# inst_encoder_flat

File: src/rtl/inst_encoder_if.sv
// Request/write-port bundle for the instruction encoder.
// The encoder sits on the slave side; the program builder drives the master side.
interface inst_encoder_if #(
  parameter int ADDR_W = 64,
  parameter int CNT_W  = 32
);
  logic              i_start;
  logic [ADDR_W-1:0] i_base_addr;
  logic              i_valid;
  logic              o_ready;
  logic              i_last;
  logic [6:0]        i_opcode;
  logic [2:0]        i_funct3;
  logic [6:0]        i_funct7;
  logic [4:0]        i_rd;
  logic [4:0]        i_rs1;
  logic [4:0]        i_rs2;
  logic [ADDR_W-1:0] i_imm;
  logic              o_mem_wen;
  logic [ADDR_W-1:0] o_mem_addr;
  logic [31:0]       o_mem_wdata;
  logic              i_mem_stall;
  logic [CNT_W-1:0]  o_count;
  logic              o_done;
  logic              o_err;
  logic [1:0]        o_err_code;

  modport master (
    output i_start, i_base_addr, i_valid, i_last, i_opcode, i_funct3, i_funct7,
           i_rd, i_rs1, i_rs2, i_imm, i_mem_stall,
    input  o_ready, o_mem_wen, o_mem_addr, o_mem_wdata, o_count, o_done,
           o_err, o_err_code
  );

  modport slave (
    input  i_start, i_base_addr, i_valid, i_last, i_opcode, i_funct3, i_funct7,
           i_rd, i_rs1, i_rs2, i_imm, i_mem_stall,
    output o_ready, o_mem_wen, o_mem_addr, o_mem_wdata, o_count, o_done,
           o_err, o_err_code
  );
endinterface

File: src/rtl/inst_encoder.sv
// Packs decoded fields plus a zero-extended immediate into a 32-bit RV64 word
// and streams the words into instruction memory from a programmable base.
module inst_encoder #(
  parameter int ADDR_W = 64,
  parameter int CNT_W  = 32
) (
  input  logic          i_clk,
  input  logic          i_rst_n,
  inst_encoder_if.slave bus
);

  typedef enum logic [2:0] {IDLE, RUN, WRITE, DONE, ERR} state_e;
  typedef enum logic [1:0] {FMT_R, FMT_I, FMT_S, FMT_B} fmt_e;

  localparam logic [1:0] ERR_NONE  = 2'b00;
  localparam logic [1:0] ERR_CLASS = 2'b01;
  localparam logic [1:0] ERR_RANGE = 2'b10;
  localparam logic [1:0] ERR_ALIGN = 2'b11;

  typedef struct packed {
    logic [6:0]        opcode;
    logic [2:0]        funct3;
    logic [6:0]        funct7;
    logic [4:0]        rd;
    logic [4:0]        rs1;
    logic [4:0]        rs2;
    logic [ADDR_W-1:0] imm;
  } req_t;

  req_t              req;
  fmt_e              fmt;
  logic              illegal;
  logic [31:0]       word_d;
  logic [1:0]        code_d;

  state_e            state_q;
  logic              ready_q;
  logic              wen_q;
  logic [ADDR_W-1:0] addr_q;
  logic [31:0]       wdata_q;
  logic [CNT_W-1:0]  count_q;
  logic              done_q;
  logic              err_q;
  logic [1:0]        code_q;
  logic              last_q;

  always_comb begin
    req.opcode = bus.i_opcode;
    req.funct3 = bus.i_funct3;
    req.funct7 = bus.i_funct7;
    req.rd     = bus.i_rd;
    req.rs1    = bus.i_rs1;
    req.rs2    = bus.i_rs2;
    req.imm    = bus.i_imm;
  end

  // The R opcode shares opcode[6:5]=01 with stores, so it is matched first.
  always_comb begin
    fmt     = FMT_I;
    illegal = 1'b0;
    if (req.opcode == 7'b0110011) begin
      fmt = FMT_R;
    end else begin
      unique case (req.opcode[6:5])
        2'b00:   fmt = FMT_I;
        2'b01:   fmt = FMT_S;
        2'b11:   fmt = FMT_B;
        default: illegal = 1'b1;
      endcase
    end
  end

  always_comb begin
    word_d = '0;
    unique case (fmt)
      FMT_R: word_d = {req.funct7, req.rs2, req.rs1, req.funct3, req.rd, req.opcode};
      FMT_I: word_d = {req.imm[11:0], req.rs1, req.funct3, req.rd, req.opcode};
      FMT_S: word_d = {req.imm[11:5], req.rs2, req.rs1, req.funct3, req.imm[4:0],
                       req.opcode};
      FMT_B: word_d = {req.imm[12], req.imm[10:5], req.rs2, req.rs1, req.funct3,
                       req.imm[4:1], req.imm[11], req.opcode};
      default: word_d = '0;
    endcase
  end

  // Misalignment outranks range so an odd, oversized branch reports 11.
  always_comb begin
    code_d = ERR_NONE;
    if (illegal)
      code_d = ERR_CLASS;
    else if (fmt == FMT_B && req.imm[0])
      code_d = ERR_ALIGN;
    else if (((fmt == FMT_I || fmt == FMT_S) && |req.imm[ADDR_W-1:12]) ||
             (fmt == FMT_B && |req.imm[ADDR_W-1:13]))
      code_d = ERR_RANGE;
  end

  always_ff @(posedge i_clk or negedge i_rst_n) begin
    if (!i_rst_n) begin
      state_q <= IDLE;
      ready_q <= 1'b0;
      wen_q   <= 1'b0;
      addr_q  <= '0;
      wdata_q <= '0;
      count_q <= '0;
      done_q  <= 1'b0;
      err_q   <= 1'b0;
      code_q  <= ERR_NONE;
      last_q  <= 1'b0;
    end else begin
      done_q <= 1'b0;
      unique case (state_q)
        IDLE, ERR: begin
          if (bus.i_start) begin
            state_q <= RUN;
            ready_q <= 1'b1;
            addr_q  <= bus.i_base_addr;
            count_q <= '0;
            err_q   <= 1'b0;
            code_q  <= ERR_NONE;
          end
        end
        RUN: begin
          if (bus.i_valid) begin
            wdata_q <= word_d;
            last_q  <= bus.i_last;
            ready_q <= 1'b0;
            if (code_d != ERR_NONE) begin
              state_q <= ERR;
              err_q   <= 1'b1;
              code_q  <= code_d;
            end else begin
              state_q <= WRITE;
              wen_q   <= 1'b1;
            end
          end
        end
        WRITE: begin
          // Address, data and enable stay frozen until memory takes the word.
          if (!bus.i_mem_stall) begin
            wen_q   <= 1'b0;
            addr_q  <= addr_q + ADDR_W'(4);
            count_q <= count_q + CNT_W'(1);
            if (last_q) begin
              state_q <= DONE;
              done_q  <= 1'b1;
            end else begin
              state_q <= RUN;
              ready_q <= 1'b1;
            end
          end
        end
        DONE:    state_q <= IDLE;
        default: state_q <= IDLE;
      endcase
    end
  end

  assign bus.o_ready     = ready_q;
  assign bus.o_mem_wen   = wen_q;
  assign bus.o_mem_addr  = addr_q;
  assign bus.o_mem_wdata = wdata_q;
  assign bus.o_count     = count_q;
  assign bus.o_done      = done_q;
  assign bus.o_err       = err_q;
  assign bus.o_err_code  = code_q;

endmodule

File: src/flat_wrapper.sv
// flat-port wrapper written by rule: the top's interface ports become plain ports
module inst_encoder_flat 
#(
  parameter int ADDR_W = 64,
  parameter int CNT_W  = 32
)
  (i_clk, i_rst_n, bus_i_start, bus_i_base_addr, bus_i_valid, bus_i_last, bus_i_opcode, bus_i_funct3, bus_i_funct7, bus_i_rd, bus_i_rs1, bus_i_rs2, bus_i_imm, bus_i_mem_stall, bus_o_ready, bus_o_mem_wen, bus_o_mem_addr, bus_o_mem_wdata, bus_o_count, bus_o_done, bus_o_err, bus_o_err_code);
  inst_encoder_if #(.ADDR_W(ADDR_W), .CNT_W(CNT_W)) bus_i ();
  input  logic i_clk;
  input  logic i_rst_n;
  input wire logic [$bits(bus_i.i_start)-1:0] bus_i_start;
  input wire logic [$bits(bus_i.i_base_addr)-1:0] bus_i_base_addr;
  input wire logic [$bits(bus_i.i_valid)-1:0] bus_i_valid;
  input wire logic [$bits(bus_i.i_last)-1:0] bus_i_last;
  input wire logic [$bits(bus_i.i_opcode)-1:0] bus_i_opcode;
  input wire logic [$bits(bus_i.i_funct3)-1:0] bus_i_funct3;
  input wire logic [$bits(bus_i.i_funct7)-1:0] bus_i_funct7;
  input wire logic [$bits(bus_i.i_rd)-1:0] bus_i_rd;
  input wire logic [$bits(bus_i.i_rs1)-1:0] bus_i_rs1;
  input wire logic [$bits(bus_i.i_rs2)-1:0] bus_i_rs2;
  input wire logic [$bits(bus_i.i_imm)-1:0] bus_i_imm;
  input wire logic [$bits(bus_i.i_mem_stall)-1:0] bus_i_mem_stall;
  output wire logic [$bits(bus_i.o_ready)-1:0] bus_o_ready;
  output wire logic [$bits(bus_i.o_mem_wen)-1:0] bus_o_mem_wen;
  output wire logic [$bits(bus_i.o_mem_addr)-1:0] bus_o_mem_addr;
  output wire logic [$bits(bus_i.o_mem_wdata)-1:0] bus_o_mem_wdata;
  output wire logic [$bits(bus_i.o_count)-1:0] bus_o_count;
  output wire logic [$bits(bus_i.o_done)-1:0] bus_o_done;
  output wire logic [$bits(bus_i.o_err)-1:0] bus_o_err;
  output wire logic [$bits(bus_i.o_err_code)-1:0] bus_o_err_code;
  assign bus_i.i_start = bus_i_start;
  assign bus_i.i_base_addr = bus_i_base_addr;
  assign bus_i.i_valid = bus_i_valid;
  assign bus_i.i_last = bus_i_last;
  assign bus_i.i_opcode = bus_i_opcode;
  assign bus_i.i_funct3 = bus_i_funct3;
  assign bus_i.i_funct7 = bus_i_funct7;
  assign bus_i.i_rd = bus_i_rd;
  assign bus_i.i_rs1 = bus_i_rs1;
  assign bus_i.i_rs2 = bus_i_rs2;
  assign bus_i.i_imm = bus_i_imm;
  assign bus_i.i_mem_stall = bus_i_mem_stall;
  assign bus_o_ready = bus_i.o_ready;
  assign bus_o_mem_wen = bus_i.o_mem_wen;
  assign bus_o_mem_addr = bus_i.o_mem_addr;
  assign bus_o_mem_wdata = bus_i.o_mem_wdata;
  assign bus_o_count = bus_i.o_count;
  assign bus_o_done = bus_i.o_done;
  assign bus_o_err = bus_i.o_err;
  assign bus_o_err_code = bus_i.o_err_code;
  inst_encoder #(.ADDR_W(ADDR_W), .CNT_W(CNT_W)) u_core (.i_clk(i_clk), .i_rst_n(i_rst_n), .bus(bus_i));
endmodule
File: config.mk
export PLATFORM = sky130hd
export DESIGN_NAME = inst_encoder_flat
export DESIGN_NICKNAME = d
export VERILOG_FILES = /design/src/rtl/inst_encoder_if.sv /design/src/rtl/inst_encoder.sv /design/src/flat_wrapper.sv
export SDC_FILE = /design/constraint.sdc
export NUM_CORES = 1
export LEC_CHECK = 0
export ABC_AREA = 1
export CORE_ASPECT_RATIO = 0.5
export CORE_MARGIN = 2
export CORE_UTILIZATION = 25
export CTS_CLUSTER_SIZE = 40
export DETAILED_ROUTE_END_ITERATION = 10
export DONT_BUFFER_PORTS = 1
export PLACE_DENSITY = 0.37
export SYNTH_ARGS = -nofsm -noshare
export SYNTH_HDL_FRONTEND = slang
export SYNTH_SLANG_ARGS = --single-unit
File: constraint.sdc
create_clock -name i_clk -period 2.05 [get_ports i_clk]
set_input_delay 0.41 -clock i_clk [delete_from_list [all_inputs] [get_ports i_clk]]
set_output_delay 0.41 -clock i_clk [all_outputs]
set_load 0.005 [all_outputs]
# lfsr_seq_ctrl_flat

==> src/rtl/lfsr_seq_ctrl_if.sv <==
// Handshake bundle for lfsr_seq_ctrl: tap-index configuration beats and the
// generated-bit stream. The controller uses the slave modport.
interface lfsr_seq_ctrl_if;
  logic       cfg_valid;
  logic       cfg_ready;
  logic [7:0] cfg_tap;
  logic       bit_out;
  logic       bit_valid;
  logic       bit_ready;

  modport master (
    output cfg_valid, cfg_tap, bit_ready,
    input  cfg_ready, bit_out, bit_valid
  );

  modport slave (
    input  cfg_valid, cfg_tap, bit_ready,
    output cfg_ready, bit_out, bit_valid
  );
endinterface

==> src/rtl/lfsr_seq_ctrl.sv <==
// Sequencer for the XORs tap-feedback datapath: owns the tap vector (co_buf)
// and the shift register, loads taps beat by beat, loads a seed, and streams
// generated bits over a valid/ready handshake.
// Optional build macro: LFSR_LOCKUP_DET_EN (all-zero register lockup detection).
module lfsr_seq_ctrl #(
  parameter int unsigned NUM_OF_TAPS = 15,
  parameter int unsigned REG_WIDTH   = 16,
  parameter int unsigned XOR_LAT     = 1,
  parameter int unsigned CNT_W       = 16
) (
  input  logic                     clk,
  input  logic                     res,
  lfsr_seq_ctrl_if.slave           bus,
  input  logic                     seed_load,
  input  logic [REG_WIDTH-1:0]     seed,
  input  logic                     start,
  input  logic [CNT_W-1:0]         num_bits,
  output logic [NUM_OF_TAPS*8-1:0] co_buf,
  output logic [REG_WIDTH-1:0]     register,
  input  logic                     xor_result,
  output logic                     busy,
  output logic                     done,
  output logic                     err
);

  localparam int unsigned TAP_W = (NUM_OF_TAPS > 1) ? $clog2(NUM_OF_TAPS) : 1;

  localparam logic [2:0] S_IDLE = 3'd0;
  localparam logic [2:0] S_LOAD = 3'd1;
  localparam logic [2:0] S_WAIT = 3'd2;
  localparam logic [2:0] S_EMIT = 3'd3;
  localparam logic [2:0] S_DONE = 3'd4;

  logic [2:0]               state_q, state_d;
  logic [TAP_W-1:0]         tap_cnt_q, tap_cnt_d;
  logic [CNT_W-1:0]         bit_cnt_q, bit_cnt_d;
  logic [NUM_OF_TAPS*8-1:0] co_buf_d;
  logic [REG_WIDTH-1:0]     register_d;
  logic [REG_WIDTH-1:0]     reg_shift;
  logic                     cfg_acc;
  logic                     cfg_ready_d, bit_out_d, bit_valid_d;
  logic                     busy_d, done_d, err_d;

  // Next-state and next-value logic for every registered output
  always_comb begin
    state_d    = state_q;
    tap_cnt_d  = tap_cnt_q;
    bit_cnt_d  = bit_cnt_q;
    co_buf_d   = co_buf;
    register_d = register;
    bit_out_d  = bus.bit_out;
    err_d      = err;
    cfg_acc    = bus.cfg_valid && bus.cfg_ready;
    reg_shift  = {register[REG_WIDTH-2:0], bus.bit_out};

    case (state_q)
      S_IDLE, S_LOAD: begin
        if (cfg_acc) begin
          for (int unsigned k = 0; k < NUM_OF_TAPS; k++) begin
            if (tap_cnt_q == TAP_W'(k)) co_buf_d[8*k +: 8] = bus.cfg_tap;
          end
          if (32'(bus.cfg_tap) >= REG_WIDTH) err_d = 1'b1;
          if (tap_cnt_q == TAP_W'(NUM_OF_TAPS - 1)) begin
            tap_cnt_d = '0;
            state_d   = S_IDLE;
          end else begin
            tap_cnt_d = tap_cnt_q + 1'b1;
            state_d   = S_LOAD;
          end
        end else if (state_q == S_IDLE) begin
          if (start) begin
            err_d = 1'b0;
            if (num_bits == '0) begin
              state_d = S_DONE;
            end else begin
              bit_cnt_d = num_bits;
              // Zero-latency XORs: register is unchanged by start, so the
              // first bit can be taken straight away.
              if (XOR_LAT == 0) begin
                bit_out_d = xor_result;
                state_d   = S_EMIT;
              end else begin
                state_d   = S_WAIT;
              end
            end
`ifdef LFSR_LOCKUP_DET_EN
            if (register == '0) begin
              err_d   = 1'b1;
              state_d = S_DONE;
            end
`endif
          end else if (seed_load) begin
            register_d = seed;
          end
        end
      end
      S_WAIT: begin
        bit_out_d = xor_result;
        state_d   = S_EMIT;
      end
      S_EMIT: begin
        if (bus.bit_ready) begin
          register_d = reg_shift;
          bit_cnt_d  = bit_cnt_q - 1'b1;
          state_d    = (bit_cnt_q == CNT_W'(1)) ? S_DONE : S_WAIT;
`ifdef LFSR_LOCKUP_DET_EN
          if (reg_shift == '0) begin
            err_d   = 1'b1;
            state_d = S_DONE;
          end
`endif
        end
      end
      S_DONE: state_d = S_IDLE;
      default: state_d = S_IDLE;
    endcase

    // Ready drops for one cycle after the final tap beat
    cfg_ready_d = (state_d == S_LOAD) || ((state_d == S_IDLE) && !cfg_acc);
    bit_valid_d = (state_d == S_EMIT);
    busy_d      = (state_d != S_IDLE);
    done_d      = (state_d == S_DONE);
  end

  // State and output registers
  always_ff @(posedge clk or negedge res) begin
    if (!res) begin
      state_q       <= S_IDLE;
      tap_cnt_q     <= '0;
      bit_cnt_q     <= '0;
      co_buf        <= '0;
      register      <= '0;
      bus.cfg_ready <= 1'b0;
      bus.bit_out   <= 1'b0;
      bus.bit_valid <= 1'b0;
      busy          <= 1'b0;
      done          <= 1'b0;
      err           <= 1'b0;
    end else begin
      state_q       <= state_d;
      tap_cnt_q     <= tap_cnt_d;
      bit_cnt_q     <= bit_cnt_d;
      co_buf        <= co_buf_d;
      register      <= register_d;
      bus.cfg_ready <= cfg_ready_d;
      bus.bit_out   <= bit_out_d;
      bus.bit_valid <= bit_valid_d;
      busy          <= busy_d;
      done          <= done_d;
      err           <= err_d;
    end
  end

endmodule
==> src/flat_wrapper.sv <==
// flat-port wrapper written by rule: the top's interface ports become plain ports
module lfsr_seq_ctrl_flat 
#(
  parameter int unsigned NUM_OF_TAPS = 15,
  parameter int unsigned REG_WIDTH   = 16,
  parameter int unsigned XOR_LAT     = 1,
  parameter int unsigned CNT_W       = 16
)
  (clk, res, seed_load, seed, start, num_bits, co_buf, register, xor_result, busy, done, err, bus_cfg_valid, bus_cfg_tap, bus_bit_ready, bus_cfg_ready, bus_bit_out, bus_bit_valid);
  lfsr_seq_ctrl_if bus_i ();
  input  logic clk;
  input  logic res;
  input  logic seed_load;
  input  logic [REG_WIDTH-1:0] seed;
  input  logic start;
  input  logic [CNT_W-1:0] num_bits;
  output logic [NUM_OF_TAPS*8-1:0] co_buf;
  output logic [REG_WIDTH-1:0] register;
  input  logic xor_result;
  output logic busy;
  output logic done;
  output logic err;
  input wire logic [$bits(bus_i.cfg_valid)-1:0] bus_cfg_valid;
  input wire logic [$bits(bus_i.cfg_tap)-1:0] bus_cfg_tap;
  input wire logic [$bits(bus_i.bit_ready)-1:0] bus_bit_ready;
  output wire logic [$bits(bus_i.cfg_ready)-1:0] bus_cfg_ready;
  output wire logic [$bits(bus_i.bit_out)-1:0] bus_bit_out;
  output wire logic [$bits(bus_i.bit_valid)-1:0] bus_bit_valid;
  assign bus_i.cfg_valid = bus_cfg_valid;
  assign bus_i.cfg_tap = bus_cfg_tap;
  assign bus_i.bit_ready = bus_bit_ready;
  assign bus_cfg_ready = bus_i.cfg_ready;
  assign bus_bit_out = bus_i.bit_out;
  assign bus_bit_valid = bus_i.bit_valid;
  lfsr_seq_ctrl #(.NUM_OF_TAPS(NUM_OF_TAPS), .REG_WIDTH(REG_WIDTH), .XOR_LAT(XOR_LAT), .CNT_W(CNT_W)) u_core (.clk(clk), .res(res), .bus(bus_i), .seed_load(seed_load), .seed(seed), .start(start), .num_bits(num_bits), .co_buf(co_buf), .register(register), .xor_result(xor_result), .busy(busy), .done(done), .err(err));
endmodule
==> config.mk <==
export PLATFORM = sky130hd
export DESIGN_NAME = lfsr_seq_ctrl_flat
export DESIGN_NICKNAME = d
export VERILOG_FILES = /design/src/rtl/lfsr_seq_ctrl_if.sv /design/src/rtl/lfsr_seq_ctrl.sv /design/src/flat_wrapper.sv
export SDC_FILE = /design/constraint.sdc
export NUM_CORES = 1
export LEC_CHECK = 0
export CAP_MARGIN = 10
export CORE_AREA = 2 2 146 148
export CTS_CLUSTER_DIAMETER = 60
export DETAILED_ROUTE_END_ITERATION = 7
export DIE_AREA = 0 0 148 150
export SYNTH_ARGS = -nofsm -noshare
export SYNTH_HDL_FRONTEND = slang
export SYNTH_SLANG_ARGS = --single-unit
==> constraint.sdc <==
create_clock -name clk -period 2.8 [get_ports clk]
set_clock_uncertainty 0.15 [all_clocks]
set_input_delay 0.28 -clock clk [delete_from_list [all_inputs] [get_ports clk]]
set_output_delay 0.28 -clock clk [all_outputs]
set_load 0.03 [all_outputs]
Fig. 1: lfsr_seq_ctrl_flat, routed metal, one colour a layer
Drawn at 2 px/micron.
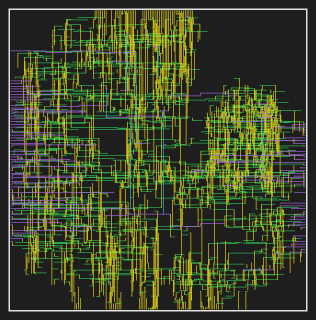
Key: met4 = cyan [wire length 247 microns]; met1 = green [wire length 8200 microns]; met2 = yellow [wire length 9770 microns]; met3 = purple [wire length 1780 microns]

==> results.yml, lfsr_seq_ctrl_flat <==
# synthesis and place-and-route metrics
clocking:
  clockBufferDepth: 2
  clk_pin_slew_ns: 0.07
  tritoncts: "yes"
  cts_buffers: 17
  cts-resized-gates: 0
power_and_ir_drop:
  seq_power_share_pct: 46.3
  powerComb_uw: 838
yosys:
  synth_cell_types: 48
  ys_sh_xor_pct: 0.123
  logic_family: "multiplexers"
  synthesis.area_sq_um: 7140
placed_design:
  dpl.hpwl_mm: 14.0
worst_setup_path:
  slowest_delay_ns: 0.45
  r2r-start: "u_core.bit_cnt_q[0]"
  worstPathCellList: "inv_1, ha_1, or3b_1, or2_2, o311ai_0, o221ai_1"
run_status:
  status: "complete, no violations"
sta:
  max_freq_mhz: 420
global_route:
  gr-total-overflow: 0
  grtUsageMet3_pct: 7.38
detailed_routing:
  drt_pass1_iterations: 4
  num_vias: 5338
  wl_met1_mm: 8.20
floorplanning:
  taps: 275
  dieArea_sq_um: 22200
cells_and_area:
  area_dominant_class: "flip-flops and latches"
  final_nets: 811
run:
  warnings: 27
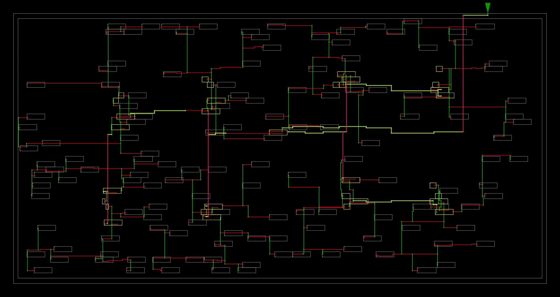
Fig. 2. Clock nets (inst_encoder_flat).
Final Skew: 0.0149 ns
sequential cells: 138
Clock net power: 3.05 mW

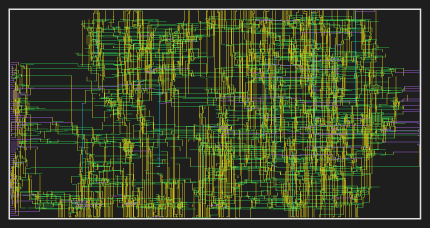
Fig. 3. Routed metal, one colour a layer (inst_encoder_flat).
Drawn at 1.5 px/micron.
Key: met2 = yellow [wire length 18400 microns]; met1 = green [wire length 16800 microns]; met4 = cyan [wire length 548 microns]; met3 = purple [wire length 1760 microns]

==> results.yml, inst_encoder_flat <==
# synthesis and place-and-route metrics
run_status:
  status: "finished, violations left"
  violations: "hold timing"
sta:
  slew_viol_final: 0
  holdWs_ns: -0.348
  hold_viol: 138
  period_needed_ns: 1.96
global_route:
  grt_pass1_wl_mm: 56.9
  grtUsageMet3_pct: 3.58
clocking:
  cts.sinks: 138
  tritoncts: "yes"
  worstSkewPairLatency_ns: 0.45
  clockBufferDepth: 2
yosys:
  synth_cell_types: 43
  synth_top_cell_by_count: "nand2_1"
  synth_nets: 1530
  ys_cells: 1362
  synthMuxAreaShare_pct: 0
  ys_seq_share_pct: 38.1
  logic_family: "simple AND/OR/NAND/NOR gates"
  synth_flops: 138
  edf_count: 0
  simple_gate_share_pct: 40.2
  top_area_share_pct: 38.1
  yosys_warnings: 0
detailed_routing:
  antenna_left: 0
  num_vias: 9399
  wl_per_cell_microns: 19.4
  routed_via_density: 4.86
  wl_met2_mm: 18.4
floorplanning:
  taps: 484
cells_and_area:
  inverters: 143
  instances_no_fill: 1935
  comb_area_sq_um: 4960
  clock_cell_area_share_pct: 4.98
  fin_util_pct: 30.6
  bufAreaShareNonClock_pct: 7.68
  final_nets: 1605
  n_clock_buffer: 19
  area_dominant_class: "logic gates"
  layout-drive-gt1-share_pct: 14.3
  area_growth_pct: 20.9
  final_cell_mix: "nand2_1, nor2_1, inv_1"
worst_setup_path:
  slowest_delay_ns: 0.44
  worstPathArrival_ns: 2.30
  worstSetupStartpoint: "u_core.bus.o_mem_addr[20]"
  critical_path.top_delay_family: "simple AND/OR/NAND/NOR gates"
  crit_type: "flop to flop"
  r2r_end: "u_core.bus.o_mem_addr[58]"
placed_design:
  dp.cells: 1900
  place_area_sq_um: 10300
power_and_ir_drop:
  powerSeq_mw: 4.33
  comb_power_share_pct: 28.6
  sw_frac_of_total_pct: 40.2
  p_per_area_nw_per_um2: 944
  peakVddDrop_mv: 0.443
  p_sw_mw: 4.15
run:
  warnings: 31

## Gallery

Metal 3.
Plate I
Drawn at 2 px/micron.
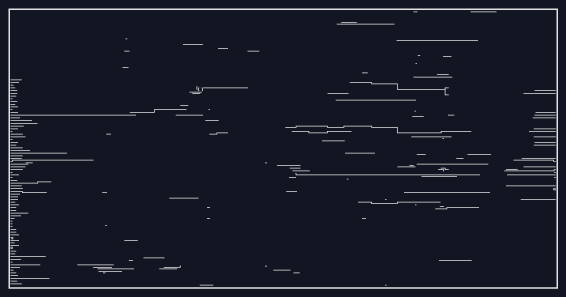
Plate II
Drawn at 3 px/micron.
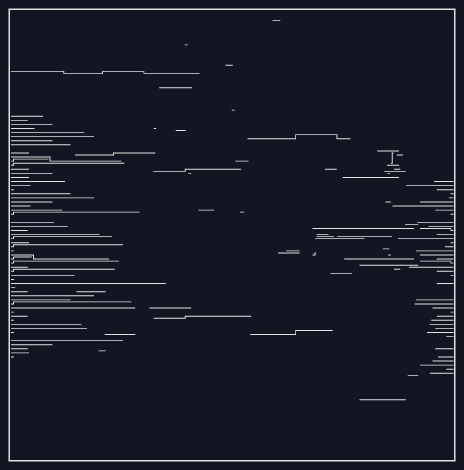
Of these, largest die: Plate I
inst_encoder_flat: Plate I
lfsr_seq_ctrl_flat: Plate II

Key to Plate I:
The layer carries 1760 microns of wire. 152 nets have wire on it.


# fetch_pc_gen

### config.mk
export PLATFORM = sky130hd
export DESIGN_NAME = fetch_pc_gen
export DESIGN_NICKNAME = d
export VERILOG_FILES = /design/src/rtl/fetch_pc_gen.sv
export SDC_FILE = /design/constraint.sdc
export NUM_CORES = 1
export LEC_CHECK = 0
export CAP_MARGIN = 20
export CORE_MARGIN = 2
export CORE_UTILIZATION = 45
export CTS_CLUSTER_SIZE = 12
export DETAILED_ROUTE_END_ITERATION = 16
export GPL_ROUTABILITY_DRIVEN = 0
export PLACE_DENSITY = 0.7
export SETUP_SLACK_MARGIN = 0.3
export SLEW_MARGIN = 10
export SYNTH_ARGS = -nofsm -noshare
export SYNTH_HDL_FRONTEND = slang
export SYNTH_SLANG_ARGS = --single-unit
### constraint.sdc
create_clock -name clk -period 6.07 [get_ports clk]
set_input_delay 0.9105 -clock clk [delete_from_list [all_inputs] [get_ports clk]]
set_output_delay 0.9105 -clock clk [all_outputs]
set_load 0.02 [all_outputs]
### src/rtl/fetch_pc_gen.sv
// Front-end PC generator: issues sequential imem fetches under a credit limit,
// drops stale responses after a redirect and buffers {pc, instr} toward decode.
module fetch_pc_gen #(
  parameter logic [31:0] RESET_PC        = 32'h0000_0000,
  parameter int unsigned MAX_OUTSTANDING = 2,
  parameter int unsigned BUF_DEPTH       = 2
) (
  input  logic        clk,
  input  logic        reset_n,
  input  logic        exec_jump_valid,
  input  logic [31:0] exec_jump_pc,
  input  logic        trap_valid,
  input  logic [31:0] trap_pc,
  output logic        imem_req_valid,
  output logic [31:0] imem_req_addr,
  input  logic        imem_req_ready,
  input  logic        imem_resp_valid,
  input  logic [31:0] imem_resp_data,
  output logic        fetch_valid,
  output logic [31:0] fetch_pc,
  output logic [31:0] fetch_instr,
  input  logic        decode_ready,
  output logic        flush_out
);

  localparam int unsigned CW = $clog2(MAX_OUTSTANDING + 1);
  localparam int unsigned BW = $clog2(BUF_DEPTH + 1);

  logic          active_q;
  logic [31:0]   pc_q, pc_d;
  logic [CW-1:0] out_q, out_d;
  logic [CW-1:0] disc_q, disc_d;
  logic [CW-1:0] rq_cnt_q, rq_cnt_d;
  logic [31:0]   rq_pc_q [MAX_OUTSTANDING];
  logic [31:0]   rq_pc_d [MAX_OUTSTANDING];
  logic [BW-1:0] buf_cnt_q, buf_cnt_d;
  logic [31:0]   buf_pc_q  [BUF_DEPTH];
  logic [31:0]   buf_pc_d  [BUF_DEPTH];
  logic [31:0]   buf_ins_q [BUF_DEPTH];
  logic [31:0]   buf_ins_d [BUF_DEPTH];
  logic          flush_q, flush_d;

  logic        redirect;
  logic [31:0] target;
  logic        req_ok;
  logic        accept;
  logic        resp_ok;
  logic        resp_keep;
  logic        resp_drop;
  logic        dec_pop;
  int          rq_wr;
  int          buf_wr;

  // Credits count buffered plus in-flight entries, so every response has a slot.
  assign req_ok    = active_q
                     && (32'(out_q) < MAX_OUTSTANDING)
                     && ((32'(out_q) + 32'(buf_cnt_q)) < BUF_DEPTH);
  assign accept    = req_ok && imem_req_ready;
  assign resp_ok   = imem_resp_valid && (out_q != '0);
  assign resp_drop = resp_ok && (disc_q != '0);
  assign resp_keep = resp_ok && (disc_q == '0);
  assign dec_pop   = (buf_cnt_q != '0) && decode_ready;
  assign redirect  = trap_valid || exec_jump_valid;
  assign target    = trap_valid ? trap_pc : exec_jump_pc;

  always_comb begin
    out_d   = out_q + CW'(accept) - CW'(resp_ok);
    disc_d  = disc_q - CW'(resp_drop);
    flush_d = redirect;
    pc_d    = pc_q;
    if (redirect) begin
      pc_d   = target & 32'hFFFF_FFFC;
      disc_d = out_d;
    end else if (accept) begin
      pc_d = pc_q + 32'd4;
    end
  end

  always_comb begin
    rq_pc_d  = rq_pc_q;
    rq_cnt_d = rq_cnt_q + CW'(accept) - CW'(resp_keep);
    rq_wr    = int'(rq_cnt_q) - int'(resp_keep);
    if (resp_keep) begin
      for (int i = 0; i < int'(MAX_OUTSTANDING) - 1; i++) rq_pc_d[i] = rq_pc_q[i+1];
    end
    if (accept) begin
      for (int i = 0; i < int'(MAX_OUTSTANDING); i++) begin
        if (i == rq_wr) rq_pc_d[i] = pc_q;
      end
    end
    if (redirect) rq_cnt_d = '0;
  end

  always_comb begin
    buf_pc_d  = buf_pc_q;
    buf_ins_d = buf_ins_q;
    buf_cnt_d = buf_cnt_q + BW'(resp_keep) - BW'(dec_pop);
    buf_wr    = int'(buf_cnt_q) - int'(dec_pop);
    if (dec_pop) begin
      for (int i = 0; i < int'(BUF_DEPTH) - 1; i++) begin
        buf_pc_d[i]  = buf_pc_q[i+1];
        buf_ins_d[i] = buf_ins_q[i+1];
      end
    end
    if (resp_keep) begin
      for (int i = 0; i < int'(BUF_DEPTH); i++) begin
        if (i == buf_wr) begin
          buf_pc_d[i]  = rq_pc_q[0];
          buf_ins_d[i] = imem_resp_data;
        end
      end
    end
    // A redirect wipes the buffer, cancelling any same-cycle push or pop.
    if (redirect) buf_cnt_d = '0;
  end

  always_ff @(posedge clk or negedge reset_n) begin
    if (!reset_n) begin
      active_q  <= 1'b0;
      pc_q      <= RESET_PC;
      out_q     <= '0;
      disc_q    <= '0;
      rq_cnt_q  <= '0;
      buf_cnt_q <= '0;
      flush_q   <= 1'b0;
      for (int i = 0; i < int'(MAX_OUTSTANDING); i++) rq_pc_q[i] <= '0;
      for (int i = 0; i < int'(BUF_DEPTH); i++) begin
        buf_pc_q[i]  <= '0;
        buf_ins_q[i] <= '0;
      end
    end else begin
      active_q  <= 1'b1;
      pc_q      <= pc_d;
      out_q     <= out_d;
      disc_q    <= disc_d;
      rq_cnt_q  <= rq_cnt_d;
      buf_cnt_q <= buf_cnt_d;
      flush_q   <= flush_d;
      rq_pc_q   <= rq_pc_d;
      buf_pc_q  <= buf_pc_d;
      buf_ins_q <= buf_ins_d;
    end
  end

  assign imem_req_valid = req_ok;
  assign imem_req_addr  = pc_q;
  assign fetch_valid    = (buf_cnt_q != '0);
  assign fetch_pc       = buf_pc_q[0];
  assign fetch_instr    = buf_ins_q[0];
  assign flush_out      = flush_q;

endmodule

# layered_priority_renderer

--- src/rtl/layered_priority_renderer.sv ---
// ============================================================================
// layered_priority_renderer: priority-resolved layer hits -> palette RGB, 2-clk pipeline
// Optional macro RENDERER_HIT_FLASH_EN: frame-timed background hit flash
// Revision: 1.0
// ============================================================================
`default_nettype none

module layered_priority_renderer #(
  parameter int N_LAYERS     = 4,
  parameter int CW           = 4,
  parameter int FLASH_FRAMES = 30,
  parameter int BG_TINT      = 1,
  localparam int AW          = $clog2(N_LAYERS + 1)
) (
  input  logic                clk,
  input  logic                reset,
  input  logic                blank,
  input  logic                frame_start,
  input  logic [N_LAYERS-1:0] layer_hit,
  input  logic                is_trigger_player,
  input  logic                cfg_we,
  input  logic [AW-1:0]       cfg_addr,
  input  logic [3*CW-1:0]     cfg_data,
  output logic [CW-1:0]       RED,
  output logic [CW-1:0]       GREEN,
  output logic [CW-1:0]       BLUE,
  output logic                out_blank
);

  localparam logic [AW-1:0] c_BG_SEL = AW'(N_LAYERS);

  logic [3*CW-1:0] r_pal [0:N_LAYERS];
  logic [AW-1:0]   w_sel;
  logic [AW-1:0]   r_sel;
  logic            r_blank_d;
  logic            r_tint_d;
  logic            w_tint;
  logic [3*CW-1:0] w_rgb;
  logic [3*CW-1:0] r_rgb;
  logic            r_out_blank;

  // Lowest set bit wins; no hit selects the background entry.
  always_comb begin
    w_sel = c_BG_SEL;
    for (int k = N_LAYERS - 1; k >= 0; k--) begin
      if (layer_hit[k]) w_sel = AW'(k);
    end
  end

  always_ff @(posedge clk or negedge reset) begin
    if (!reset) begin
      for (int i = 0; i < N_LAYERS; i++) r_pal[i] <= '1;
      r_pal[N_LAYERS] <= '0;
    end else if (cfg_we && (cfg_addr <= c_BG_SEL)) begin
      r_pal[cfg_addr] <= cfg_data;
    end
  end

`ifdef RENDERER_HIT_FLASH_EN
  logic       r_trig_q;
  logic [7:0] r_flash_cnt;

  always_ff @(posedge clk or negedge reset) begin
    if (!reset) begin
      r_trig_q    <= 1'b0;
      r_flash_cnt <= 8'd0;
    end else begin
      r_trig_q <= is_trigger_player;
      if (is_trigger_player && !r_trig_q)
        r_flash_cnt <= 8'(FLASH_FRAMES);
      else if (frame_start && (r_flash_cnt != 8'd0))
        r_flash_cnt <= r_flash_cnt - 8'd1;
    end
  end

  // Odd counts tint, so the flash blinks on alternate frames.
  assign w_tint = (r_flash_cnt != 8'd0) && r_flash_cnt[0];
`else
  logic w_unused;
  assign w_unused = ^{frame_start, 8'(FLASH_FRAMES)};
  assign w_tint   = is_trigger_player;
`endif

  // Blank pipeline resets to 1 so the first two pixels after release are blank.
  always_ff @(posedge clk or negedge reset) begin
    if (!reset) begin
      r_blank_d <= 1'b1;
      r_sel     <= '0;
      r_tint_d  <= 1'b0;
    end else begin
      r_blank_d <= blank;
      r_sel     <= w_sel;
      r_tint_d  <= w_tint;
    end
  end

  always_comb begin
    w_rgb = '0;
    if (!r_blank_d) begin
      if (r_sel != c_BG_SEL) begin
        w_rgb = r_pal[r_sel];
      end else begin
        w_rgb = r_pal[N_LAYERS];
        if (r_tint_d) w_rgb[3*CW-1 -: CW] = CW'(BG_TINT);
      end
    end
  end

  always_ff @(posedge clk or negedge reset) begin
    if (!reset) begin
      r_rgb       <= '0;
      r_out_blank <= 1'b1;
    end else begin
      r_rgb       <= w_rgb;
      r_out_blank <= r_blank_d;
    end
  end

  assign RED       = r_rgb[3*CW-1 -: CW];
  assign GREEN     = r_rgb[2*CW-1 -: CW];
  assign BLUE      = r_rgb[CW-1:0];
  assign out_blank = r_out_blank;

endmodule

`default_nettype wire
--- config.mk ---
export PLATFORM = sky130hd
export DESIGN_NAME = layered_priority_renderer
export DESIGN_NICKNAME = d
export VERILOG_FILES = /design/src/rtl/layered_priority_renderer.sv
export SDC_FILE = /design/constraint.sdc
export NUM_CORES = 1
export LEC_CHECK = 0
export ABC_CLOCK_PERIOD_IN_PS = 1200
export CELL_PAD_IN_SITES_DETAIL_PLACEMENT = 1
export CELL_PAD_IN_SITES_GLOBAL_PLACEMENT = 1
export CORE_UTILIZATION = 42
export CTS_CLUSTER_DIAMETER = 150
export DETAILED_ROUTE_END_ITERATION = 10
export GPL_ROUTABILITY_DRIVEN = 0
export PLACE_DENSITY_LB_ADDON = 0.1
export SETUP_SLACK_MARGIN = 0.02
export SLEW_MARGIN = 15
export SYNTH_ARGS = -nofsm -noshare
export SYNTH_HDL_FRONTEND = slang
export SYNTH_SLANG_ARGS = --single-unit
--- constraint.sdc ---
create_clock -name clk -period 1.2 [get_ports clk]
set_input_delay 0.18 -clock clk [delete_from_list [all_inputs] [get_ports clk]]
set_output_delay 0.18 -clock clk [all_outputs]
set_load 0.01 [all_outputs]
# fetch_unit

File: config.mk
export PLATFORM = sky130hd
export DESIGN_NAME = fetch_unit
export DESIGN_NICKNAME = d
export VERILOG_FILES = /design/src/rtl/riscv_pkg.sv /design/src/rtl/branch_resolve.sv /design/src/rtl/fetch_unit.sv
export SDC_FILE = /design/constraint.sdc
export NUM_CORES = 1
export LEC_CHECK = 0
export ABC_AREA = 1
export CAP_MARGIN = 15
export CORE_ASPECT_RATIO = 1.25
export CORE_MARGIN = 2
export CORE_UTILIZATION = 44
export CTS_BUF_LIST = sky130_fd_sc_hd__clkbuf_4
export DETAILED_ROUTE_END_ITERATION = 6
export GPL_ROUTABILITY_DRIVEN = 1
export PLACE_DENSITY = 0.92
export SYNTH_ARGS = -nofsm -noshare
export SYNTH_HDL_FRONTEND = slang
export SYNTH_SLANG_ARGS = --single-unit
File: constraint.sdc
create_clock -name clk -period 1.4 [get_ports clk]
set_input_delay 0.21 -clock clk [delete_from_list [all_inputs] [get_ports clk]]
set_output_delay 0.21 -clock clk [all_outputs]
set_load 0.02 [all_outputs]
File: src/rtl/riscv_pkg.sv
// Shared RISC-V front-end definitions: opcode/funct3 constants, the default
// datapath width and the fetch FSM state type.
package riscv_pkg;

  localparam int XLEN_DEF = 32;

  // Opcodes of the control-flow instructions the fetch stage reacts to
  localparam logic [6:0] OPC_BRANCH = 7'b1100011;
  localparam logic [6:0] OPC_JAL    = 7'b1101111;
  localparam logic [6:0] OPC_JALR   = 7'b1100111;

  // Branch flavours resolved against the ALU Zero flag
  localparam logic [2:0] FUNCT3_BNE  = 3'b001;
  localparam logic [2:0] FUNCT3_BGEU = 3'b111;

  typedef enum logic [2:0] {
    IDLE,
    REQ,
    WAIT,
    HOLD,
    DRAIN
  } fetch_state_t;

  // Branch condition from funct3 and Zero; unsupported funct3 never branches
  function automatic logic branch_cond(input logic [2:0] funct3, input logic zero);
    case (funct3)
      FUNCT3_BNE:  branch_cond = !zero;
      FUNCT3_BGEU: branch_cond = zero;
      default:     branch_cond = 1'b0;
    endcase
  endfunction

endpackage

File: src/rtl/branch_resolve.sv
// Combinational resolution of the execute-stage control bundle into a
// redirect request and its target PC.
// Build option FETCH_MISALIGN_CHK_EN: when undefined, target bit[1] is
// forced to 0 so every redirect stays word aligned; when defined the raw
// target is passed through and fetch_unit flags a misaligned one.
module branch_resolve
  import riscv_pkg::*;
#(
  parameter int XLEN = XLEN_DEF
) (
  input  logic            ex_valid,
  input  logic            ex_branch,
  input  logic            ex_jump,
  input  logic            ex_jalr,
  input  logic [2:0]      ex_funct3,
  input  logic            ex_zero,
  input  logic [XLEN-1:0] ex_pc,
  input  logic [XLEN-1:0] ex_imm_ext,
  input  logic [XLEN-1:0] ex_alu_result,
  output logic            redirect,
  output logic [XLEN-1:0] target
);

  logic [XLEN-1:0] raw_target;

  // Taken decision and target selection; JALR clears bit 0, others wrap mod 2^XLEN
  always_comb begin
    redirect = ex_valid & (ex_jump | ex_jalr | (ex_branch & branch_cond(ex_funct3, ex_zero)));
    if (ex_jalr) raw_target = {ex_alu_result[XLEN-1:1], 1'b0};
    else         raw_target = ex_pc + ex_imm_ext;
`ifdef FETCH_MISALIGN_CHK_EN
    target = raw_target;
`else
    target = {raw_target[XLEN-1:2], 1'b0, raw_target[0]};
`endif
  end

endmodule

File: src/rtl/fetch_unit.sv
// Instruction-fetch stage: owns the PC, keeps at most one imem request in
// flight, buffers the fetched word for decode and flushes on redirects.
// Build option FETCH_MISALIGN_CHK_EN: a redirect whose target has bit[1]
// set raises a sticky misalign flag and parks the FSM in IDLE.
module fetch_unit
  import riscv_pkg::*;
#(
  parameter int              XLEN     = XLEN_DEF,
  parameter logic [XLEN-1:0] RESET_PC = '0
) (
  input  logic            clk,
  input  logic            rst_n,
  output logic            imem_req_valid,
  input  logic            imem_req_ready,
  output logic [XLEN-1:0] imem_req_addr,
  input  logic            imem_rsp_valid,
  input  logic [31:0]     imem_rsp_data,
  output logic            if_valid,
  input  logic            if_ready,
  output logic [31:0]     if_instr,
  output logic [XLEN-1:0] if_pc,
  output logic [XLEN-1:0] if_pc_plus4,
  input  logic            ex_valid,
  input  logic            ex_branch,
  input  logic            ex_jump,
  input  logic            ex_jalr,
  input  logic [2:0]      ex_funct3,
  input  logic            ex_zero,
  input  logic [XLEN-1:0] ex_pc,
  input  logic [XLEN-1:0] ex_imm_ext,
  input  logic [XLEN-1:0] ex_alu_result,
  output logic            redirect,
  output logic            misalign
);

  fetch_state_t    state_q, state_d;
  logic [XLEN-1:0] pc_q, target;
  logic            req_hs, load_if, drop_if, bad_target, park;

  branch_resolve #(.XLEN(XLEN)) u_branch_resolve (
    .ex_valid      (ex_valid),
    .ex_branch     (ex_branch),
    .ex_jump       (ex_jump),
    .ex_jalr       (ex_jalr),
    .ex_funct3     (ex_funct3),
    .ex_zero       (ex_zero),
    .ex_pc         (ex_pc),
    .ex_imm_ext    (ex_imm_ext),
    .ex_alu_result (ex_alu_result),
    .redirect      (redirect),
    .target        (target)
  );

  assign imem_req_valid = (state_q == REQ);
  assign imem_req_addr  = pc_q;
  assign req_hs         = imem_req_valid & imem_req_ready;

`ifdef FETCH_MISALIGN_CHK_EN
  logic misalign_q;
  assign bad_target = redirect & target[1];
  assign park       = misalign_q;
  assign misalign   = misalign_q;

  // Sticky misaligned-redirect flag, cleared only by reset
  always_ff @(posedge clk or negedge rst_n) begin
    if (!rst_n)          misalign_q <= 1'b0;
    else if (bad_target) misalign_q <= 1'b1;
  end
`else
  assign bad_target = 1'b0;
  assign park       = 1'b0;
  assign misalign   = 1'b0;
`endif

  // Next-state logic; a redirect overrides the normal flow of every state
  always_comb begin
    // NOTE: every output of this block gets a default first so no latch is inferred.
    state_d = state_q;
    load_if = 1'b0;
    drop_if = 1'b0;
    case (state_q)
      IDLE:  if (!park) state_d = REQ;
      REQ:   if (req_hs) state_d = WAIT;
      WAIT:  if (imem_rsp_valid) begin
               load_if = 1'b1;
               state_d = HOLD;
             end
      HOLD:  if (if_ready) begin
               drop_if = 1'b1;
               state_d = REQ;
             end
      DRAIN: if (imem_rsp_valid) state_d = REQ;
      default: state_d = IDLE;
    endcase
    if (redirect) begin
      load_if = 1'b0;
      case (state_q)
        IDLE, REQ: state_d = req_hs ? DRAIN : REQ;
        WAIT:      state_d = imem_rsp_valid ? REQ : DRAIN;
        HOLD: begin
          drop_if = 1'b1;
          state_d = REQ;
        end
        default: ;
      endcase
      if (bad_target) state_d = IDLE;
    end
  end

  // FSM state and PC registers
  always_ff @(posedge clk or negedge rst_n) begin
    // NOTE: state is updated with non-blocking assignments so all registers sample together.
    if (!rst_n) begin
      state_q <= IDLE;
      pc_q    <= RESET_PC;
    end else begin
      state_q <= state_d;
      if (redirect)     pc_q <= target;
      else if (load_if) pc_q <= pc_q + XLEN'(4);
    end
  end

  // Output buffer towards decode
  always_ff @(posedge clk or negedge rst_n) begin
    if (!rst_n) begin
      if_valid    <= 1'b0;
      if_instr    <= '0;
      if_pc       <= '0;
      if_pc_plus4 <= '0;
    end else if (load_if) begin
      if_valid    <= 1'b1;
      if_instr    <= imem_rsp_data;
      if_pc       <= pc_q;
      if_pc_plus4 <= pc_q + XLEN'(4);
    end else if (drop_if) begin
      if_valid    <= 1'b0;
    end
  end

endmodule

# banked_address_decoder

==> src/rtl/banked_address_decoder.sv <==
// -----------------------------------------------------------------------------
// banked_address_decoder
//
// Purpose:
//   Registered address decoder for a banked 8-bit system memory map. Each
//   request presented with addr_valid is decoded into one device select plus
//   attribute flags and a translated 17-bit RAM address. The outputs appear
//   one clock later with decode_valid set. Requests can arrive every cycle.
//   An optional expansion control register remaps 8000-FFFF into a second
//   64 KiB of RAM.
//
// Configuration macro:
//   EXPANSION_RAM_EN - when defined, the expansion control register and the
//                      expansion map are built. When undefined, bank_reg reads
//                      as 8'h00, register writes are ignored, and only the
//                      base map is decoded. Latency is the same in both builds.
//
// Ports:
//   clk          in   1          system clock
//   reset        in   1          synchronous, active-high reset
//   addr_valid   in   1          decode request strobe
//   addr         in   ADDR_WIDTH bus address
//   cpu_we       in   1          write qualifier
//   cpu_data     in   8          write data (expansion register)
//   ram_enable   out  1          RAM / ROM select
//   magic_enable out  1          E800-E80F select
//   pia1_enable  out  1          E810-E81F select
//   pia2_enable  out  1          E820-E83F select
//   via_enable   out  1          E840-E87F select
//   crtc_enable  out  1          E880-E8FF select
//   io_enable    out  1          set with any of the four I/O chip selects
//   is_mirrored  out  1          video RAM window 8000-8FFF
//   is_readonly  out  1          access target is read-only
//   ram_addr     out  17         translated RAM address (holds when idle)
//   decode_valid out  1          outputs valid for this cycle
//   bank_reg     out  8          current expansion control register
// -----------------------------------------------------------------------------
module banked_address_decoder #(
    parameter int          ADDR_WIDTH   = 17,
    parameter logic [15:0] EXP_REG_ADDR = 16'hFFF0
) (
    input  logic                  clk,
    input  logic                  reset,
    input  logic                  addr_valid,
    input  logic [ADDR_WIDTH-1:0] addr,
    input  logic                  cpu_we,
    input  logic [7:0]            cpu_data,
    output logic                  ram_enable,
    output logic                  magic_enable,
    output logic                  pia1_enable,
    output logic                  pia2_enable,
    output logic                  via_enable,
    output logic                  crtc_enable,
    output logic                  io_enable,
    output logic                  is_mirrored,
    output logic                  is_readonly,
    output logic [16:0]           ram_addr,
    output logic                  decode_valid,
    output logic [7:0]            bank_reg
);

    logic [15:0] addr16_s;
    logic        upper_nz_s;
    logic [7:0]  bank_s;

    // Next-cycle decode results
    logic        ram_s;
    logic        magic_s;
    logic        pia1_s;
    logic        pia2_s;
    logic        via_s;
    logic        crtc_s;
    logic        io_s;
    logic        mirrored_s;
    logic        readonly_s;
    logic [16:0] ram_addr_s;

    assign addr16_s   = addr[15:0];
    assign upper_nz_s = |addr[ADDR_WIDTH-1:16];

`ifdef EXPANSION_RAM_EN
    logic [7:0] bank_r;
    logic       reg_wr_s;
    logic       peek_s;
    logic       exp_hit_s;

    // Register write: full-width match on the register address only
    assign reg_wr_s = addr_valid & cpu_we & ~upper_nz_s & (addr16_s == EXP_REG_ADDR);

    // Peek-through windows fall back to the base map even in expansion mode
    assign peek_s = (bank_r[6] & (addr16_s >= 16'hE800) & (addr16_s <= 16'hEFFF)) |
                    (bank_r[5] & (addr16_s >= 16'h8000) & (addr16_s <= 16'h8FFF));

    assign exp_hit_s = bank_r[7] & addr16_s[15] & ~peek_s;

    // Expansion control register; reset wins over a simultaneous write
    always_ff @(posedge clk) begin
        if (reset) begin
            bank_r <= 8'h00;
        end else if (reg_wr_s) begin
            bank_r <= cpu_data;
        end else begin
            bank_r <= bank_r;
        end
    end

    assign bank_s = bank_r;
`else
    logic exp_hit_s;
    logic unused_inputs_s;

    assign exp_hit_s       = 1'b0;
    assign bank_s          = 8'h00;
    // Write path is not built in this configuration
    assign unused_inputs_s = &{1'b0, cpu_we, cpu_data};
`endif

    assign bank_reg = bank_s;

    // Combinational decode of the current request (uses pre-write bank_reg)
    always_comb begin
        ram_s      = 1'b0;
        magic_s    = 1'b0;
        pia1_s     = 1'b0;
        pia2_s     = 1'b0;
        via_s      = 1'b0;
        crtc_s     = 1'b0;
        io_s       = 1'b0;
        mirrored_s = 1'b0;
        readonly_s = 1'b0;
        ram_addr_s = {1'b0, addr16_s};

        if (upper_nz_s) begin
            // Anything above 64 KiB reads as ROM image
            ram_s      = 1'b1;
            readonly_s = 1'b1;
        end else if (exp_hit_s) begin
            // Bit 14 chooses the 8000-BFFF or C000-FFFF control pair
            ram_s      = 1'b1;
            ram_addr_s = {1'b1, (addr16_s[14] ? bank_s[3] : bank_s[2]), addr16_s[14:0]};
            readonly_s = addr16_s[14] ? bank_s[1] : bank_s[0];
        end else if (addr16_s <= 16'h7FFF) begin
            ram_s = 1'b1;
        end else if (addr16_s <= 16'h8FFF) begin
            ram_s      = 1'b1;
            mirrored_s = 1'b1;
        end else if ((addr16_s >= 16'hE800) && (addr16_s <= 16'hE80F)) begin
            magic_s = 1'b1;
        end else if ((addr16_s >= 16'hE810) && (addr16_s <= 16'hE81F)) begin
            pia1_s = 1'b1;
            io_s   = 1'b1;
        end else if ((addr16_s >= 16'hE820) && (addr16_s <= 16'hE83F)) begin
            pia2_s = 1'b1;
            io_s   = 1'b1;
        end else if ((addr16_s >= 16'hE840) && (addr16_s <= 16'hE87F)) begin
            via_s = 1'b1;
            io_s  = 1'b1;
        end else if ((addr16_s >= 16'hE880) && (addr16_s <= 16'hE8FF)) begin
            crtc_s = 1'b1;
            io_s   = 1'b1;
        end else begin
            ram_s      = 1'b1;
            readonly_s = 1'b1;
        end
    end

    // Output register stage: one-cycle decode latency, ram_addr holds when idle
    always_ff @(posedge clk) begin
        if (reset) begin
            decode_valid <= 1'b0;
            ram_enable   <= 1'b0;
            magic_enable <= 1'b0;
            pia1_enable  <= 1'b0;
            pia2_enable  <= 1'b0;
            via_enable   <= 1'b0;
            crtc_enable  <= 1'b0;
            io_enable    <= 1'b0;
            is_mirrored  <= 1'b0;
            is_readonly  <= 1'b0;
            ram_addr     <= 17'h00000;
        end else if (addr_valid) begin
            decode_valid <= 1'b1;
            ram_enable   <= ram_s;
            magic_enable <= magic_s;
            pia1_enable  <= pia1_s;
            pia2_enable  <= pia2_s;
            via_enable   <= via_s;
            crtc_enable  <= crtc_s;
            io_enable    <= io_s;
            is_mirrored  <= mirrored_s;
            is_readonly  <= readonly_s;
            ram_addr     <= ram_addr_s;
        end else begin
            decode_valid <= 1'b0;
            ram_enable   <= 1'b0;
            magic_enable <= 1'b0;
            pia1_enable  <= 1'b0;
            pia2_enable  <= 1'b0;
            via_enable   <= 1'b0;
            crtc_enable  <= 1'b0;
            io_enable    <= 1'b0;
            is_mirrored  <= 1'b0;
            is_readonly  <= 1'b0;
            ram_addr     <= ram_addr;
        end
    end

endmodule

==> config.mk <==
export PLATFORM = sky130hd
export DESIGN_NAME = banked_address_decoder
export DESIGN_NICKNAME = d
export VERILOG_FILES = /design/src/rtl/banked_address_decoder.sv
export SDC_FILE = /design/constraint.sdc
export NUM_CORES = 1
export LEC_CHECK = 0
export CORE_MARGIN = 1
export CORE_UTILIZATION = 37
export CTS_BUF_LIST = sky130_fd_sc_hd__clkbuf_8
export DETAILED_ROUTE_END_ITERATION = 6
export PLACE_DENSITY = 0.8
export SETUP_SLACK_MARGIN = 0.3
export SYNTH_ARGS = -nofsm -noshare
export SYNTH_HDL_FRONTEND = slang
export SYNTH_SLANG_ARGS = --single-unit
==> constraint.sdc <==
create_clock -name clk -period 1.39 [get_ports clk]
set_clock_uncertainty 0.05 [all_clocks]
set_input_delay 0.2085 -clock clk [delete_from_list [all_inputs] [get_ports clk]]
set_output_delay 0.2085 -clock clk [all_outputs]
set_load 0.05 [all_outputs]
Fig. 4: fetch_pc_gen, routed metal, one colour a layer
Drawn at 1.5 px/micron.
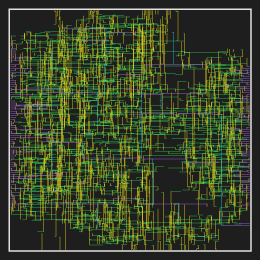
Key: met3 = purple [wire length 1470 microns]; met4 = cyan [wire length 329 microns]; met1 = green [wire length 11500 microns]; met2 = yellow [wire length 10400 microns]

==> results.yml, fetch_pc_gen <==
# synthesis and place-and-route metrics
worst_setup_path:
  slowest_delay_ns: 0.67
  r2r-start: "out_q[1]"
  rr_worst_depth: 9
  worstPathArrival_ns: 4.24
power_and_ir_drop:
  pwr-share-clk_pct: 26.2
  powerSeq_mw: 2.48
  total_power_mw: 6.11
  p_sw_mw: 1.99
  sw_frac_of_total_pct: 32.6
  seq_power_share_pct: 40.5
detailed_routing:
  drc_errors: 0
  top_layer: "met4"
  wl_met3_mm: 1.47
yosys:
  avgSynthCellArea_sq_um: 10.8
  top_area_share_pct: 52.4
  synth_flops: 230
  yosys_area_sq_um: 11000
  synth_cell_types: 50
  ys_cells: 1015
  fa_ha_area_share_pct: 1.55
  top_area_cell: "dfrtp_1"
  logic_family: "multiplexers"
  simple_gate_share_pct: 11.5
  synth.top_cells.by_count: "dfrtp_1, nor2_1, nand2_1"
global_route:
  grt_pass1_wl_mm: 39.5
  grt_pass1_vias: 7470
sta:
  max_freq_mhz: 261
  slew_viol_final: 0
  holdWs_ns: 0.440
  hold_viol: 0
  fin_crit_sh_pct: 63.2
  fin_skew_ns: 0.0177
cells_and_area:
  comb_cells: 643
  n_sequential_cell: 230
  clock_cell_area_share_pct: 6.57
  n_clock_buffer: 40
  final_nets: 1239
  area_dominant_class: "flip-flops and latches"
  final_cell_mix: "dfrtp_1, clkdlybuf4s50_1, nor2_1"
  largest_reg_flops: 62
  seq_area_share_pct: 42.4
  comb_area_sq_um: 4440
run:
  cap_violations: 0
  warnings: 32
floorplanning:
  die_width_microns: 160
  dieArea_sq_um: 25700
placed_design:
  dp.cells: 1419
  place_area_sq_um: 12700
clocking:
  cts_root_buf: "clkbuf_16"
  tritoncts: "yes"
  clockBufferDepth: 3
  worstSkewPairLatency_ns: 0.53
run_status:
  status: "complete, no violations"
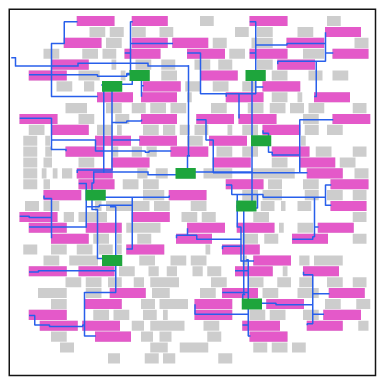
Fig. 5. Clock wires, drivers and flops (layered_priority_renderer).
Drawn at 4 px/micron.
Key: cells driving clock nets = green [count 9]; flip-flops = magenta [count 78]; clock wires = blue [length 985 microns]
There are 10 routed clock nets.

==> results.yml, layered_priority_renderer <==
# synthesis and place-and-route metrics
global_route:
  grtUsageMet3_pct: 3.27
  met1_usage_pct: 24.0
  antenna_found_initial: 0
floorplanning:
  core-area_sq_um: 7730
  dieHeight_microns: 91.2
  dieArea_sq_um: 8310
yosys:
  synth_cell_types: 24
  ys_seq_share_pct: 60.3
  synth_top_cell_by_count: "mux2_2"
detailed_routing:
  drt_pass1_iterations: 2
  routed_via_density: 5.21
  drc_errors: 0
sta:
  worst_slack_ns: -0.206
  slew_headroom_pct: 74.1
  slew_viol_final: 0
  setup_viol: 12
cells_and_area:
  comb_area_share_pct: 29.5
  area_dominant_class: "flip-flops and latches"
  fill_cells: 764
  seq_area_share_pct: 46.8
  layout-drive-gt1-share_pct: 61.8
clocking:
  cts-resized-gates: 36
  cts_buffers: 9
  tritoncts: "yes"
worst_setup_path:
  worst-path-buf-inv: 0
  required_ns: 1.42
placed_design:
  portBuffers: 36
run_status:
  violations: "setup timing"
  status: "finished, violations left"
power_and_ir_drop:
  pwr-share-clk_pct: 30.5
  powerSeq_mw: 3.66
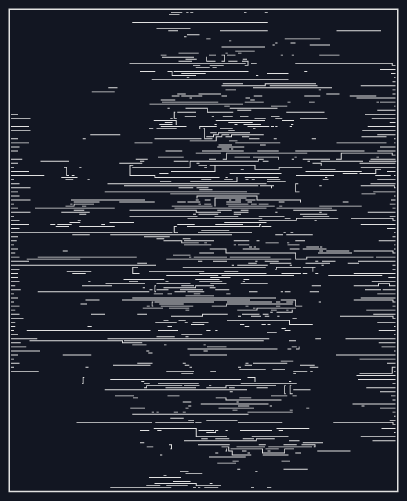
Fig. 6. Metal 3 (fetch_unit).
Drawn at 3 px/micron.
The wires run mostly horizontal. The longest straight run is 53.6 microns.

==> results.yml, fetch_unit <==
# synthesis and place-and-route metrics
clocking:
  clk_pin_slew_ns: 0.15
worst_setup_path:
  worstPathCellList: "buf_6, nand4_1, inv_1, nand2_2, nor3_2, nand2_2, nand2_2, nand2_2, a21oi_2, nand2_1"
  crit_type: "flop to flop"
  rr_worst_depth: 10
  worstSetupStartpoint: "imem_req_addr[18]"
  r2r_end: "imem_req_addr[30]"
  worst-path-buf-inv: 2
  critical_path.top_delay_family: "simple AND/OR/NAND/NOR gates"
placed_design:
  place_congestion: 0.964
  portBuffers: 266
yosys:
  top_area_share_pct: 37.3
  synthMuxAreaShare_pct: 0
  ys_cells: 1294
  ys_sh_xor_pct: 3.57
  synth.top_cells.by_count: "nand2_1, inv_1, dfrtp_1"
  synth_top_cell_by_count: "nand2_1"
  avgSynthCellArea_sq_um: 6.64
  top_area_cell: "dfrtp_1"
  fa_ha_area_share_pct: 4.66
  yosys_area_sq_um: 8590
sta:
  slew_headroom_pct: 65.2
  worst_slack_ns: -0.875
  slew_viol_final: 0
  finalSetupTns_ns: -41.92
  setup_viol: 167
cells_and_area:
  comb_area_sq_um: 6120
  area_dominant_class: "logic gates"
  n_clock_buffer: 17
  n_sequential_cell: 128
  largest_reg_flops: 32
  lay_top_count: "nand2_1"
  inverters: 176
  comb_area_share_pct: 39.2
floorplanning:
  fp-utilization_pct: 44.5
  dieArea_sq_um: 20700
  num_rows: 57
  die_width_microns: 129
global_route:
  globalRouteTotalUtil_pct: 32.8
  antenna_found_initial: 2
  grt_max_degree: 47
run_status:
  violations: "setup timing"
  status: "finished, violations left"
power_and_ir_drop:
  p_sw_mw: 10.9
  seq_power_share_pct: 29.5
  comb_power_share_pct: 58.5
  total_power_mw: 22.6
  p_leak_nw: 8.43
  peakVddDrop_mv: 0.949
detailed_routing:
  wl_per_cell_microns: 21.4
  wl_met3_mm: 5.22
  drc_errors: 0
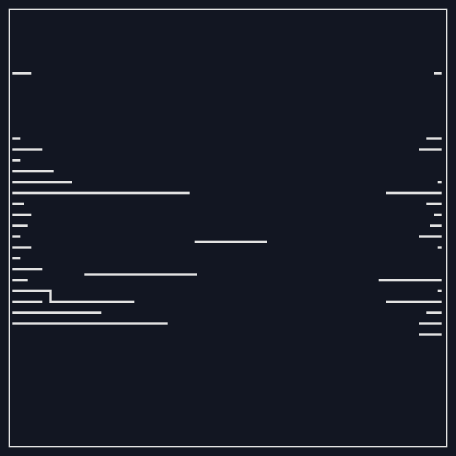
Fig. 7. Metal 3 (banked_address_decoder).
Drawn at 8 px/micron.
The layer carries 165 microns of wire. The layer holds 6.9% of the routed length. 36 nets have wire on it.

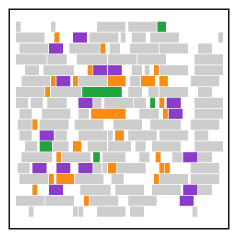
Fig. 8. Selected gate families (banked_address_decoder).
Drawn at 4 px/micron.
Key: multiplexers = purple [cells 16, most used mux2i_1]; NAND gates = green [cells 5]; NOR gates = orange [cells 26, most used nor2_1]

==> results.yml, banked_address_decoder <==
# synthesis and place-and-route metrics
run_status:
  status: "complete, no violations"
clocking:
  cts.sinks: 26
  ctsHoldBuffers: 0
  tritoncts: "yes"
  cts_setup_buffers: 1
yosys:
  top_area_share_pct: 51.0
  aoi_share_pct: 1.47
  async_flop_share_pct: 0
cells_and_area:
  fin_util_pct: 73.2
  comb_area_share_pct: 24.3
  comb_area_sq_um: 453
  comb_cells: 61
detailed_routing:
  wl_met3_microns: 165
  antenna_left: 0
global_route:
  gr-total-overflow: 0
  antenna_found_initial: 0
placed_design:
  post-place-ws_ns: -0.198

# run_controller

Fig. 9: run_controller, metal 3
Drawn at 4 px/micron.
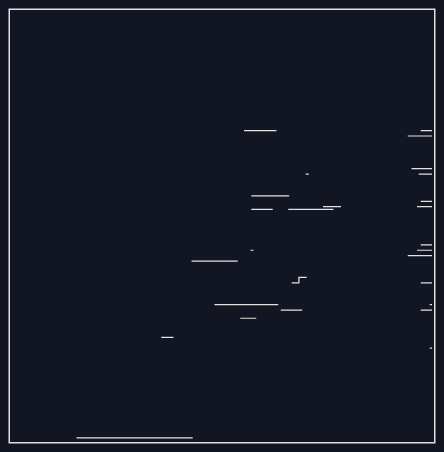

**src/rtl/run_ctrl_pkg.sv**
```systemverilog
// run_ctrl_pkg: shared state encoding and sub-counter widths for run_controller.
package run_ctrl_pkg;
    typedef enum logic [1:0] {IDLE, LAUNCH, RUN, DONE} run_state_t;
    localparam int unsigned SUB_W = 4;
endpackage

```
**src/rtl/run_cycle_counter.sv**
```systemverilog
// run_cycle_counter: RUN-cycle counter with a terminal flag at TIMEOUT.
module run_cycle_counter #(
    parameter int unsigned CNT_W   = 16,
    parameter int unsigned TIMEOUT = 16'hFFFF
) (
    input  logic             CLK,
    input  logic             RST_N,
    input  logic             clear,
    input  logic             enable,
    output logic [CNT_W-1:0] count,
    output logic             at_limit
);
    logic [CNT_W-1:0] cnt_q, cnt_d;
    always_comb cnt_d = clear ? '0 : enable ? cnt_q + CNT_W'(1) : cnt_q;
    always_ff @(posedge CLK or negedge RST_N) begin
        if (!RST_N) cnt_q <= '0;
        else        cnt_q <= cnt_d;
    end
    assign count    = cnt_q;
    assign at_limit = cnt_q == CNT_W'(TIMEOUT);
endmodule

```
**src/rtl/run_controller.sv**
```systemverilog
// run_controller: launches a TopLevel run with a start pulse, measures it until
// halt, and reports completion with cycle count and timeout/abort status.
module run_controller
    import run_ctrl_pkg::*;
#(
    parameter int unsigned CNT_W     = 16,
    parameter int unsigned TIMEOUT   = 16'hFFFF,
    parameter int unsigned START_LEN = 1,
    parameter int unsigned BLANK     = 1
) (
    input  logic             CLK,
    input  logic             RST_N,
    input  logic             run_req,
    input  logic             abort,
    output logic             run_ack,
    output logic             start,
    input  logic             halt,
    output logic             busy,
    output logic             done,
    output logic             timed_out,
    output logic             aborted,
    output logic [CNT_W-1:0] cycle_count
);
    run_state_t       state_q, state_d;
    logic [SUB_W-1:0] len_q, len_d;
    logic             run_ack_q, run_ack_d, start_q, start_d, busy_q, busy_d;
    logic             done_q, done_d, to_q, to_d, ab_q, ab_d;
    logic [CNT_W-1:0] cc_q, cc_d, n;
    logic             clr, en, at_lim, halt_ok;

    run_cycle_counter #(.CNT_W(CNT_W), .TIMEOUT(TIMEOUT)) u_cnt (
        .CLK      (CLK),
        .RST_N    (RST_N),
        .clear    (clr),
        .enable   (en),
        .count    (n),
        .at_limit (at_lim)
    );

    // A halt still asserted from the previous program is masked for BLANK cycles
    assign halt_ok = halt && (n > CNT_W'(BLANK));

    always_comb begin
        state_d   = state_q;
        len_d     = len_q;
        run_ack_d = 1'b0;
        start_d   = start_q;
        busy_d    = busy_q;
        done_d    = 1'b0;
        to_d      = to_q;
        ab_d      = ab_q;
        cc_d      = cc_q;
        clr       = 1'b0;
        en        = 1'b0;
        case (state_q)
            IDLE: if (run_req) begin
                state_d   = LAUNCH;
                run_ack_d = 1'b1;
                start_d   = 1'b1;
                busy_d    = 1'b1;
                to_d      = 1'b0;
                ab_d      = 1'b0;
                clr       = 1'b1;
                len_d     = SUB_W'(1);
            end
            LAUNCH: if (abort) begin
                state_d = DONE;
                start_d = 1'b0;
                busy_d  = 1'b0;
                done_d  = 1'b1;
                ab_d    = 1'b1;
                cc_d    = '0;
            end else if (len_q == SUB_W'(START_LEN)) begin
                state_d = RUN;
                start_d = 1'b0;
                en      = 1'b1;
            end else begin
                len_d = len_q + SUB_W'(1);
            end
            // Exit priority: halt, then abort, then timeout
            RUN: if (halt_ok || abort || at_lim) begin
                state_d = DONE;
                busy_d  = 1'b0;
                done_d  = 1'b1;
                cc_d    = n;
                to_d    = !halt_ok && !abort;
                ab_d    = !halt_ok && abort;
            end else begin
                en = 1'b1;
            end
            DONE:    state_d = IDLE;
            default: state_d = IDLE;
        endcase
    end

    always_ff @(posedge CLK or negedge RST_N) begin
        if (!RST_N) begin
            state_q   <= IDLE;
            len_q     <= '0;
            run_ack_q <= 1'b0;
            start_q   <= 1'b0;
            busy_q    <= 1'b0;
            done_q    <= 1'b0;
            to_q      <= 1'b0;
            ab_q      <= 1'b0;
            cc_q      <= '0;
        end else begin
            state_q   <= state_d;
            len_q     <= len_d;
            run_ack_q <= run_ack_d;
            start_q   <= start_d;
            busy_q    <= busy_d;
            done_q    <= done_d;
            to_q      <= to_d;
            ab_q      <= ab_d;
            cc_q      <= cc_d;
        end
    end

    assign run_ack     = run_ack_q;
    assign start       = start_q;
    assign busy        = busy_q;
    assign done        = done_q;
    assign timed_out   = to_q;
    assign aborted     = ab_q;
    assign cycle_count = cc_q;
endmodule

```
**config.mk**
```make
export PLATFORM = sky130hd
export DESIGN_NAME = run_controller
export DESIGN_NICKNAME = d
export VERILOG_FILES = /design/src/rtl/run_ctrl_pkg.sv /design/src/rtl/run_cycle_counter.sv /design/src/rtl/run_controller.sv
export SDC_FILE = /design/constraint.sdc
export NUM_CORES = 1
export LEC_CHECK = 0
export ABC_AREA = 1
export CAP_MARGIN = 15
export CORE_AREA = 2 2 104 106
export CTS_CLUSTER_DIAMETER = 100
export DETAILED_ROUTE_END_ITERATION = 7
export DIE_AREA = 0 0 106 108
export PLACE_DENSITY_LB_ADDON = 0.3
export SLEW_MARGIN = 20
export SYNTH_ARGS = -nofsm -noshare
export SYNTH_HDL_FRONTEND = slang
export SYNTH_SLANG_ARGS = --single-unit
```
**constraint.sdc**
```tcl
create_clock -name CLK -period 2.5 [get_ports CLK]
set_input_delay 0.375 -clock CLK [delete_from_list [all_inputs] [get_ports CLK]]
set_output_delay 0.375 -clock CLK [all_outputs]
set_load 0.1 [all_outputs]
```
# wb_regfile

$ cat config.mk
export PLATFORM = sky130hd
export DESIGN_NAME = wb_regfile
export DESIGN_NICKNAME = d
export VERILOG_FILES = /design/src/rtl/wb_regfile.sv
export SDC_FILE = /design/constraint.sdc
export NUM_CORES = 2
export LEC_CHECK = 0
export CORE_MARGIN = 3
export CORE_UTILIZATION = 40
export DETAILED_ROUTE_END_ITERATION = 8
export DONT_BUFFER_PORTS = 1
export GPL_ROUTABILITY_DRIVEN = 0
export PLACE_DENSITY = 0.6
export SLEW_MARGIN = 20
export SYNTH_ARGS = -nofsm -noshare
export SYNTH_HDL_FRONTEND = slang
export SYNTH_SLANG_ARGS = --single-unit
$ cat constraint.sdc
create_clock -name clk -period 4.68 [get_ports clk]
set_clock_uncertainty 0.1 [all_clocks]
set_input_delay 1.17 -clock clk [delete_from_list [all_inputs] [get_ports clk]]
set_output_delay 1.17 -clock clk [all_outputs]
set_load 0.1 [all_outputs]
$ cat src/rtl/wb_regfile.sv
// wb_regfile: MIPS write-back stage and 32x32 architectural register file.
// Selects the ALU or the formatted load result, commits it to the register
// file, and serves two bypassed read ports. The current write-back is also
// exported to the forwarding unit. A retired-instruction counter and a sticky
// misaligned-load flag are kept for debug.
module wb_regfile #(
  parameter int unsigned CNT_W      = 32,
  parameter bit          BIG_ENDIAN = 1'b0
) (
  input  logic             clk,
  input  logic             rst,
  input  logic [2:0]       WB_W,
  input  logic [31:0]      ALUOutW,
  input  logic [31:0]      MEMOutW,
  input  logic [31:0]      inst_w,
  input  logic [4:0]       rs_addr,
  input  logic [4:0]       rt_addr,
  output logic [31:0]      rs_data,
  output logic [31:0]      rt_data,
  output logic             wb_we,
  output logic [4:0]       wb_addr,
  output logic [31:0]      wb_data,
  output logic [CNT_W-1:0] retired_cnt,
  output logic             misalign_err
);

  localparam logic [5:0] OP_LB  = 6'h20;
  localparam logic [5:0] OP_LH  = 6'h21;
  localparam logic [5:0] OP_LW  = 6'h23;
  localparam logic [5:0] OP_LBU = 6'h24;
  localparam logic [5:0] OP_LHU = 6'h25;

  logic        reg_write;
  logic        mem_to_reg;
  logic        reg_dst;
  logic [5:0]  opcode;
  logic [1:0]  byte_sel;
  logic        half_sel;
  logic [7:0]  load_byte;
  logic [15:0] load_half;
  logic [31:0] load_data;
  logic        misaligned;

  logic [31:0]      regfile_reg [32];
  logic [CNT_W-1:0] retired_cnt_reg;
  logic             misalign_reg;

  // Instruction fields that the write-back stage does not look at
  logic unused_bits;
  assign unused_bits = ^{inst_w[25:21], inst_w[10:0], ALUOutW[31:2]};

  assign {reg_write, mem_to_reg, reg_dst} = WB_W;
  assign opcode = inst_w[31:26];

  // Byte lane numbering flips with endianness; byte 0 is the lowest address
  assign byte_sel  = BIG_ENDIAN ? ~ALUOutW[1:0] : ALUOutW[1:0];
  assign half_sel  = BIG_ENDIAN ? ~ALUOutW[1]   : ALUOutW[1];
  assign load_byte = MEMOutW[{byte_sel, 3'b000} +: 8];
  assign load_half = MEMOutW[{half_sel, 4'b0000} +: 16];

  // Load formatting and alignment check; only loads can be misaligned
  always_comb begin
    load_data  = MEMOutW;
    misaligned = 1'b0;
    case (opcode)
      OP_LB:  load_data = {{24{load_byte[7]}}, load_byte};
      OP_LBU: load_data = {24'b0, load_byte};
      OP_LH: begin
        load_data  = {{16{load_half[15]}}, load_half};
        misaligned = ALUOutW[0];
      end
      OP_LHU: begin
        load_data  = {16'b0, load_half};
        misaligned = ALUOutW[0];
      end
      OP_LW: begin
        load_data  = MEMOutW;
        misaligned = |ALUOutW[1:0];
      end
      default: begin
        load_data  = MEMOutW;
        misaligned = |ALUOutW[1:0];
      end
    endcase
    if (!mem_to_reg) begin
      misaligned = 1'b0;
    end
  end

  assign wb_addr = reg_dst ? inst_w[15:11] : inst_w[20:16];
  assign wb_data = mem_to_reg ? load_data : ALUOutW;
  assign wb_we   = reg_write & (wb_addr != 5'd0) & ~misaligned;

  // Register file commit; $0 is never written because wb_we excludes it
  always_ff @(posedge clk) begin
    if (rst) begin
      for (int i = 0; i < 32; i++) begin
        regfile_reg[i] <= '0;
      end
    end else if (wb_we) begin
      regfile_reg[wb_addr] <= wb_data;
    end
  end

  // Two identical read ports with write-first bypass from the current write-back
  logic [4:0]  rd_addr [2];
  logic [31:0] rd_data [2];
  assign rd_addr[0] = rs_addr;
  assign rd_addr[1] = rt_addr;

  genvar gi;
  generate
    for (gi = 0; gi < 2; gi++) begin : g_rd_port
      assign rd_data[gi] = (rd_addr[gi] == 5'd0)                ? 32'd0   :
                           (wb_we && (rd_addr[gi] == wb_addr)) ? wb_data :
                                                                  regfile_reg[rd_addr[gi]];
    end
  endgenerate

  assign rs_data = rd_data[0];
  assign rt_data = rd_data[1];

  // Retired counter counts every non-bubble instruction and wraps naturally
  always_ff @(posedge clk) begin
    if (rst) begin
      retired_cnt_reg <= '0;
    end else if (inst_w != 32'd0) begin
      retired_cnt_reg <= retired_cnt_reg + 1'b1;
    end
  end

  // Misaligned-load flag stays set until reset
  always_ff @(posedge clk) begin
    if (rst) begin
      misalign_reg <= 1'b0;
    end else if (misaligned) begin
      misalign_reg <= 1'b1;
    end
  end

  assign retired_cnt  = retired_cnt_reg;
  assign misalign_err = misalign_reg;

endmodule

Fig. 10: run_controller, routed metal, one colour a layer
Drawn at 2 px/micron.
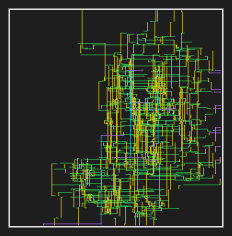
Key: met2 = yellow [wire length 2500 microns]; met4 = cyan [wire length 114 microns]; met1 = green [wire length 2780 microns]; met3 = purple [wire length 149 microns]

## Picture notes: Fig. 9
The layer carries 149 microns of wire. The layer holds 2.7% of the routed length. 22 nets have wire on it. The wires run mostly horizontal.

==> results.yml, run_controller <==
# synthesis and place-and-route metrics
run_status:
  status: "complete, no violations"
global_route:
  grt_max_degree: 45
  gr-total-overflow: 0
  globalRouteTotalUtil_pct: 10.2
  grt_pass1_wl_mm: 9.39
yosys:
  logic_family: "simple AND/OR/NAND/NOR gates"
  simple_gate_share_pct: 33.8
  synthTopCellsByArea: "dfrtp_1, nand2_1, nand3_1"
  synth_flops: 44
  edf_count: 0
  fa_ha_area_share_pct: 4.48
detailed_routing:
  wl_met1_mm: 2.78
  routed_via_density: 4.38
power_and_ir_drop:
  seq_power_share_pct: 30.8
  p_sw_mw: 1.45
  maxPowerGroup: "combinational cells"
  p_leak_nw: 1.52
  comb_power_share_pct: 50.4
  pg_clk_uw: 547
  sw_frac_of_total_pct: 49.6
sta:
  setup_viol: 0
  max_freq_mhz: 477
  worst_slack_ns: 0.405
  finalSetupTns_ns: 0
placed_design:
  post-place-ws_ns: 0.372
  place_area_sq_um: 2850
floorplanning:
  die_width_microns: 106
  io_pins: 27
  taps: 136
  num_rows: 37
clocking:
  tritoncts: "yes"
  clk_pin_slew_ns: 0.08
  cts-resized-gates: 0
  cts_root_buf: "clkbuf_8"
  ctsHoldBuffers: 0
  cts_buffers: 5
cells_and_area:
  area_dominant_class: "logic gates"
  lay_top_count: "nand2_1"
  area_growth_pct: 17.5
  final_nets: 362
  seq_area_sq_um: 1100
  comb_area_share_pct: 41.4
  comb_area_sq_um: 1220
worst_setup_path:
  ff2ff_setup_slack_ns: 0.40
  worstPathMaxFanout: 32
  r2r_end: "cycle_count[9]"
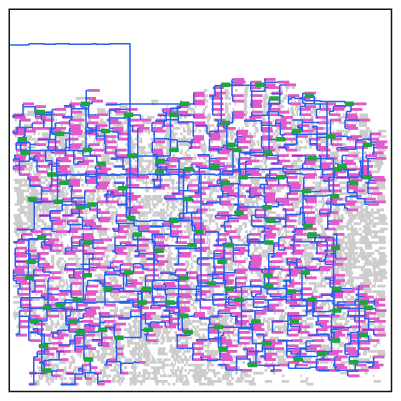
Fig. 11. Clock wires, drivers and flops (wb_regfile).
Drawn at 1 px/micron.
Key: flip-flops = magenta [count 1057]; clock wires = blue [length 13600 microns]; cells driving clock nets = green [count 111]
There are 112 routed clock nets.

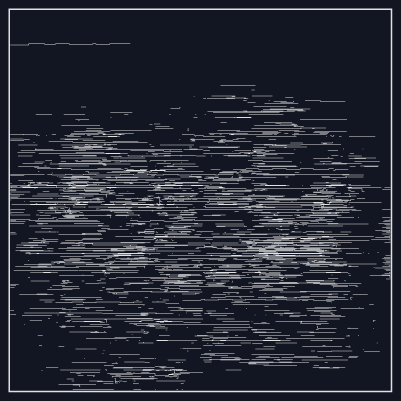
Fig. 12. Metal 3 (wb_regfile).
Drawn at 1 px/micron.
The layer holds 12% of the routed length. The wires run mostly horizontal. 686 nets have wire on it.

==> results.yml, wb_regfile <==
# synthesis and place-and-route metrics
run_status:
  status: "finished, violations left"
  violations: "setup timing"
clocking:
  tritoncts: "yes"
  worstSkewPairLatency_ns: 0.73
  cts.sinks: 1057
  clockBufferDepth: 3
worst_hold_path:
  min-delay-start: "rst"
  hold_class: "input port to flop"
cells_and_area:
  inverters: 59
  buffers_excl_clock: 499
  n_sequential_cell: 1057
  seq_area_sq_um: 31400
  comb_cells: 3004
  lay_top_count: "nor2_1"
  seq_area_share_pct: 46.1
  n_clock_buffer: 135
  comb_area_share_pct: 36.1
  fin_util_pct: 49.1
  area_dominant_class: "flip-flops and latches"
  bufAreaShareNonClock_pct: 8.90
floorplanning:
  die_width_microns: 381
  fp-utilization_pct: 40.6
  num_rows: 136
power_and_ir_drop:
  maxPowerGroup: "registers"
  sw_frac_of_total_pct: 28.8
  powerSeq_mw: 11.2
  seq_power_share_pct: 45.4
  comb_power_share_pct: 19.4
  peakVddDrop_mv: 0.285
worst_setup_path:
  endpoint: "rt_data[22]"
  worstPathArrival_ns: 3.96
  worst-path-buf-inv: 2
  startpoint_type: "input port"
  worstSetupStartpoint: "rt_addr[1]"
  required_ns: 3.41
  cp-end-kind: "output pin"
  worstPathMaxFanout: 278
  critical_path.top_delay_family: "AND-OR/OR-AND gates"
detailed_routing:
  wl_met3_mm: 27.4
  drt_pass1_iterations: 6
  drt-total-wl_mm: 222
  wl_met1_mm: 84.2
  wl_per_cell_microns: 33.3
  num_vias: 42600
sta:
  period_needed_ns: 5.23
  setup_viol: 58
  slew_headroom_pct: 5.52
  holdWs_ns: 0.449
  worst_slack_ns: -0.549
  max_freq_mhz: 191
yosys:
  synthesis.area_sq_um: 56200
  synth_top_cell_by_count: "nor2_1"
  fa_ha_area_share_pct: 0.0223
  edf_count: 1024
  ys_sh_xor_pct: 0.530
  synth.top_cells.by_count: "nor2_1, edfxtp_1, mux2i_1"
  synth_cells: 4552
  logic_family: "multiplexers"
  synthTopCellsByArea: "edfxtp_1, mux4_2, mux2i_1"
global_route:
  gr-total-overflow: 0
  globalRouteTotalUtil_pct: 29.3
  grt_max_degree: 326
  top_usage_layer: "met2"
  antenna_found_initial: 7
placed_design:
  dpl.hpwl_mm: 138
  dp.cells: 6428
  portBuffers: 0
  post-place-ws_ns: -0.314

# ro_freq_counter

Fig. 13: ro_freq_counter, routed metal, one colour a layer
Drawn at 3 px/micron.
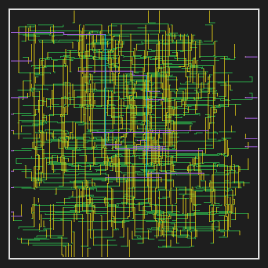

File: config.mk
export PLATFORM = sky130hd
export DESIGN_NAME = ro_freq_counter
export DESIGN_NICKNAME = d
export VERILOG_FILES = /design/src/rtl/ro_freq_counter_pkg.sv /design/src/rtl/ro_freq_counter_edge_sync.sv /design/src/rtl/ro_freq_counter.sv
export SDC_FILE = /design/constraint.sdc
export NUM_CORES = 1
export LEC_CHECK = 0
export CAP_MARGIN = 40
export CELL_PAD_IN_SITES_DETAIL_PLACEMENT = 1
export CELL_PAD_IN_SITES_GLOBAL_PLACEMENT = 1
export CORE_MARGIN = 2
export CORE_UTILIZATION = 42
export DETAILED_ROUTE_END_ITERATION = 7
export GPL_TIMING_DRIVEN = 0
export PLACE_DENSITY = 0.76
export SYNTH_ARGS = -nofsm -noshare
export SYNTH_HDL_FRONTEND = slang
export SYNTH_SLANG_ARGS = --single-unit
File: constraint.sdc
create_clock -name clk -period 2.2 [get_ports clk]
set_input_delay 0.55 -clock clk [delete_from_list [all_inputs] [get_ports clk]]
set_output_delay 0.55 -clock clk [all_outputs]
set_load 0.005 [all_outputs]
File: src/rtl/ro_freq_counter_pkg.sv
// Shared definitions for the ring-oscillator temperature sensor measurement path:
// FSM encodings, default timing parameters and oscillator select codes.
package ro_freq_counter_pkg;

  typedef enum logic [1:0] {
    ST_IDLE   = 2'd0,
    ST_SETTLE = 2'd1,
    ST_GATE   = 2'd2,
    ST_DONE   = 2'd3
  } ro_state_e;

  localparam int unsigned DEF_COUNT_W       = 16;
  localparam int unsigned DEF_GATE_CYCLES   = 1000;
  localparam int unsigned DEF_SETTLE_CYCLES = 8;
  localparam int unsigned DEF_SYNC_STAGES   = 2;

  localparam logic RO_INV2  = 1'b0;
  localparam logic RO_NAND4 = 1'b1;

  function automatic int unsigned max_u(input int unsigned a, input int unsigned b);
    return (a > b) ? a : b;
  endfunction

endpackage

File: src/rtl/ro_freq_counter_edge_sync.sv
// Brings the free-running ring output into clk through a flop chain and flags
// each rising edge seen on the last stage for exactly one clk cycle.
module ro_freq_counter_edge_sync
  import ro_freq_counter_pkg::*;
#(
  parameter int unsigned SYNC_STAGES = DEF_SYNC_STAGES
) (
  input  logic clk,
  input  logic rst_n,
  input  logic ro_async_i,
  output logic rise_o
);

  logic [SYNC_STAGES-1:0] sync_q;
  logic                   prev_q;

  // History is reloaded every cycle, so an edge older than one cycle never re-fires.
  always_ff @(posedge clk) begin
    if (!rst_n) begin
      sync_q <= '0;
      prev_q <= 1'b0;
    end else begin
      sync_q <= {sync_q[SYNC_STAGES-2:0], ro_async_i};
      prev_q <= sync_q[SYNC_STAGES-1];
    end
  end

  assign rise_o = sync_q[SYNC_STAGES-1] & ~prev_q;

endmodule

File: src/rtl/ro_freq_counter.sv
// Enables one ring oscillator, lets it settle, then counts its synchronised rising
// edges over a fixed clk window and holds the saturating count as the result.
module ro_freq_counter
  import ro_freq_counter_pkg::*;
#(
  parameter int unsigned COUNT_W       = DEF_COUNT_W,
  parameter int unsigned GATE_CYCLES   = DEF_GATE_CYCLES,
  parameter int unsigned SETTLE_CYCLES = DEF_SETTLE_CYCLES,
  parameter int unsigned SYNC_STAGES   = DEF_SYNC_STAGES
) (
  input  logic               clk,
  input  logic               rst_n,
  input  logic               start,
  input  logic               sel,
  input  logic               ro_in_inv2,
  input  logic               ro_in_nand4,
  output logic               ro_en_inv2,
  output logic               ro_en_nand4,
  output logic               busy,
  output logic               done,
  output logic [COUNT_W-1:0] result,
  output logic               overflow,
  output ro_state_e          dbg_state_o
);

  localparam int unsigned WIN_MAX = max_u(max_u(GATE_CYCLES, SETTLE_CYCLES), 2);
  localparam int unsigned WIN_W   = $clog2(WIN_MAX);
  localparam logic [COUNT_W-1:0] CNT_MAX = {COUNT_W{1'b1}};

  ro_state_e          state_q, state_d;
  logic [WIN_W-1:0]   win_q, win_d;
  logic [COUNT_W-1:0] cnt_q, cnt_d;
  logic               ovf_q, ovf_d;
  logic               sel_q, sel_d;
  logic [COUNT_W-1:0] result_q, result_d;
  logic               overflow_q, overflow_d;
  logic               ro_mux;
  logic               rise;

  // Only the latched selection reaches the synchroniser; one chain serves both rings.
  assign ro_mux = (sel_q == RO_NAND4) ? ro_in_nand4 : ro_in_inv2;

  ro_freq_counter_edge_sync #(
    .SYNC_STAGES(SYNC_STAGES)
  ) u_edge_sync (
    .clk       (clk),
    .rst_n     (rst_n),
    .ro_async_i(ro_mux),
    .rise_o    (rise)
  );

  always_ff @(posedge clk) begin
    if (!rst_n) begin
      state_q    <= ST_IDLE;
      win_q      <= '0;
      cnt_q      <= '0;
      ovf_q      <= 1'b0;
      sel_q      <= RO_INV2;
      result_q   <= '0;
      overflow_q <= 1'b0;
    end else begin
      state_q    <= state_d;
      win_q      <= win_d;
      cnt_q      <= cnt_d;
      ovf_q      <= ovf_d;
      sel_q      <= sel_d;
      result_q   <= result_d;
      overflow_q <= overflow_d;
    end
  end

  // start is a one-cycle request honoured only in IDLE; there is no ready, and a
  // start seen in any other state is dropped. done marks result/overflow valid.
  always_comb begin
    state_d    = state_q;
    win_d      = win_q;
    cnt_d      = cnt_q;
    ovf_d      = ovf_q;
    sel_d      = sel_q;
    result_d   = result_q;
    overflow_d = overflow_q;
    unique case (state_q)
      ST_IDLE: begin
        if (start) begin
          sel_d   = sel;
          win_d   = '0;
          cnt_d   = '0;
          ovf_d   = 1'b0;
          state_d = ST_SETTLE;
        end
      end
      ST_SETTLE: begin
        cnt_d = '0;
        ovf_d = 1'b0;
        if (win_q == WIN_W'(SETTLE_CYCLES - 1)) begin
          win_d   = '0;
          state_d = ST_GATE;
        end else begin
          win_d = win_q + WIN_W'(1);
        end
      end
      ST_GATE: begin
        if (rise) begin
          if (cnt_q == CNT_MAX) ovf_d = 1'b1;
          else                  cnt_d = cnt_q + COUNT_W'(1);
        end
        // Capture on the way into DONE so the result is already valid while done is high.
        if (win_q == WIN_W'(GATE_CYCLES - 1)) begin
          result_d   = cnt_d;
          overflow_d = ovf_d;
          state_d    = ST_DONE;
        end else begin
          win_d = win_q + WIN_W'(1);
        end
      end
      ST_DONE: state_d = ST_IDLE;
      default: state_d = ST_IDLE;
    endcase
  end

  assign busy        = (state_q == ST_SETTLE) || (state_q == ST_GATE);
  assign done        = (state_q == ST_DONE);
  assign ro_en_inv2  = busy && (sel_q == RO_INV2);
  assign ro_en_nand4 = busy && (sel_q == RO_NAND4);
  assign result      = result_q;
  assign overflow    = overflow_q;
  assign dbg_state_o = state_q;

endmodule

# walk_initiator

File: src/rtl/walk_initiator_pkg.sv
// Shared encodings and constants for the LED-walker Wishbone initiator.
package walk_initiator_pkg;

  localparam int unsigned DATA_W   = 32;
  localparam int unsigned STATUS_W = 4;
  localparam logic        WALKER_ADDR = 1'b0;

  localparam logic [2:0] ST_IDLE = 3'd0;
  localparam logic [2:0] ST_WREQ = 3'd1;
  localparam logic [2:0] ST_WACK = 3'd2;
  localparam logic [2:0] ST_WAIT = 3'd3;
  localparam logic [2:0] ST_RREQ = 3'd4;
  localparam logic [2:0] ST_RACK = 3'd5;

  typedef enum logic [2:0] {
    S_IDLE = ST_IDLE,
    S_WREQ = ST_WREQ,
    S_WACK = ST_WACK,
    S_WAIT = ST_WAIT,
    S_RREQ = ST_RREQ,
    S_RACK = ST_RACK
  } state_e;

  // Counter width able to hold max_val; never narrower than one bit.
  function automatic int unsigned ctr_width(input int unsigned max_val);
    return (max_val < 1) ? 1 : $clog2(max_val + 1);
  endfunction

endpackage

File: src/rtl/walk_timer.sv
// Loadable saturating up/down counter with a registered terminal-count flag.
module walk_timer
  import walk_initiator_pkg::*;
#(
  parameter int unsigned MAX_VAL  = 15,
  parameter int unsigned TERM_VAL = 0,
  localparam int unsigned W       = ctr_width(MAX_VAL)
) (
  input  logic         clk_i,
  input  logic         reset_i,
  input  logic         load_i,
  input  logic [W-1:0] load_val_i,
  input  logic         en_i,
  input  logic         up_i,
  output logic         term_o
);

  logic [W-1:0] count_q, count_d;
  logic         term_q;

  // Saturate at either end so the count never wraps.
  always_comb begin
    count_d = count_q;
    if (load_i) begin
      count_d = load_val_i;
    end else if (en_i) begin
      if (up_i && (count_q != W'(MAX_VAL))) begin
        count_d = count_q + W'(1);
      end else if (!up_i && (count_q != '0)) begin
        count_d = count_q - W'(1);
      end
    end
  end

  always_ff @(posedge clk_i) begin
    if (reset_i) begin
      count_q <= '0;
      term_q  <= (TERM_VAL == 0);
    end else begin
      count_q <= count_d;
      term_q  <= (count_d == W'(TERM_VAL));
    end
  end

  assign term_o = term_q;

endmodule

File: src/rtl/walk_initiator.sv
// Wishbone pipelined master: one write starts a walk, then status reads are
// polled until the walker reports state zero, ending in done or err.
module walk_initiator
  import walk_initiator_pkg::*;
#(
  parameter int unsigned POLL_INTERVAL = 16,
  parameter int unsigned TIMEOUT       = 32
) (
  input  logic                i_clk,
  input  logic                i_reset,
  input  logic                i_request,
  output logic                o_cyc,
  output logic                o_stb,
  output logic                o_we,
  output logic                o_addr,
  output logic [DATA_W-1:0]   o_data,
  input  logic                i_stall,
  input  logic                i_ack,
  input  logic [DATA_W-1:0]   i_data,
  output logic                o_busy,
  output logic                o_done,
  output logic                o_err,
  output logic [STATUS_W-1:0] o_status
);

  localparam int unsigned POLL_W = ctr_width(POLL_INTERVAL - 1);
  localparam int unsigned TO_W   = ctr_width(TIMEOUT - 1);

  state_e              state_q, state_d;
  logic                cyc_q, cyc_d, stb_q, stb_d, we_q, we_d;
  logic                busy_q, busy_d, done_q, done_d, err_q, err_d;
  logic                pending_q, pending_d;
  logic [STATUS_W-1:0] status_q, status_d;
  logic                poll_load, poll_en, poll_term;
  logic                to_load, to_en, to_term;
  logic                abort;
  logic                unused_data;

  assign unused_data = ^i_data[DATA_W-1:STATUS_W];

  walk_timer #(.MAX_VAL(POLL_INTERVAL - 1), .TERM_VAL(0)) u_poll_timer (
    .clk_i      (i_clk),
    .reset_i    (i_reset),
    .load_i     (poll_load),
    .load_val_i (POLL_W'(POLL_INTERVAL - 1)),
    .en_i       (poll_en),
    .up_i       (1'b0),
    .term_o     (poll_term)
  );

  // Abort fires on the edge at which the count would reach TIMEOUT-1.
  walk_timer #(.MAX_VAL(TIMEOUT - 1), .TERM_VAL(TIMEOUT - 2)) u_timeout_timer (
    .clk_i      (i_clk),
    .reset_i    (i_reset),
    .load_i     (to_load),
    .load_val_i (TO_W'(0)),
    .en_i       (to_en),
    .up_i       (1'b1),
    .term_o     (to_term)
  );

  always_comb begin
    state_d   = state_q;
    cyc_d     = cyc_q;
    stb_d     = stb_q;
    we_d      = we_q;
    done_d    = 1'b0;
    err_d     = 1'b0;
    status_d  = status_q;
    pending_d = pending_q;
    poll_load = 1'b0;
    poll_en   = 1'b0;
    to_load   = 1'b0;
    to_en     = 1'b0;
    abort     = 1'b0;

    if (i_request && (state_q != S_IDLE)) pending_d = 1'b1;

    unique case (state_q)
      S_IDLE: begin
        if (i_request || pending_q) begin
          state_d   = S_WREQ;
          cyc_d     = 1'b1;
          stb_d     = 1'b1;
          we_d      = 1'b1;
          pending_d = 1'b0;
          to_load   = 1'b1;
        end
      end
      // Read strobe is raised on the first RREQ cycle; write strobe already is.
      S_WREQ, S_RREQ: begin
        to_en = 1'b1;
        if (stb_q && !i_stall) begin
          state_d = (state_q == S_WREQ) ? S_WACK : S_RACK;
          stb_d   = 1'b0;
          we_d    = 1'b0;
        end else if (to_term) begin
          abort = 1'b1;
        end else begin
          cyc_d = 1'b1;
          stb_d = 1'b1;
          we_d  = (state_q == S_WREQ);
        end
      end
      S_WACK: begin
        to_en = 1'b1;
        if (i_ack) begin
          state_d   = S_WAIT;
          cyc_d     = 1'b0;
          poll_load = 1'b1;
        end else if (to_term) begin
          abort = 1'b1;
        end
      end
      S_WAIT: begin
        if (poll_term) begin
          state_d = S_RREQ;
          to_load = 1'b1;
        end else begin
          poll_en = 1'b1;
        end
      end
      S_RACK: begin
        to_en = 1'b1;
        if (i_ack) begin
          status_d = i_data[STATUS_W-1:0];
          cyc_d    = 1'b0;
          if (i_data[STATUS_W-1:0] == '0) begin
            done_d  = 1'b1;
            state_d = S_IDLE;
          end else begin
            state_d   = S_WAIT;
            poll_load = 1'b1;
          end
        end else if (to_term) begin
          abort = 1'b1;
        end
      end
      default: state_d = S_IDLE;
    endcase

    if (abort) begin
      state_d = S_IDLE;
      cyc_d   = 1'b0;
      stb_d   = 1'b0;
      we_d    = 1'b0;
      err_d   = 1'b1;
    end
  end

  assign busy_d = (state_d != S_IDLE);

  always_ff @(posedge i_clk) begin
    if (i_reset) begin
      state_q   <= S_IDLE;
      cyc_q     <= 1'b0;
      stb_q     <= 1'b0;
      we_q      <= 1'b0;
      busy_q    <= 1'b0;
      done_q    <= 1'b0;
      err_q     <= 1'b0;
      status_q  <= '0;
      pending_q <= 1'b0;
    end else begin
      state_q   <= state_d;
      cyc_q     <= cyc_d;
      stb_q     <= stb_d;
      we_q      <= we_d;
      busy_q    <= busy_d;
      done_q    <= done_d;
      err_q     <= err_d;
      status_q  <= status_d;
      pending_q <= pending_d;
    end
  end

  assign o_cyc    = cyc_q;
  assign o_stb    = stb_q;
  assign o_we     = we_q;
  assign o_busy   = busy_q;
  assign o_done   = done_q;
  assign o_err    = err_q;
  assign o_status = status_q;
  assign o_addr   = WALKER_ADDR;
  assign o_data   = '0;

endmodule

File: config.mk
export PLATFORM = sky130hd
export DESIGN_NAME = walk_initiator
export DESIGN_NICKNAME = d
export VERILOG_FILES = /design/src/rtl/walk_initiator_pkg.sv /design/src/rtl/walk_timer.sv /design/src/rtl/walk_initiator.sv
export SDC_FILE = /design/constraint.sdc
export NUM_CORES = 1
export LEC_CHECK = 0
export ABC_AREA = 1
export CAP_MARGIN = 20
export CORE_UTILIZATION = 41
export CTS_BUF_LIST = sky130_fd_sc_hd__clkbuf_16
export CTS_CLUSTER_SIZE = 20
export DETAILED_ROUTE_END_ITERATION = 7
export PLACE_DENSITY = 0.81
export SYNTH_ARGS = -nofsm -noshare
export SYNTH_HDL_FRONTEND = slang
export SYNTH_SLANG_ARGS = --single-unit
File: constraint.sdc
create_clock -name i_clk -period 1.53 [get_ports i_clk]
set_input_delay 0.459 -clock i_clk [delete_from_list [all_inputs] [get_ports i_clk]]
set_output_delay 0.459 -clock i_clk [all_outputs]
set_load 0.02 [all_outputs]
# ctrl_decode_stage

File: src/rtl/ctrl_pkg.sv
// ctrl_pkg: opcodes, control-field encodings and the decoded control bundle for the RV32I decode stage
package ctrl_pkg;
  localparam logic [6:0] OP_R      = 7'b0110011;
  localparam logic [6:0] OP_IMM    = 7'b0010011;
  localparam logic [6:0] OP_LOAD   = 7'b0000011;
  localparam logic [6:0] OP_STORE  = 7'b0100011;
  localparam logic [6:0] OP_BRANCH = 7'b1100011;
  localparam logic [6:0] OP_JAL    = 7'b1101111;
  localparam logic [6:0] OP_JALR   = 7'b1100111;
  localparam logic [6:0] OP_LUI    = 7'b0110111;
  localparam logic [6:0] OP_AUIPC  = 7'b0010111;
  localparam logic [6:0] F7_ZERO   = 7'b0000000;
  localparam logic [6:0] F7_ALT    = 7'b0100000;
  localparam logic [6:0] F7_MULDIV = 7'b0000001;
  localparam logic [3:0] MEM_NONE = 4'b0000;
  localparam logic [3:0] MEM_B    = 4'b0001;
  localparam logic [3:0] MEM_H    = 4'b0010;
  localparam logic [3:0] MEM_W    = 4'b1000;
  localparam logic [3:0] MEM_BU   = 4'b1001;
  localparam logic [3:0] MEM_HU   = 4'b1010;
  typedef enum logic [1:0] {RES_ALU = 2'b00, RES_MEM = 2'b01, RES_PC4 = 2'b10, RES_UIMM = 2'b11} result_src_e;
  typedef enum logic [1:0] {ALU_ADD = 2'b00, ALU_BR = 2'b01, ALU_FUNCT = 2'b10} alu_op_e;
  typedef enum logic [2:0] {
    IMM_NONE = 3'b000, IMM_I = 3'b001, IMM_S = 3'b010, IMM_B = 3'b011,
    IMM_U = 3'b100, IMM_J = 3'b101, IMM_SHAMT = 3'b110
  } imm_src_e;
  typedef enum logic [1:0] {S_EMPTY, S_ONE, S_FULL} state_e;
  typedef struct packed {
    logic [4:0]  rd;
    logic [4:0]  rs1;
    logic [4:0]  rs2;
    logic [2:0]  funct3;
    logic        reg_write;
    logic        jump;
    logic        jalr;
    logic        branch;
    logic        alu_src;
    logic        imm_ui;
    logic        mul_div;
    logic        illegal;
    result_src_e result_src;
    logic [3:0]  mem_write;
    logic [3:0]  mem_read;
    alu_op_e     alu_op;
    imm_src_e    imm_src;
  } ctrl_t;
  function automatic logic [3:0] mem_read_enc(input logic [2:0] f3);
    return f3 == 3'b000 ? MEM_B  :
           f3 == 3'b001 ? MEM_H  :
           f3 == 3'b010 ? MEM_W  :
           f3 == 3'b100 ? MEM_BU :
           f3 == 3'b101 ? MEM_HU : MEM_NONE;
  endfunction
  function automatic logic [3:0] mem_write_enc(input logic [2:0] f3);
    return f3 == 3'b000 ? MEM_B :
           f3 == 3'b001 ? MEM_H :
           f3 == 3'b010 ? MEM_W : MEM_NONE;
  endfunction
endpackage

File: src/rtl/ctrl_decode.sv
// ctrl_decode: combinational RV32I(+M) instruction decode into the control bundle with illegal detection
module ctrl_decode
  import ctrl_pkg::*;
#(
  parameter bit EN_MEXT        = 1'b1,
  parameter bit EN_SHAMT_CHECK = 1'b1
) (
  input  logic [31:0] instr_i,
  output ctrl_t       ctrl_o
);
  logic [6:0] op;
  logic [6:0] f7;
  logic [2:0] f3;
  assign op = instr_i[6:0];
  assign f3 = instr_i[14:12];
  assign f7 = instr_i[31:25];
  always_comb begin
    ctrl_o = '0;
    case (op)
      OP_R: begin
        ctrl_o.rd = instr_i[11:7];
        ctrl_o.rs1 = instr_i[19:15];
        ctrl_o.rs2 = instr_i[24:20];
        ctrl_o.funct3 = f3;
        ctrl_o.reg_write = 1'b1;
        ctrl_o.alu_op = ALU_FUNCT;
        ctrl_o.mul_div = EN_MEXT && f7 == F7_MULDIV;
        ctrl_o.illegal = !EN_MEXT && f7 == F7_MULDIV;
      end
      OP_IMM: begin
        ctrl_o.rd = instr_i[11:7];
        ctrl_o.rs1 = instr_i[19:15];
        ctrl_o.funct3 = f3;
        ctrl_o.reg_write = 1'b1;
        ctrl_o.alu_src = 1'b1;
        ctrl_o.alu_op = ALU_FUNCT;
        ctrl_o.imm_src = (f3 == 3'b001 || f3 == 3'b101) ? IMM_SHAMT : IMM_I;
        ctrl_o.illegal = EN_SHAMT_CHECK && ((f3 == 3'b001 && f7 != F7_ZERO) ||
                         (f3 == 3'b101 && f7 != F7_ZERO && f7 != F7_ALT));
      end
      OP_LOAD: begin
        ctrl_o.rd = instr_i[11:7];
        ctrl_o.rs1 = instr_i[19:15];
        ctrl_o.funct3 = f3;
        ctrl_o.reg_write = 1'b1;
        ctrl_o.alu_src = 1'b1;
        ctrl_o.result_src = RES_MEM;
        ctrl_o.imm_src = IMM_I;
        ctrl_o.mem_read = mem_read_enc(f3);
        ctrl_o.illegal = f3 == 3'b011 || f3 == 3'b110 || f3 == 3'b111;
      end
      OP_STORE: begin
        ctrl_o.rs1 = instr_i[19:15];
        ctrl_o.rs2 = instr_i[24:20];
        ctrl_o.funct3 = f3;
        ctrl_o.alu_src = 1'b1;
        ctrl_o.imm_src = IMM_S;
        ctrl_o.mem_write = mem_write_enc(f3);
        ctrl_o.illegal = f3 >= 3'b011;
      end
      OP_BRANCH: begin
        ctrl_o.rs1 = instr_i[19:15];
        ctrl_o.rs2 = instr_i[24:20];
        ctrl_o.funct3 = f3;
        ctrl_o.branch = 1'b1;
        ctrl_o.alu_op = ALU_BR;
        ctrl_o.imm_src = IMM_B;
      end
      OP_JAL: begin
        ctrl_o.rd = instr_i[11:7];
        ctrl_o.reg_write = 1'b1;
        ctrl_o.jump = 1'b1;
        ctrl_o.result_src = RES_PC4;
        ctrl_o.imm_src = IMM_J;
      end
      OP_JALR: begin
        ctrl_o.rd = instr_i[11:7];
        ctrl_o.rs1 = instr_i[19:15];
        ctrl_o.funct3 = f3;
        ctrl_o.reg_write = 1'b1;
        ctrl_o.jalr = 1'b1;
        ctrl_o.alu_src = 1'b1;
        ctrl_o.result_src = RES_PC4;
        ctrl_o.imm_src = IMM_I;
        ctrl_o.illegal = f3 != 3'b000;
      end
      OP_LUI, OP_AUIPC: begin
        ctrl_o.rd = instr_i[11:7];
        ctrl_o.reg_write = 1'b1;
        ctrl_o.result_src = RES_UIMM;
        ctrl_o.imm_src = IMM_U;
        ctrl_o.imm_ui = op == OP_LUI;
      end
      default: ctrl_o.illegal = 1'b1;
    endcase
    // illegal entries still travel downstream for the trap, but must not touch architectural state
    if (ctrl_o.illegal) begin
      ctrl_o.reg_write = 1'b0;
      ctrl_o.mem_write = MEM_NONE;
      ctrl_o.mem_read = MEM_NONE;
      ctrl_o.jump = 1'b0;
      ctrl_o.jalr = 1'b0;
      ctrl_o.branch = 1'b0;
    end
  end
endmodule

File: src/rtl/ctrl_decode_stage.sv
// ctrl_decode_stage: decode stage with a 2-entry skid buffer between fetch and execute
module ctrl_decode_stage
  import ctrl_pkg::*;
#(
  parameter int PC_W           = 32,
  parameter bit EN_MEXT        = 1'b1,
  parameter bit EN_SHAMT_CHECK = 1'b1
) (
  input  logic            clk_i,
  input  logic            rst_i,
  input  logic            flush_i,
  input  logic            in_valid_i,
  output logic            in_ready_o,
  input  logic [31:0]     instr_i,
  input  logic [PC_W-1:0] pc_i,
  output logic            out_valid_o,
  input  logic            out_ready_i,
  output logic [PC_W-1:0] pc_o,
  output logic [4:0]      rd_o,
  output logic [4:0]      rs1_o,
  output logic [4:0]      rs2_o,
  output logic [2:0]      funct3_o,
  output logic            RegWrite_o,
  output logic            Jump_o,
  output logic            Jalr_o,
  output logic            Branch_o,
  output logic            ALUsrc_o,
  output logic            ImmUI_o,
  output logic            MulDiv_o,
  output logic            Illegal_o,
  output logic [1:0]      ResultSrc_o,
  output logic [3:0]      MemWrite_o,
  output logic [3:0]      MemRead_o,
  output logic [1:0]      ALUop_o,
  output logic [2:0]      ImmSrc_o
);
  typedef struct packed {
    logic [PC_W-1:0] pc;
    ctrl_t           ctrl;
  } entry_t;
  state_e state_q, state_d;
  entry_t head_q, head_d, skid_q, skid_d, new_e, out_e;
  ctrl_t  dec;
  logic   accept, pop;
  ctrl_decode #(.EN_MEXT(EN_MEXT), .EN_SHAMT_CHECK(EN_SHAMT_CHECK)) u_dec (
    .instr_i(instr_i),
    .ctrl_o (dec)
  );
  assign new_e       = {pc_i, dec};
  assign in_ready_o  = state_q != S_FULL;
  assign out_valid_o = state_q != S_EMPTY;
  assign accept      = in_valid_i && in_ready_o;
  assign pop         = out_valid_o && out_ready_i;
  always_comb begin
    state_d = state_q;
    head_d = head_q;
    skid_d = skid_q;
    if (flush_i) state_d = S_EMPTY;
    else begin
      case (state_q)
        S_EMPTY: begin
          head_d = accept ? new_e : head_q;
          state_d = accept ? S_ONE : S_EMPTY;
        end
        S_ONE: begin
          head_d = (accept && pop) ? new_e : head_q;
          skid_d = (accept && !pop) ? new_e : skid_q;
          state_d = (accept && !pop) ? S_FULL : (pop && !accept) ? S_EMPTY : S_ONE;
        end
        S_FULL: begin
          head_d = pop ? skid_q : head_q;
          state_d = pop ? S_ONE : S_FULL;
        end
        default: state_d = S_EMPTY;
      endcase
    end
  end
  always_ff @(posedge clk_i or posedge rst_i) begin
    if (rst_i) begin
      state_q <= S_EMPTY;
      head_q <= '0;
      skid_q <= '0;
    end else begin
      state_q <= state_d;
      head_q <= head_d;
      skid_q <= skid_d;
    end
  end
  // stale head contents never leak out while the stage is empty
  assign out_e       = out_valid_o ? head_q : '0;
  assign pc_o        = out_e.pc;
  assign rd_o        = out_e.ctrl.rd;
  assign rs1_o       = out_e.ctrl.rs1;
  assign rs2_o       = out_e.ctrl.rs2;
  assign funct3_o    = out_e.ctrl.funct3;
  assign RegWrite_o  = out_e.ctrl.reg_write;
  assign Jump_o      = out_e.ctrl.jump;
  assign Jalr_o      = out_e.ctrl.jalr;
  assign Branch_o    = out_e.ctrl.branch;
  assign ALUsrc_o    = out_e.ctrl.alu_src;
  assign ImmUI_o     = out_e.ctrl.imm_ui;
  assign MulDiv_o    = out_e.ctrl.mul_div;
  assign Illegal_o   = out_e.ctrl.illegal;
  assign ResultSrc_o = out_e.ctrl.result_src;
  assign MemWrite_o  = out_e.ctrl.mem_write;
  assign MemRead_o   = out_e.ctrl.mem_read;
  assign ALUop_o     = out_e.ctrl.alu_op;
  assign ImmSrc_o    = out_e.ctrl.imm_src;
endmodule

File: config.mk
export PLATFORM = sky130hd
export DESIGN_NAME = ctrl_decode_stage
export DESIGN_NICKNAME = d
export VERILOG_FILES = /design/src/rtl/ctrl_pkg.sv /design/src/rtl/ctrl_decode.sv /design/src/rtl/ctrl_decode_stage.sv
export SDC_FILE = /design/constraint.sdc
export NUM_CORES = 1
export LEC_CHECK = 0
export CAP_MARGIN = 20
export CORE_MARGIN = 5
export CORE_UTILIZATION = 47
export DETAILED_ROUTE_END_ITERATION = 8
export PLACE_DENSITY = 0.79
export SETUP_SLACK_MARGIN = 0.3
export SYNTH_ARGS = -nofsm -noshare
export SYNTH_HDL_FRONTEND = slang
export SYNTH_SLANG_ARGS = --single-unit
File: constraint.sdc
create_clock -name clk_i -period 8.75 [get_ports clk_i]
set_input_delay 0.875 -clock clk_i [delete_from_list [all_inputs] [get_ports clk_i]]
set_output_delay 0.875 -clock clk_i [all_outputs]
set_load 0.01 [all_outputs]
Fig. 14: walk_initiator, flops by top-level scope
Drawn at 8 px/micron.
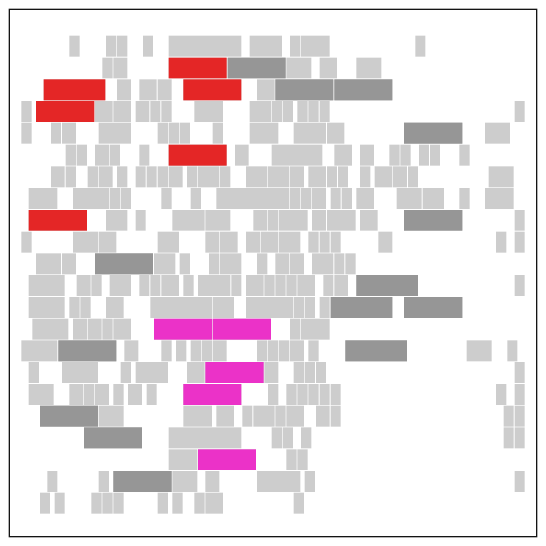
Key: u_poll_timer = magenta [flops 5]; u_timeout_timer = red [flops 6, where north-west]

==> results.yml, walk_initiator <==
# synthesis and place-and-route metrics
sta:
  hold_viol: 0
  worst_slack_ns: 0.0895
  slew_viol_final: 0
  max_freq_mhz: 694
run_status:
  status: "complete, no violations"
detailed_routing:
  num_vias: 1433
  drt-total-wl_mm: 3.25
  dr.first_iter.drc_count: 37
  wl_met3_microns: 134
  top_layer: "met4"
cells_and_area:
  comb_area_share_pct: 48.1
  clock_cell_area_share_pct: 3.97
  seq_area_share_pct: 25.5
  n_sequential_cell: 25
  final_nets: 312
  finish.instance_area_sq_um: 1990
worst_setup_path:
  endpoint: "o_busy"
  rr_worst_depth: 9
  cp.depth: 9
  r2r-start: "u_timeout_timer.count_q[1]"
  startpoint_type: "input port"
  slowest_delay_ns: 0.46
  slowest_stage: "clkdlybuf4s50_1"
  ff2ff_setup_slack_ns: 0.20
worst_hold_path:
  min_to: "o_status[1]"
  hold_class: "flop to flop"
global_route:
  gr-total-overflow: 0
  grtUsageMet3_pct: 2.08
  grt_pass1_wl_mm: 5.06
yosys:
  ys_seq_share_pct: 30.1
  synth.top_cells.by_count: "nand2_1, buf_4, nor2_1"
  async_flop_share_pct: 0
  logic_family: "simple AND/OR/NAND/NOR gates"
floorplanning:
  num_rows: 22
  dieHeight_microns: 65.7
clocking:
  clk_pin_slew_ns: 0.06
  worstSkewPairLatency_ns: 0.26
  ctsHoldBuffers: 0
  tritoncts: "yes"
power_and_ir_drop:
  pwr-share-clk_pct: 34.4
  comb_power_share_pct: 23.0
  total_power_mw: 1.67
placed_design:
  post-place-ws_ns: -0.235
  place_congestion: 0.845
  portBuffers: 18
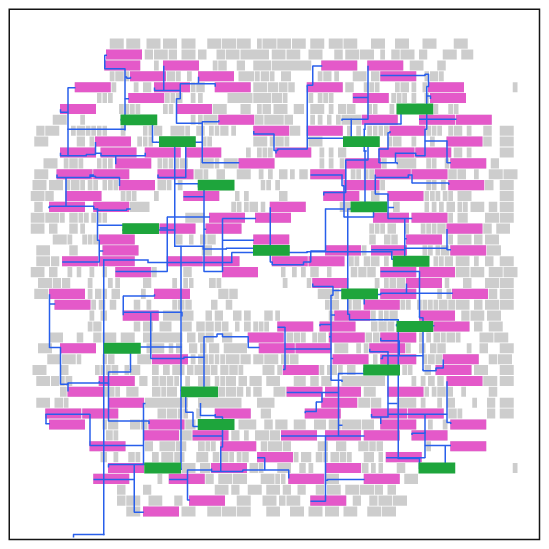
Fig. 15. Clock wires, drivers and flops (ctrl_decode_stage).
Drawn at 4 px/micron.
Key: clock wires = blue [length 1890 microns]; cells driving clock nets = green [count 17]; flip-flops = magenta [count 144]
There are 18 routed clock nets.

==> results.yml, ctrl_decode_stage <==
# synthesis and place-and-route metrics
detailed_routing:
  routed_via_density: 5.45
  wl_met1_mm: 7.95
  num_vias: 6106
  wl_per_cell_microns: 16.1
yosys:
  ys_seq_share_pct: 51.4
  aoi_share_pct: 12.9
  synth.top_cells.by_count: "nand2_1, dfrtp_1, and2_1"
  synth_cell_types: 53
  synthesis.area_sq_um: 7020
  synth_flops: 144
  simple_gate_share_pct: 30.0
  ys_cells: 821
  synthMuxAreaShare_pct: 0.749
  synth_top_cell_by_count: "nand2_1"
  top_area_cell: "dfrtp_1"
  async_flop_share_pct: 100
worst_setup_path:
  slowest_delay_ns: 0.67
  r2r_end: "skid_q[33]"
  required_ns: 7.88
  worstPathCellList: "nor2b_4, buf_4, inv_2, clkdlybuf4s50_1"
  crit_type: "flop to output pin"
  slowest_stage: "buf_4"
  cp.depth: 4
  worstPathMaxFanout: 80
  worstPathArrival_ns: 2.41
sta:
  setup_viol: 0
  period_needed_ns: 3.28
  holdWs_ns: 0.470
  fin_skew_ns: 0.00857
  slew_headroom_pct: 32.6
power_and_ir_drop:
  comb_power_share_pct: 19.9
  seq_power_share_pct: 42.4
  sw_frac_of_total_pct: 26.8
  p_leak_nw: 3.97
  maxPowerGroup: "registers"
  total_power_mw: 2.05
  powerSeq_uw: 867
  powerComb_uw: 408
  peakVddDrop_mv: 0.129
placed_design:
  place_area_sq_um: 8470
  dp.cells: 1088
  dpl.hpwl_mm: 11.3
worst_hold_path:
  min_to: "skid_q[22]"
  hold_class: "flop to flop"
  min-delay-start: "skid_q[22]"
cells_and_area:
  fin_util_pct: 62.5
  finish.instance_area_sq_um: 9120
  top_regs: "head_q: 71 flops, skid_q: 71 flops, state_q: 2 flops"
  fill_cells: 1219
  area_growth_pct: 30.1
  n_sequential_cell: 144
  inverters: 9
  buffers_excl_clock: 148
clocking:
  clk_pin_slew_ns: 0.06
  htreeDepth: 4
  cts.sinks: 144
  cts_buffers: 17
  ctsHoldBuffers: 0
global_route:
  globalRouteTotalUtil_pct: 20.9
  antenna_found_initial: 0
  gr-total-overflow: 0
floorplanning:
  dieArea_sq_um: 17500
  taps: 184
  core-area_sq_um: 14600
run_status:
  status: "complete, no violations"
run:
  cap_violations: 0
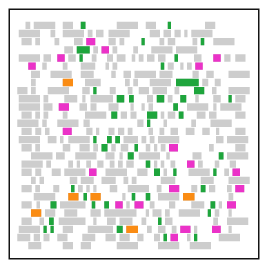
Fig. 16. Selected gate families (ro_freq_counter).
Drawn at 3 px/micron.
Key: NAND gates = green [cells 49, most used nand2_1]; multiplexers = orange [cells 6, most used mux2i_1]; AND-OR and OR-AND gates = magenta [cells 20, most used a21o_1, where all over the die]

Notes on Fig. 13 above:
Key: met3 = purple [wire length 243 microns]; met4 = cyan [wire length 70.7 microns]; met2 = yellow [wire length 3330 microns]; met1 = green [wire length 3770 microns]

==> results.yml, ro_freq_counter <==
# synthesis and place-and-route metrics
cells_and_area:
  instances_no_fill: 422
  area_dominant_class: "logic gates"
  comb_area_share_pct: 49.1
  diodes: 0
  comb_cells: 237
  finish.instance_area_sq_um: 3150
  fill_cells: 733
  bufAreaShareNonClock_pct: 11.5
power_and_ir_drop:
  comb_power_share_pct: 29.8
  p_leak_nw: 1.12
  sw_frac_of_total_pct: 32.1
  p_int_mw: 1.57
  powerComb_uw: 689
  peakVddDrop_mv: 0.555
global_route:
  antenna_found_initial: 0
  grtUsageMet3_pct: 3.70
  top_usage_layer: "met2"
  gr-total-overflow: 0
  grt_pass1_wl_mm: 11.6
floorplanning:
  dieArea_sq_um: 6830
  core-area_sq_um: 5960
  dieHeight_microns: 82.6
  die_width_microns: 82.6
  io_pins: 29
yosys:
  synthMuxAreaShare_pct: 2.41
  simple_gate_share_pct: 26.8
  synth_flops: 50
  fa_ha_area_share_pct: 3.37
  ys_seq_share_pct: 38.5
  synth_cells: 310
  top_area_share_pct: 38.5
worst_setup_path:
  slowest_stage: "or4_1"
  r2r_end: "result[8]"
  startpoint_type: "input port"
  cp-end-kind: "flop"
  worst-path-buf-inv: 1
  worstPathMaxFanout: 7
  slowest_delay_ns: 0.53
clocking:
  cts.sinks: 50
  clockBufferDepth: 2
sta:
  worst_slack_ns: 0.117
  fin_skew_ns: 0.00678
worst_hold_path:
  whs_path_depth: 2
  hold_class: "flop to flop"
detailed_routing:
  drt-total-wl_mm: 7.41
  top_layer: "met4"
  antenna_left: 0
placed_design:
  dp.cells: 414
  post-place-ws_ns: -0.598
  place_congestion: 0.834
run_status:
  status: "complete, no violations"
run:
  cap_violations: 0


==> screenshots <==
Routed metal, one colour a layer.
picture 1
Drawn at 1 px/micron.
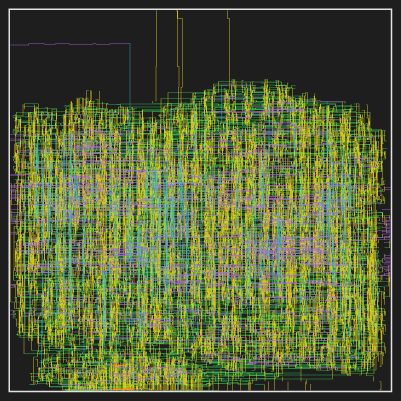
picture 2
Drawn at 4 px/micron.
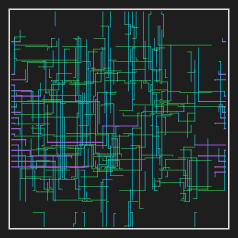
picture 3
Drawn at 2 px/micron.
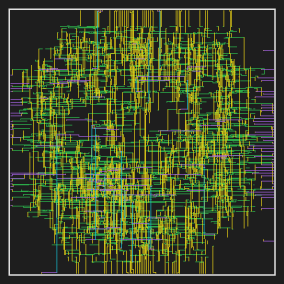
picture 4
Drawn at 1.5 px/micron.
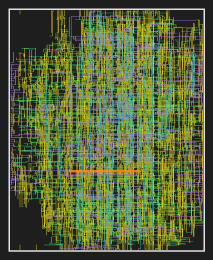
picture 5
Drawn at 3 px/micron.
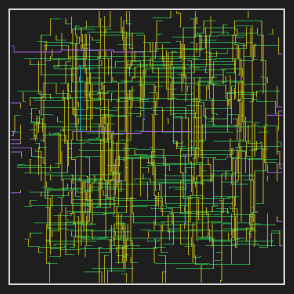
- smallest die: picture 2
- largest die: picture 1
wb_regfile: picture 1
ctrl_decode_stage: picture 3
banked_address_decoder: picture 2
fetch_unit: picture 4
layered_priority_renderer: picture 5

Key to picture 3:
Key: met1 = green [wire length 7950 microns]; met3 = purple [wire length 1020 microns]; met4 = cyan [wire length 466 microns]; met2 = yellow [wire length 8570 microns]


==> screenshots <==
Clock wires, drivers and flops.
(a)
Drawn at 4 px/micron.
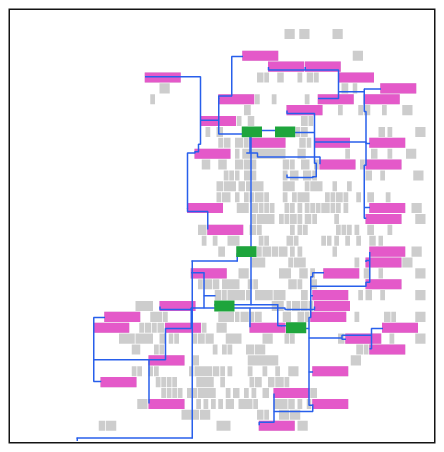
(b)
Drawn at 6 px/micron.
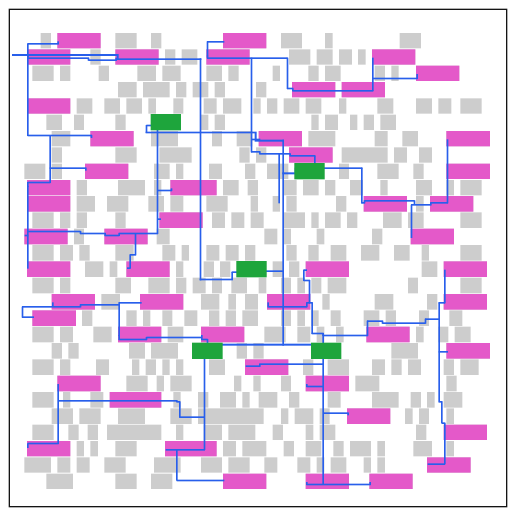
(c)
Drawn at 3 px/micron.
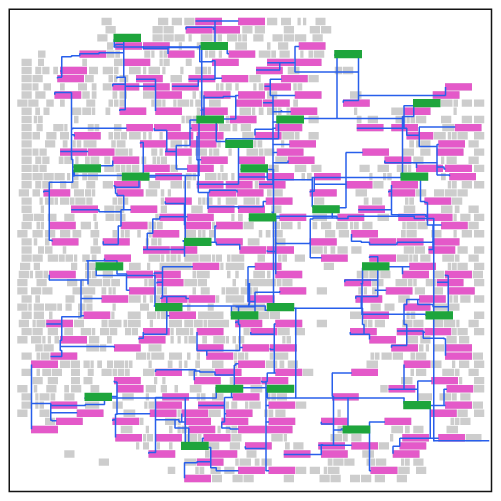
(d)
Drawn at 8 px/micron.
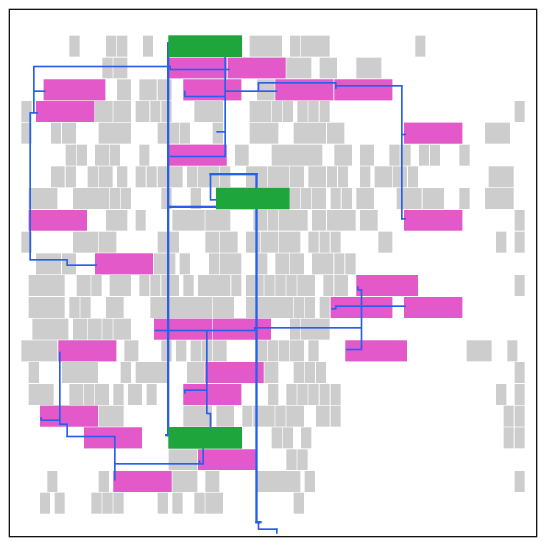
(e)
Drawn at 2 px/micron.
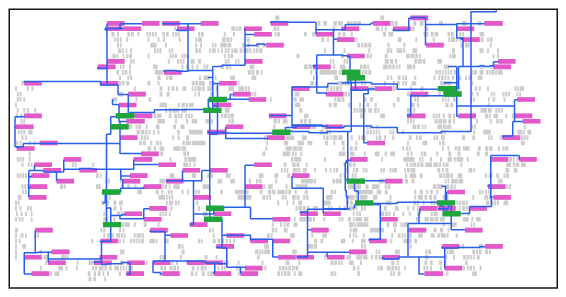
(f)
Drawn at 3 px/micron.
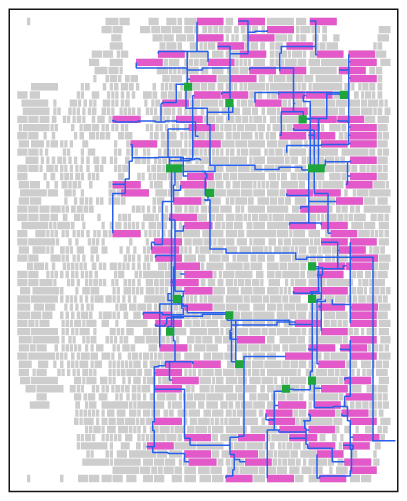
- (b) = ro_freq_counter
- (a) = run_controller
- (d) = walk_initiator
- (e) = inst_encoder_flat
- (f) = fetch_unit
- (c) = fetch_pc_gen
Of these, smallest die: (d)

Key to (d):
Key: cells driving clock nets = green [count 3]; clock wires = blue [length 358 microns]; flip-flops = magenta [count 25]
Position of the flops: all over the die.

Power is estimated from default activity; no workload was simulated.
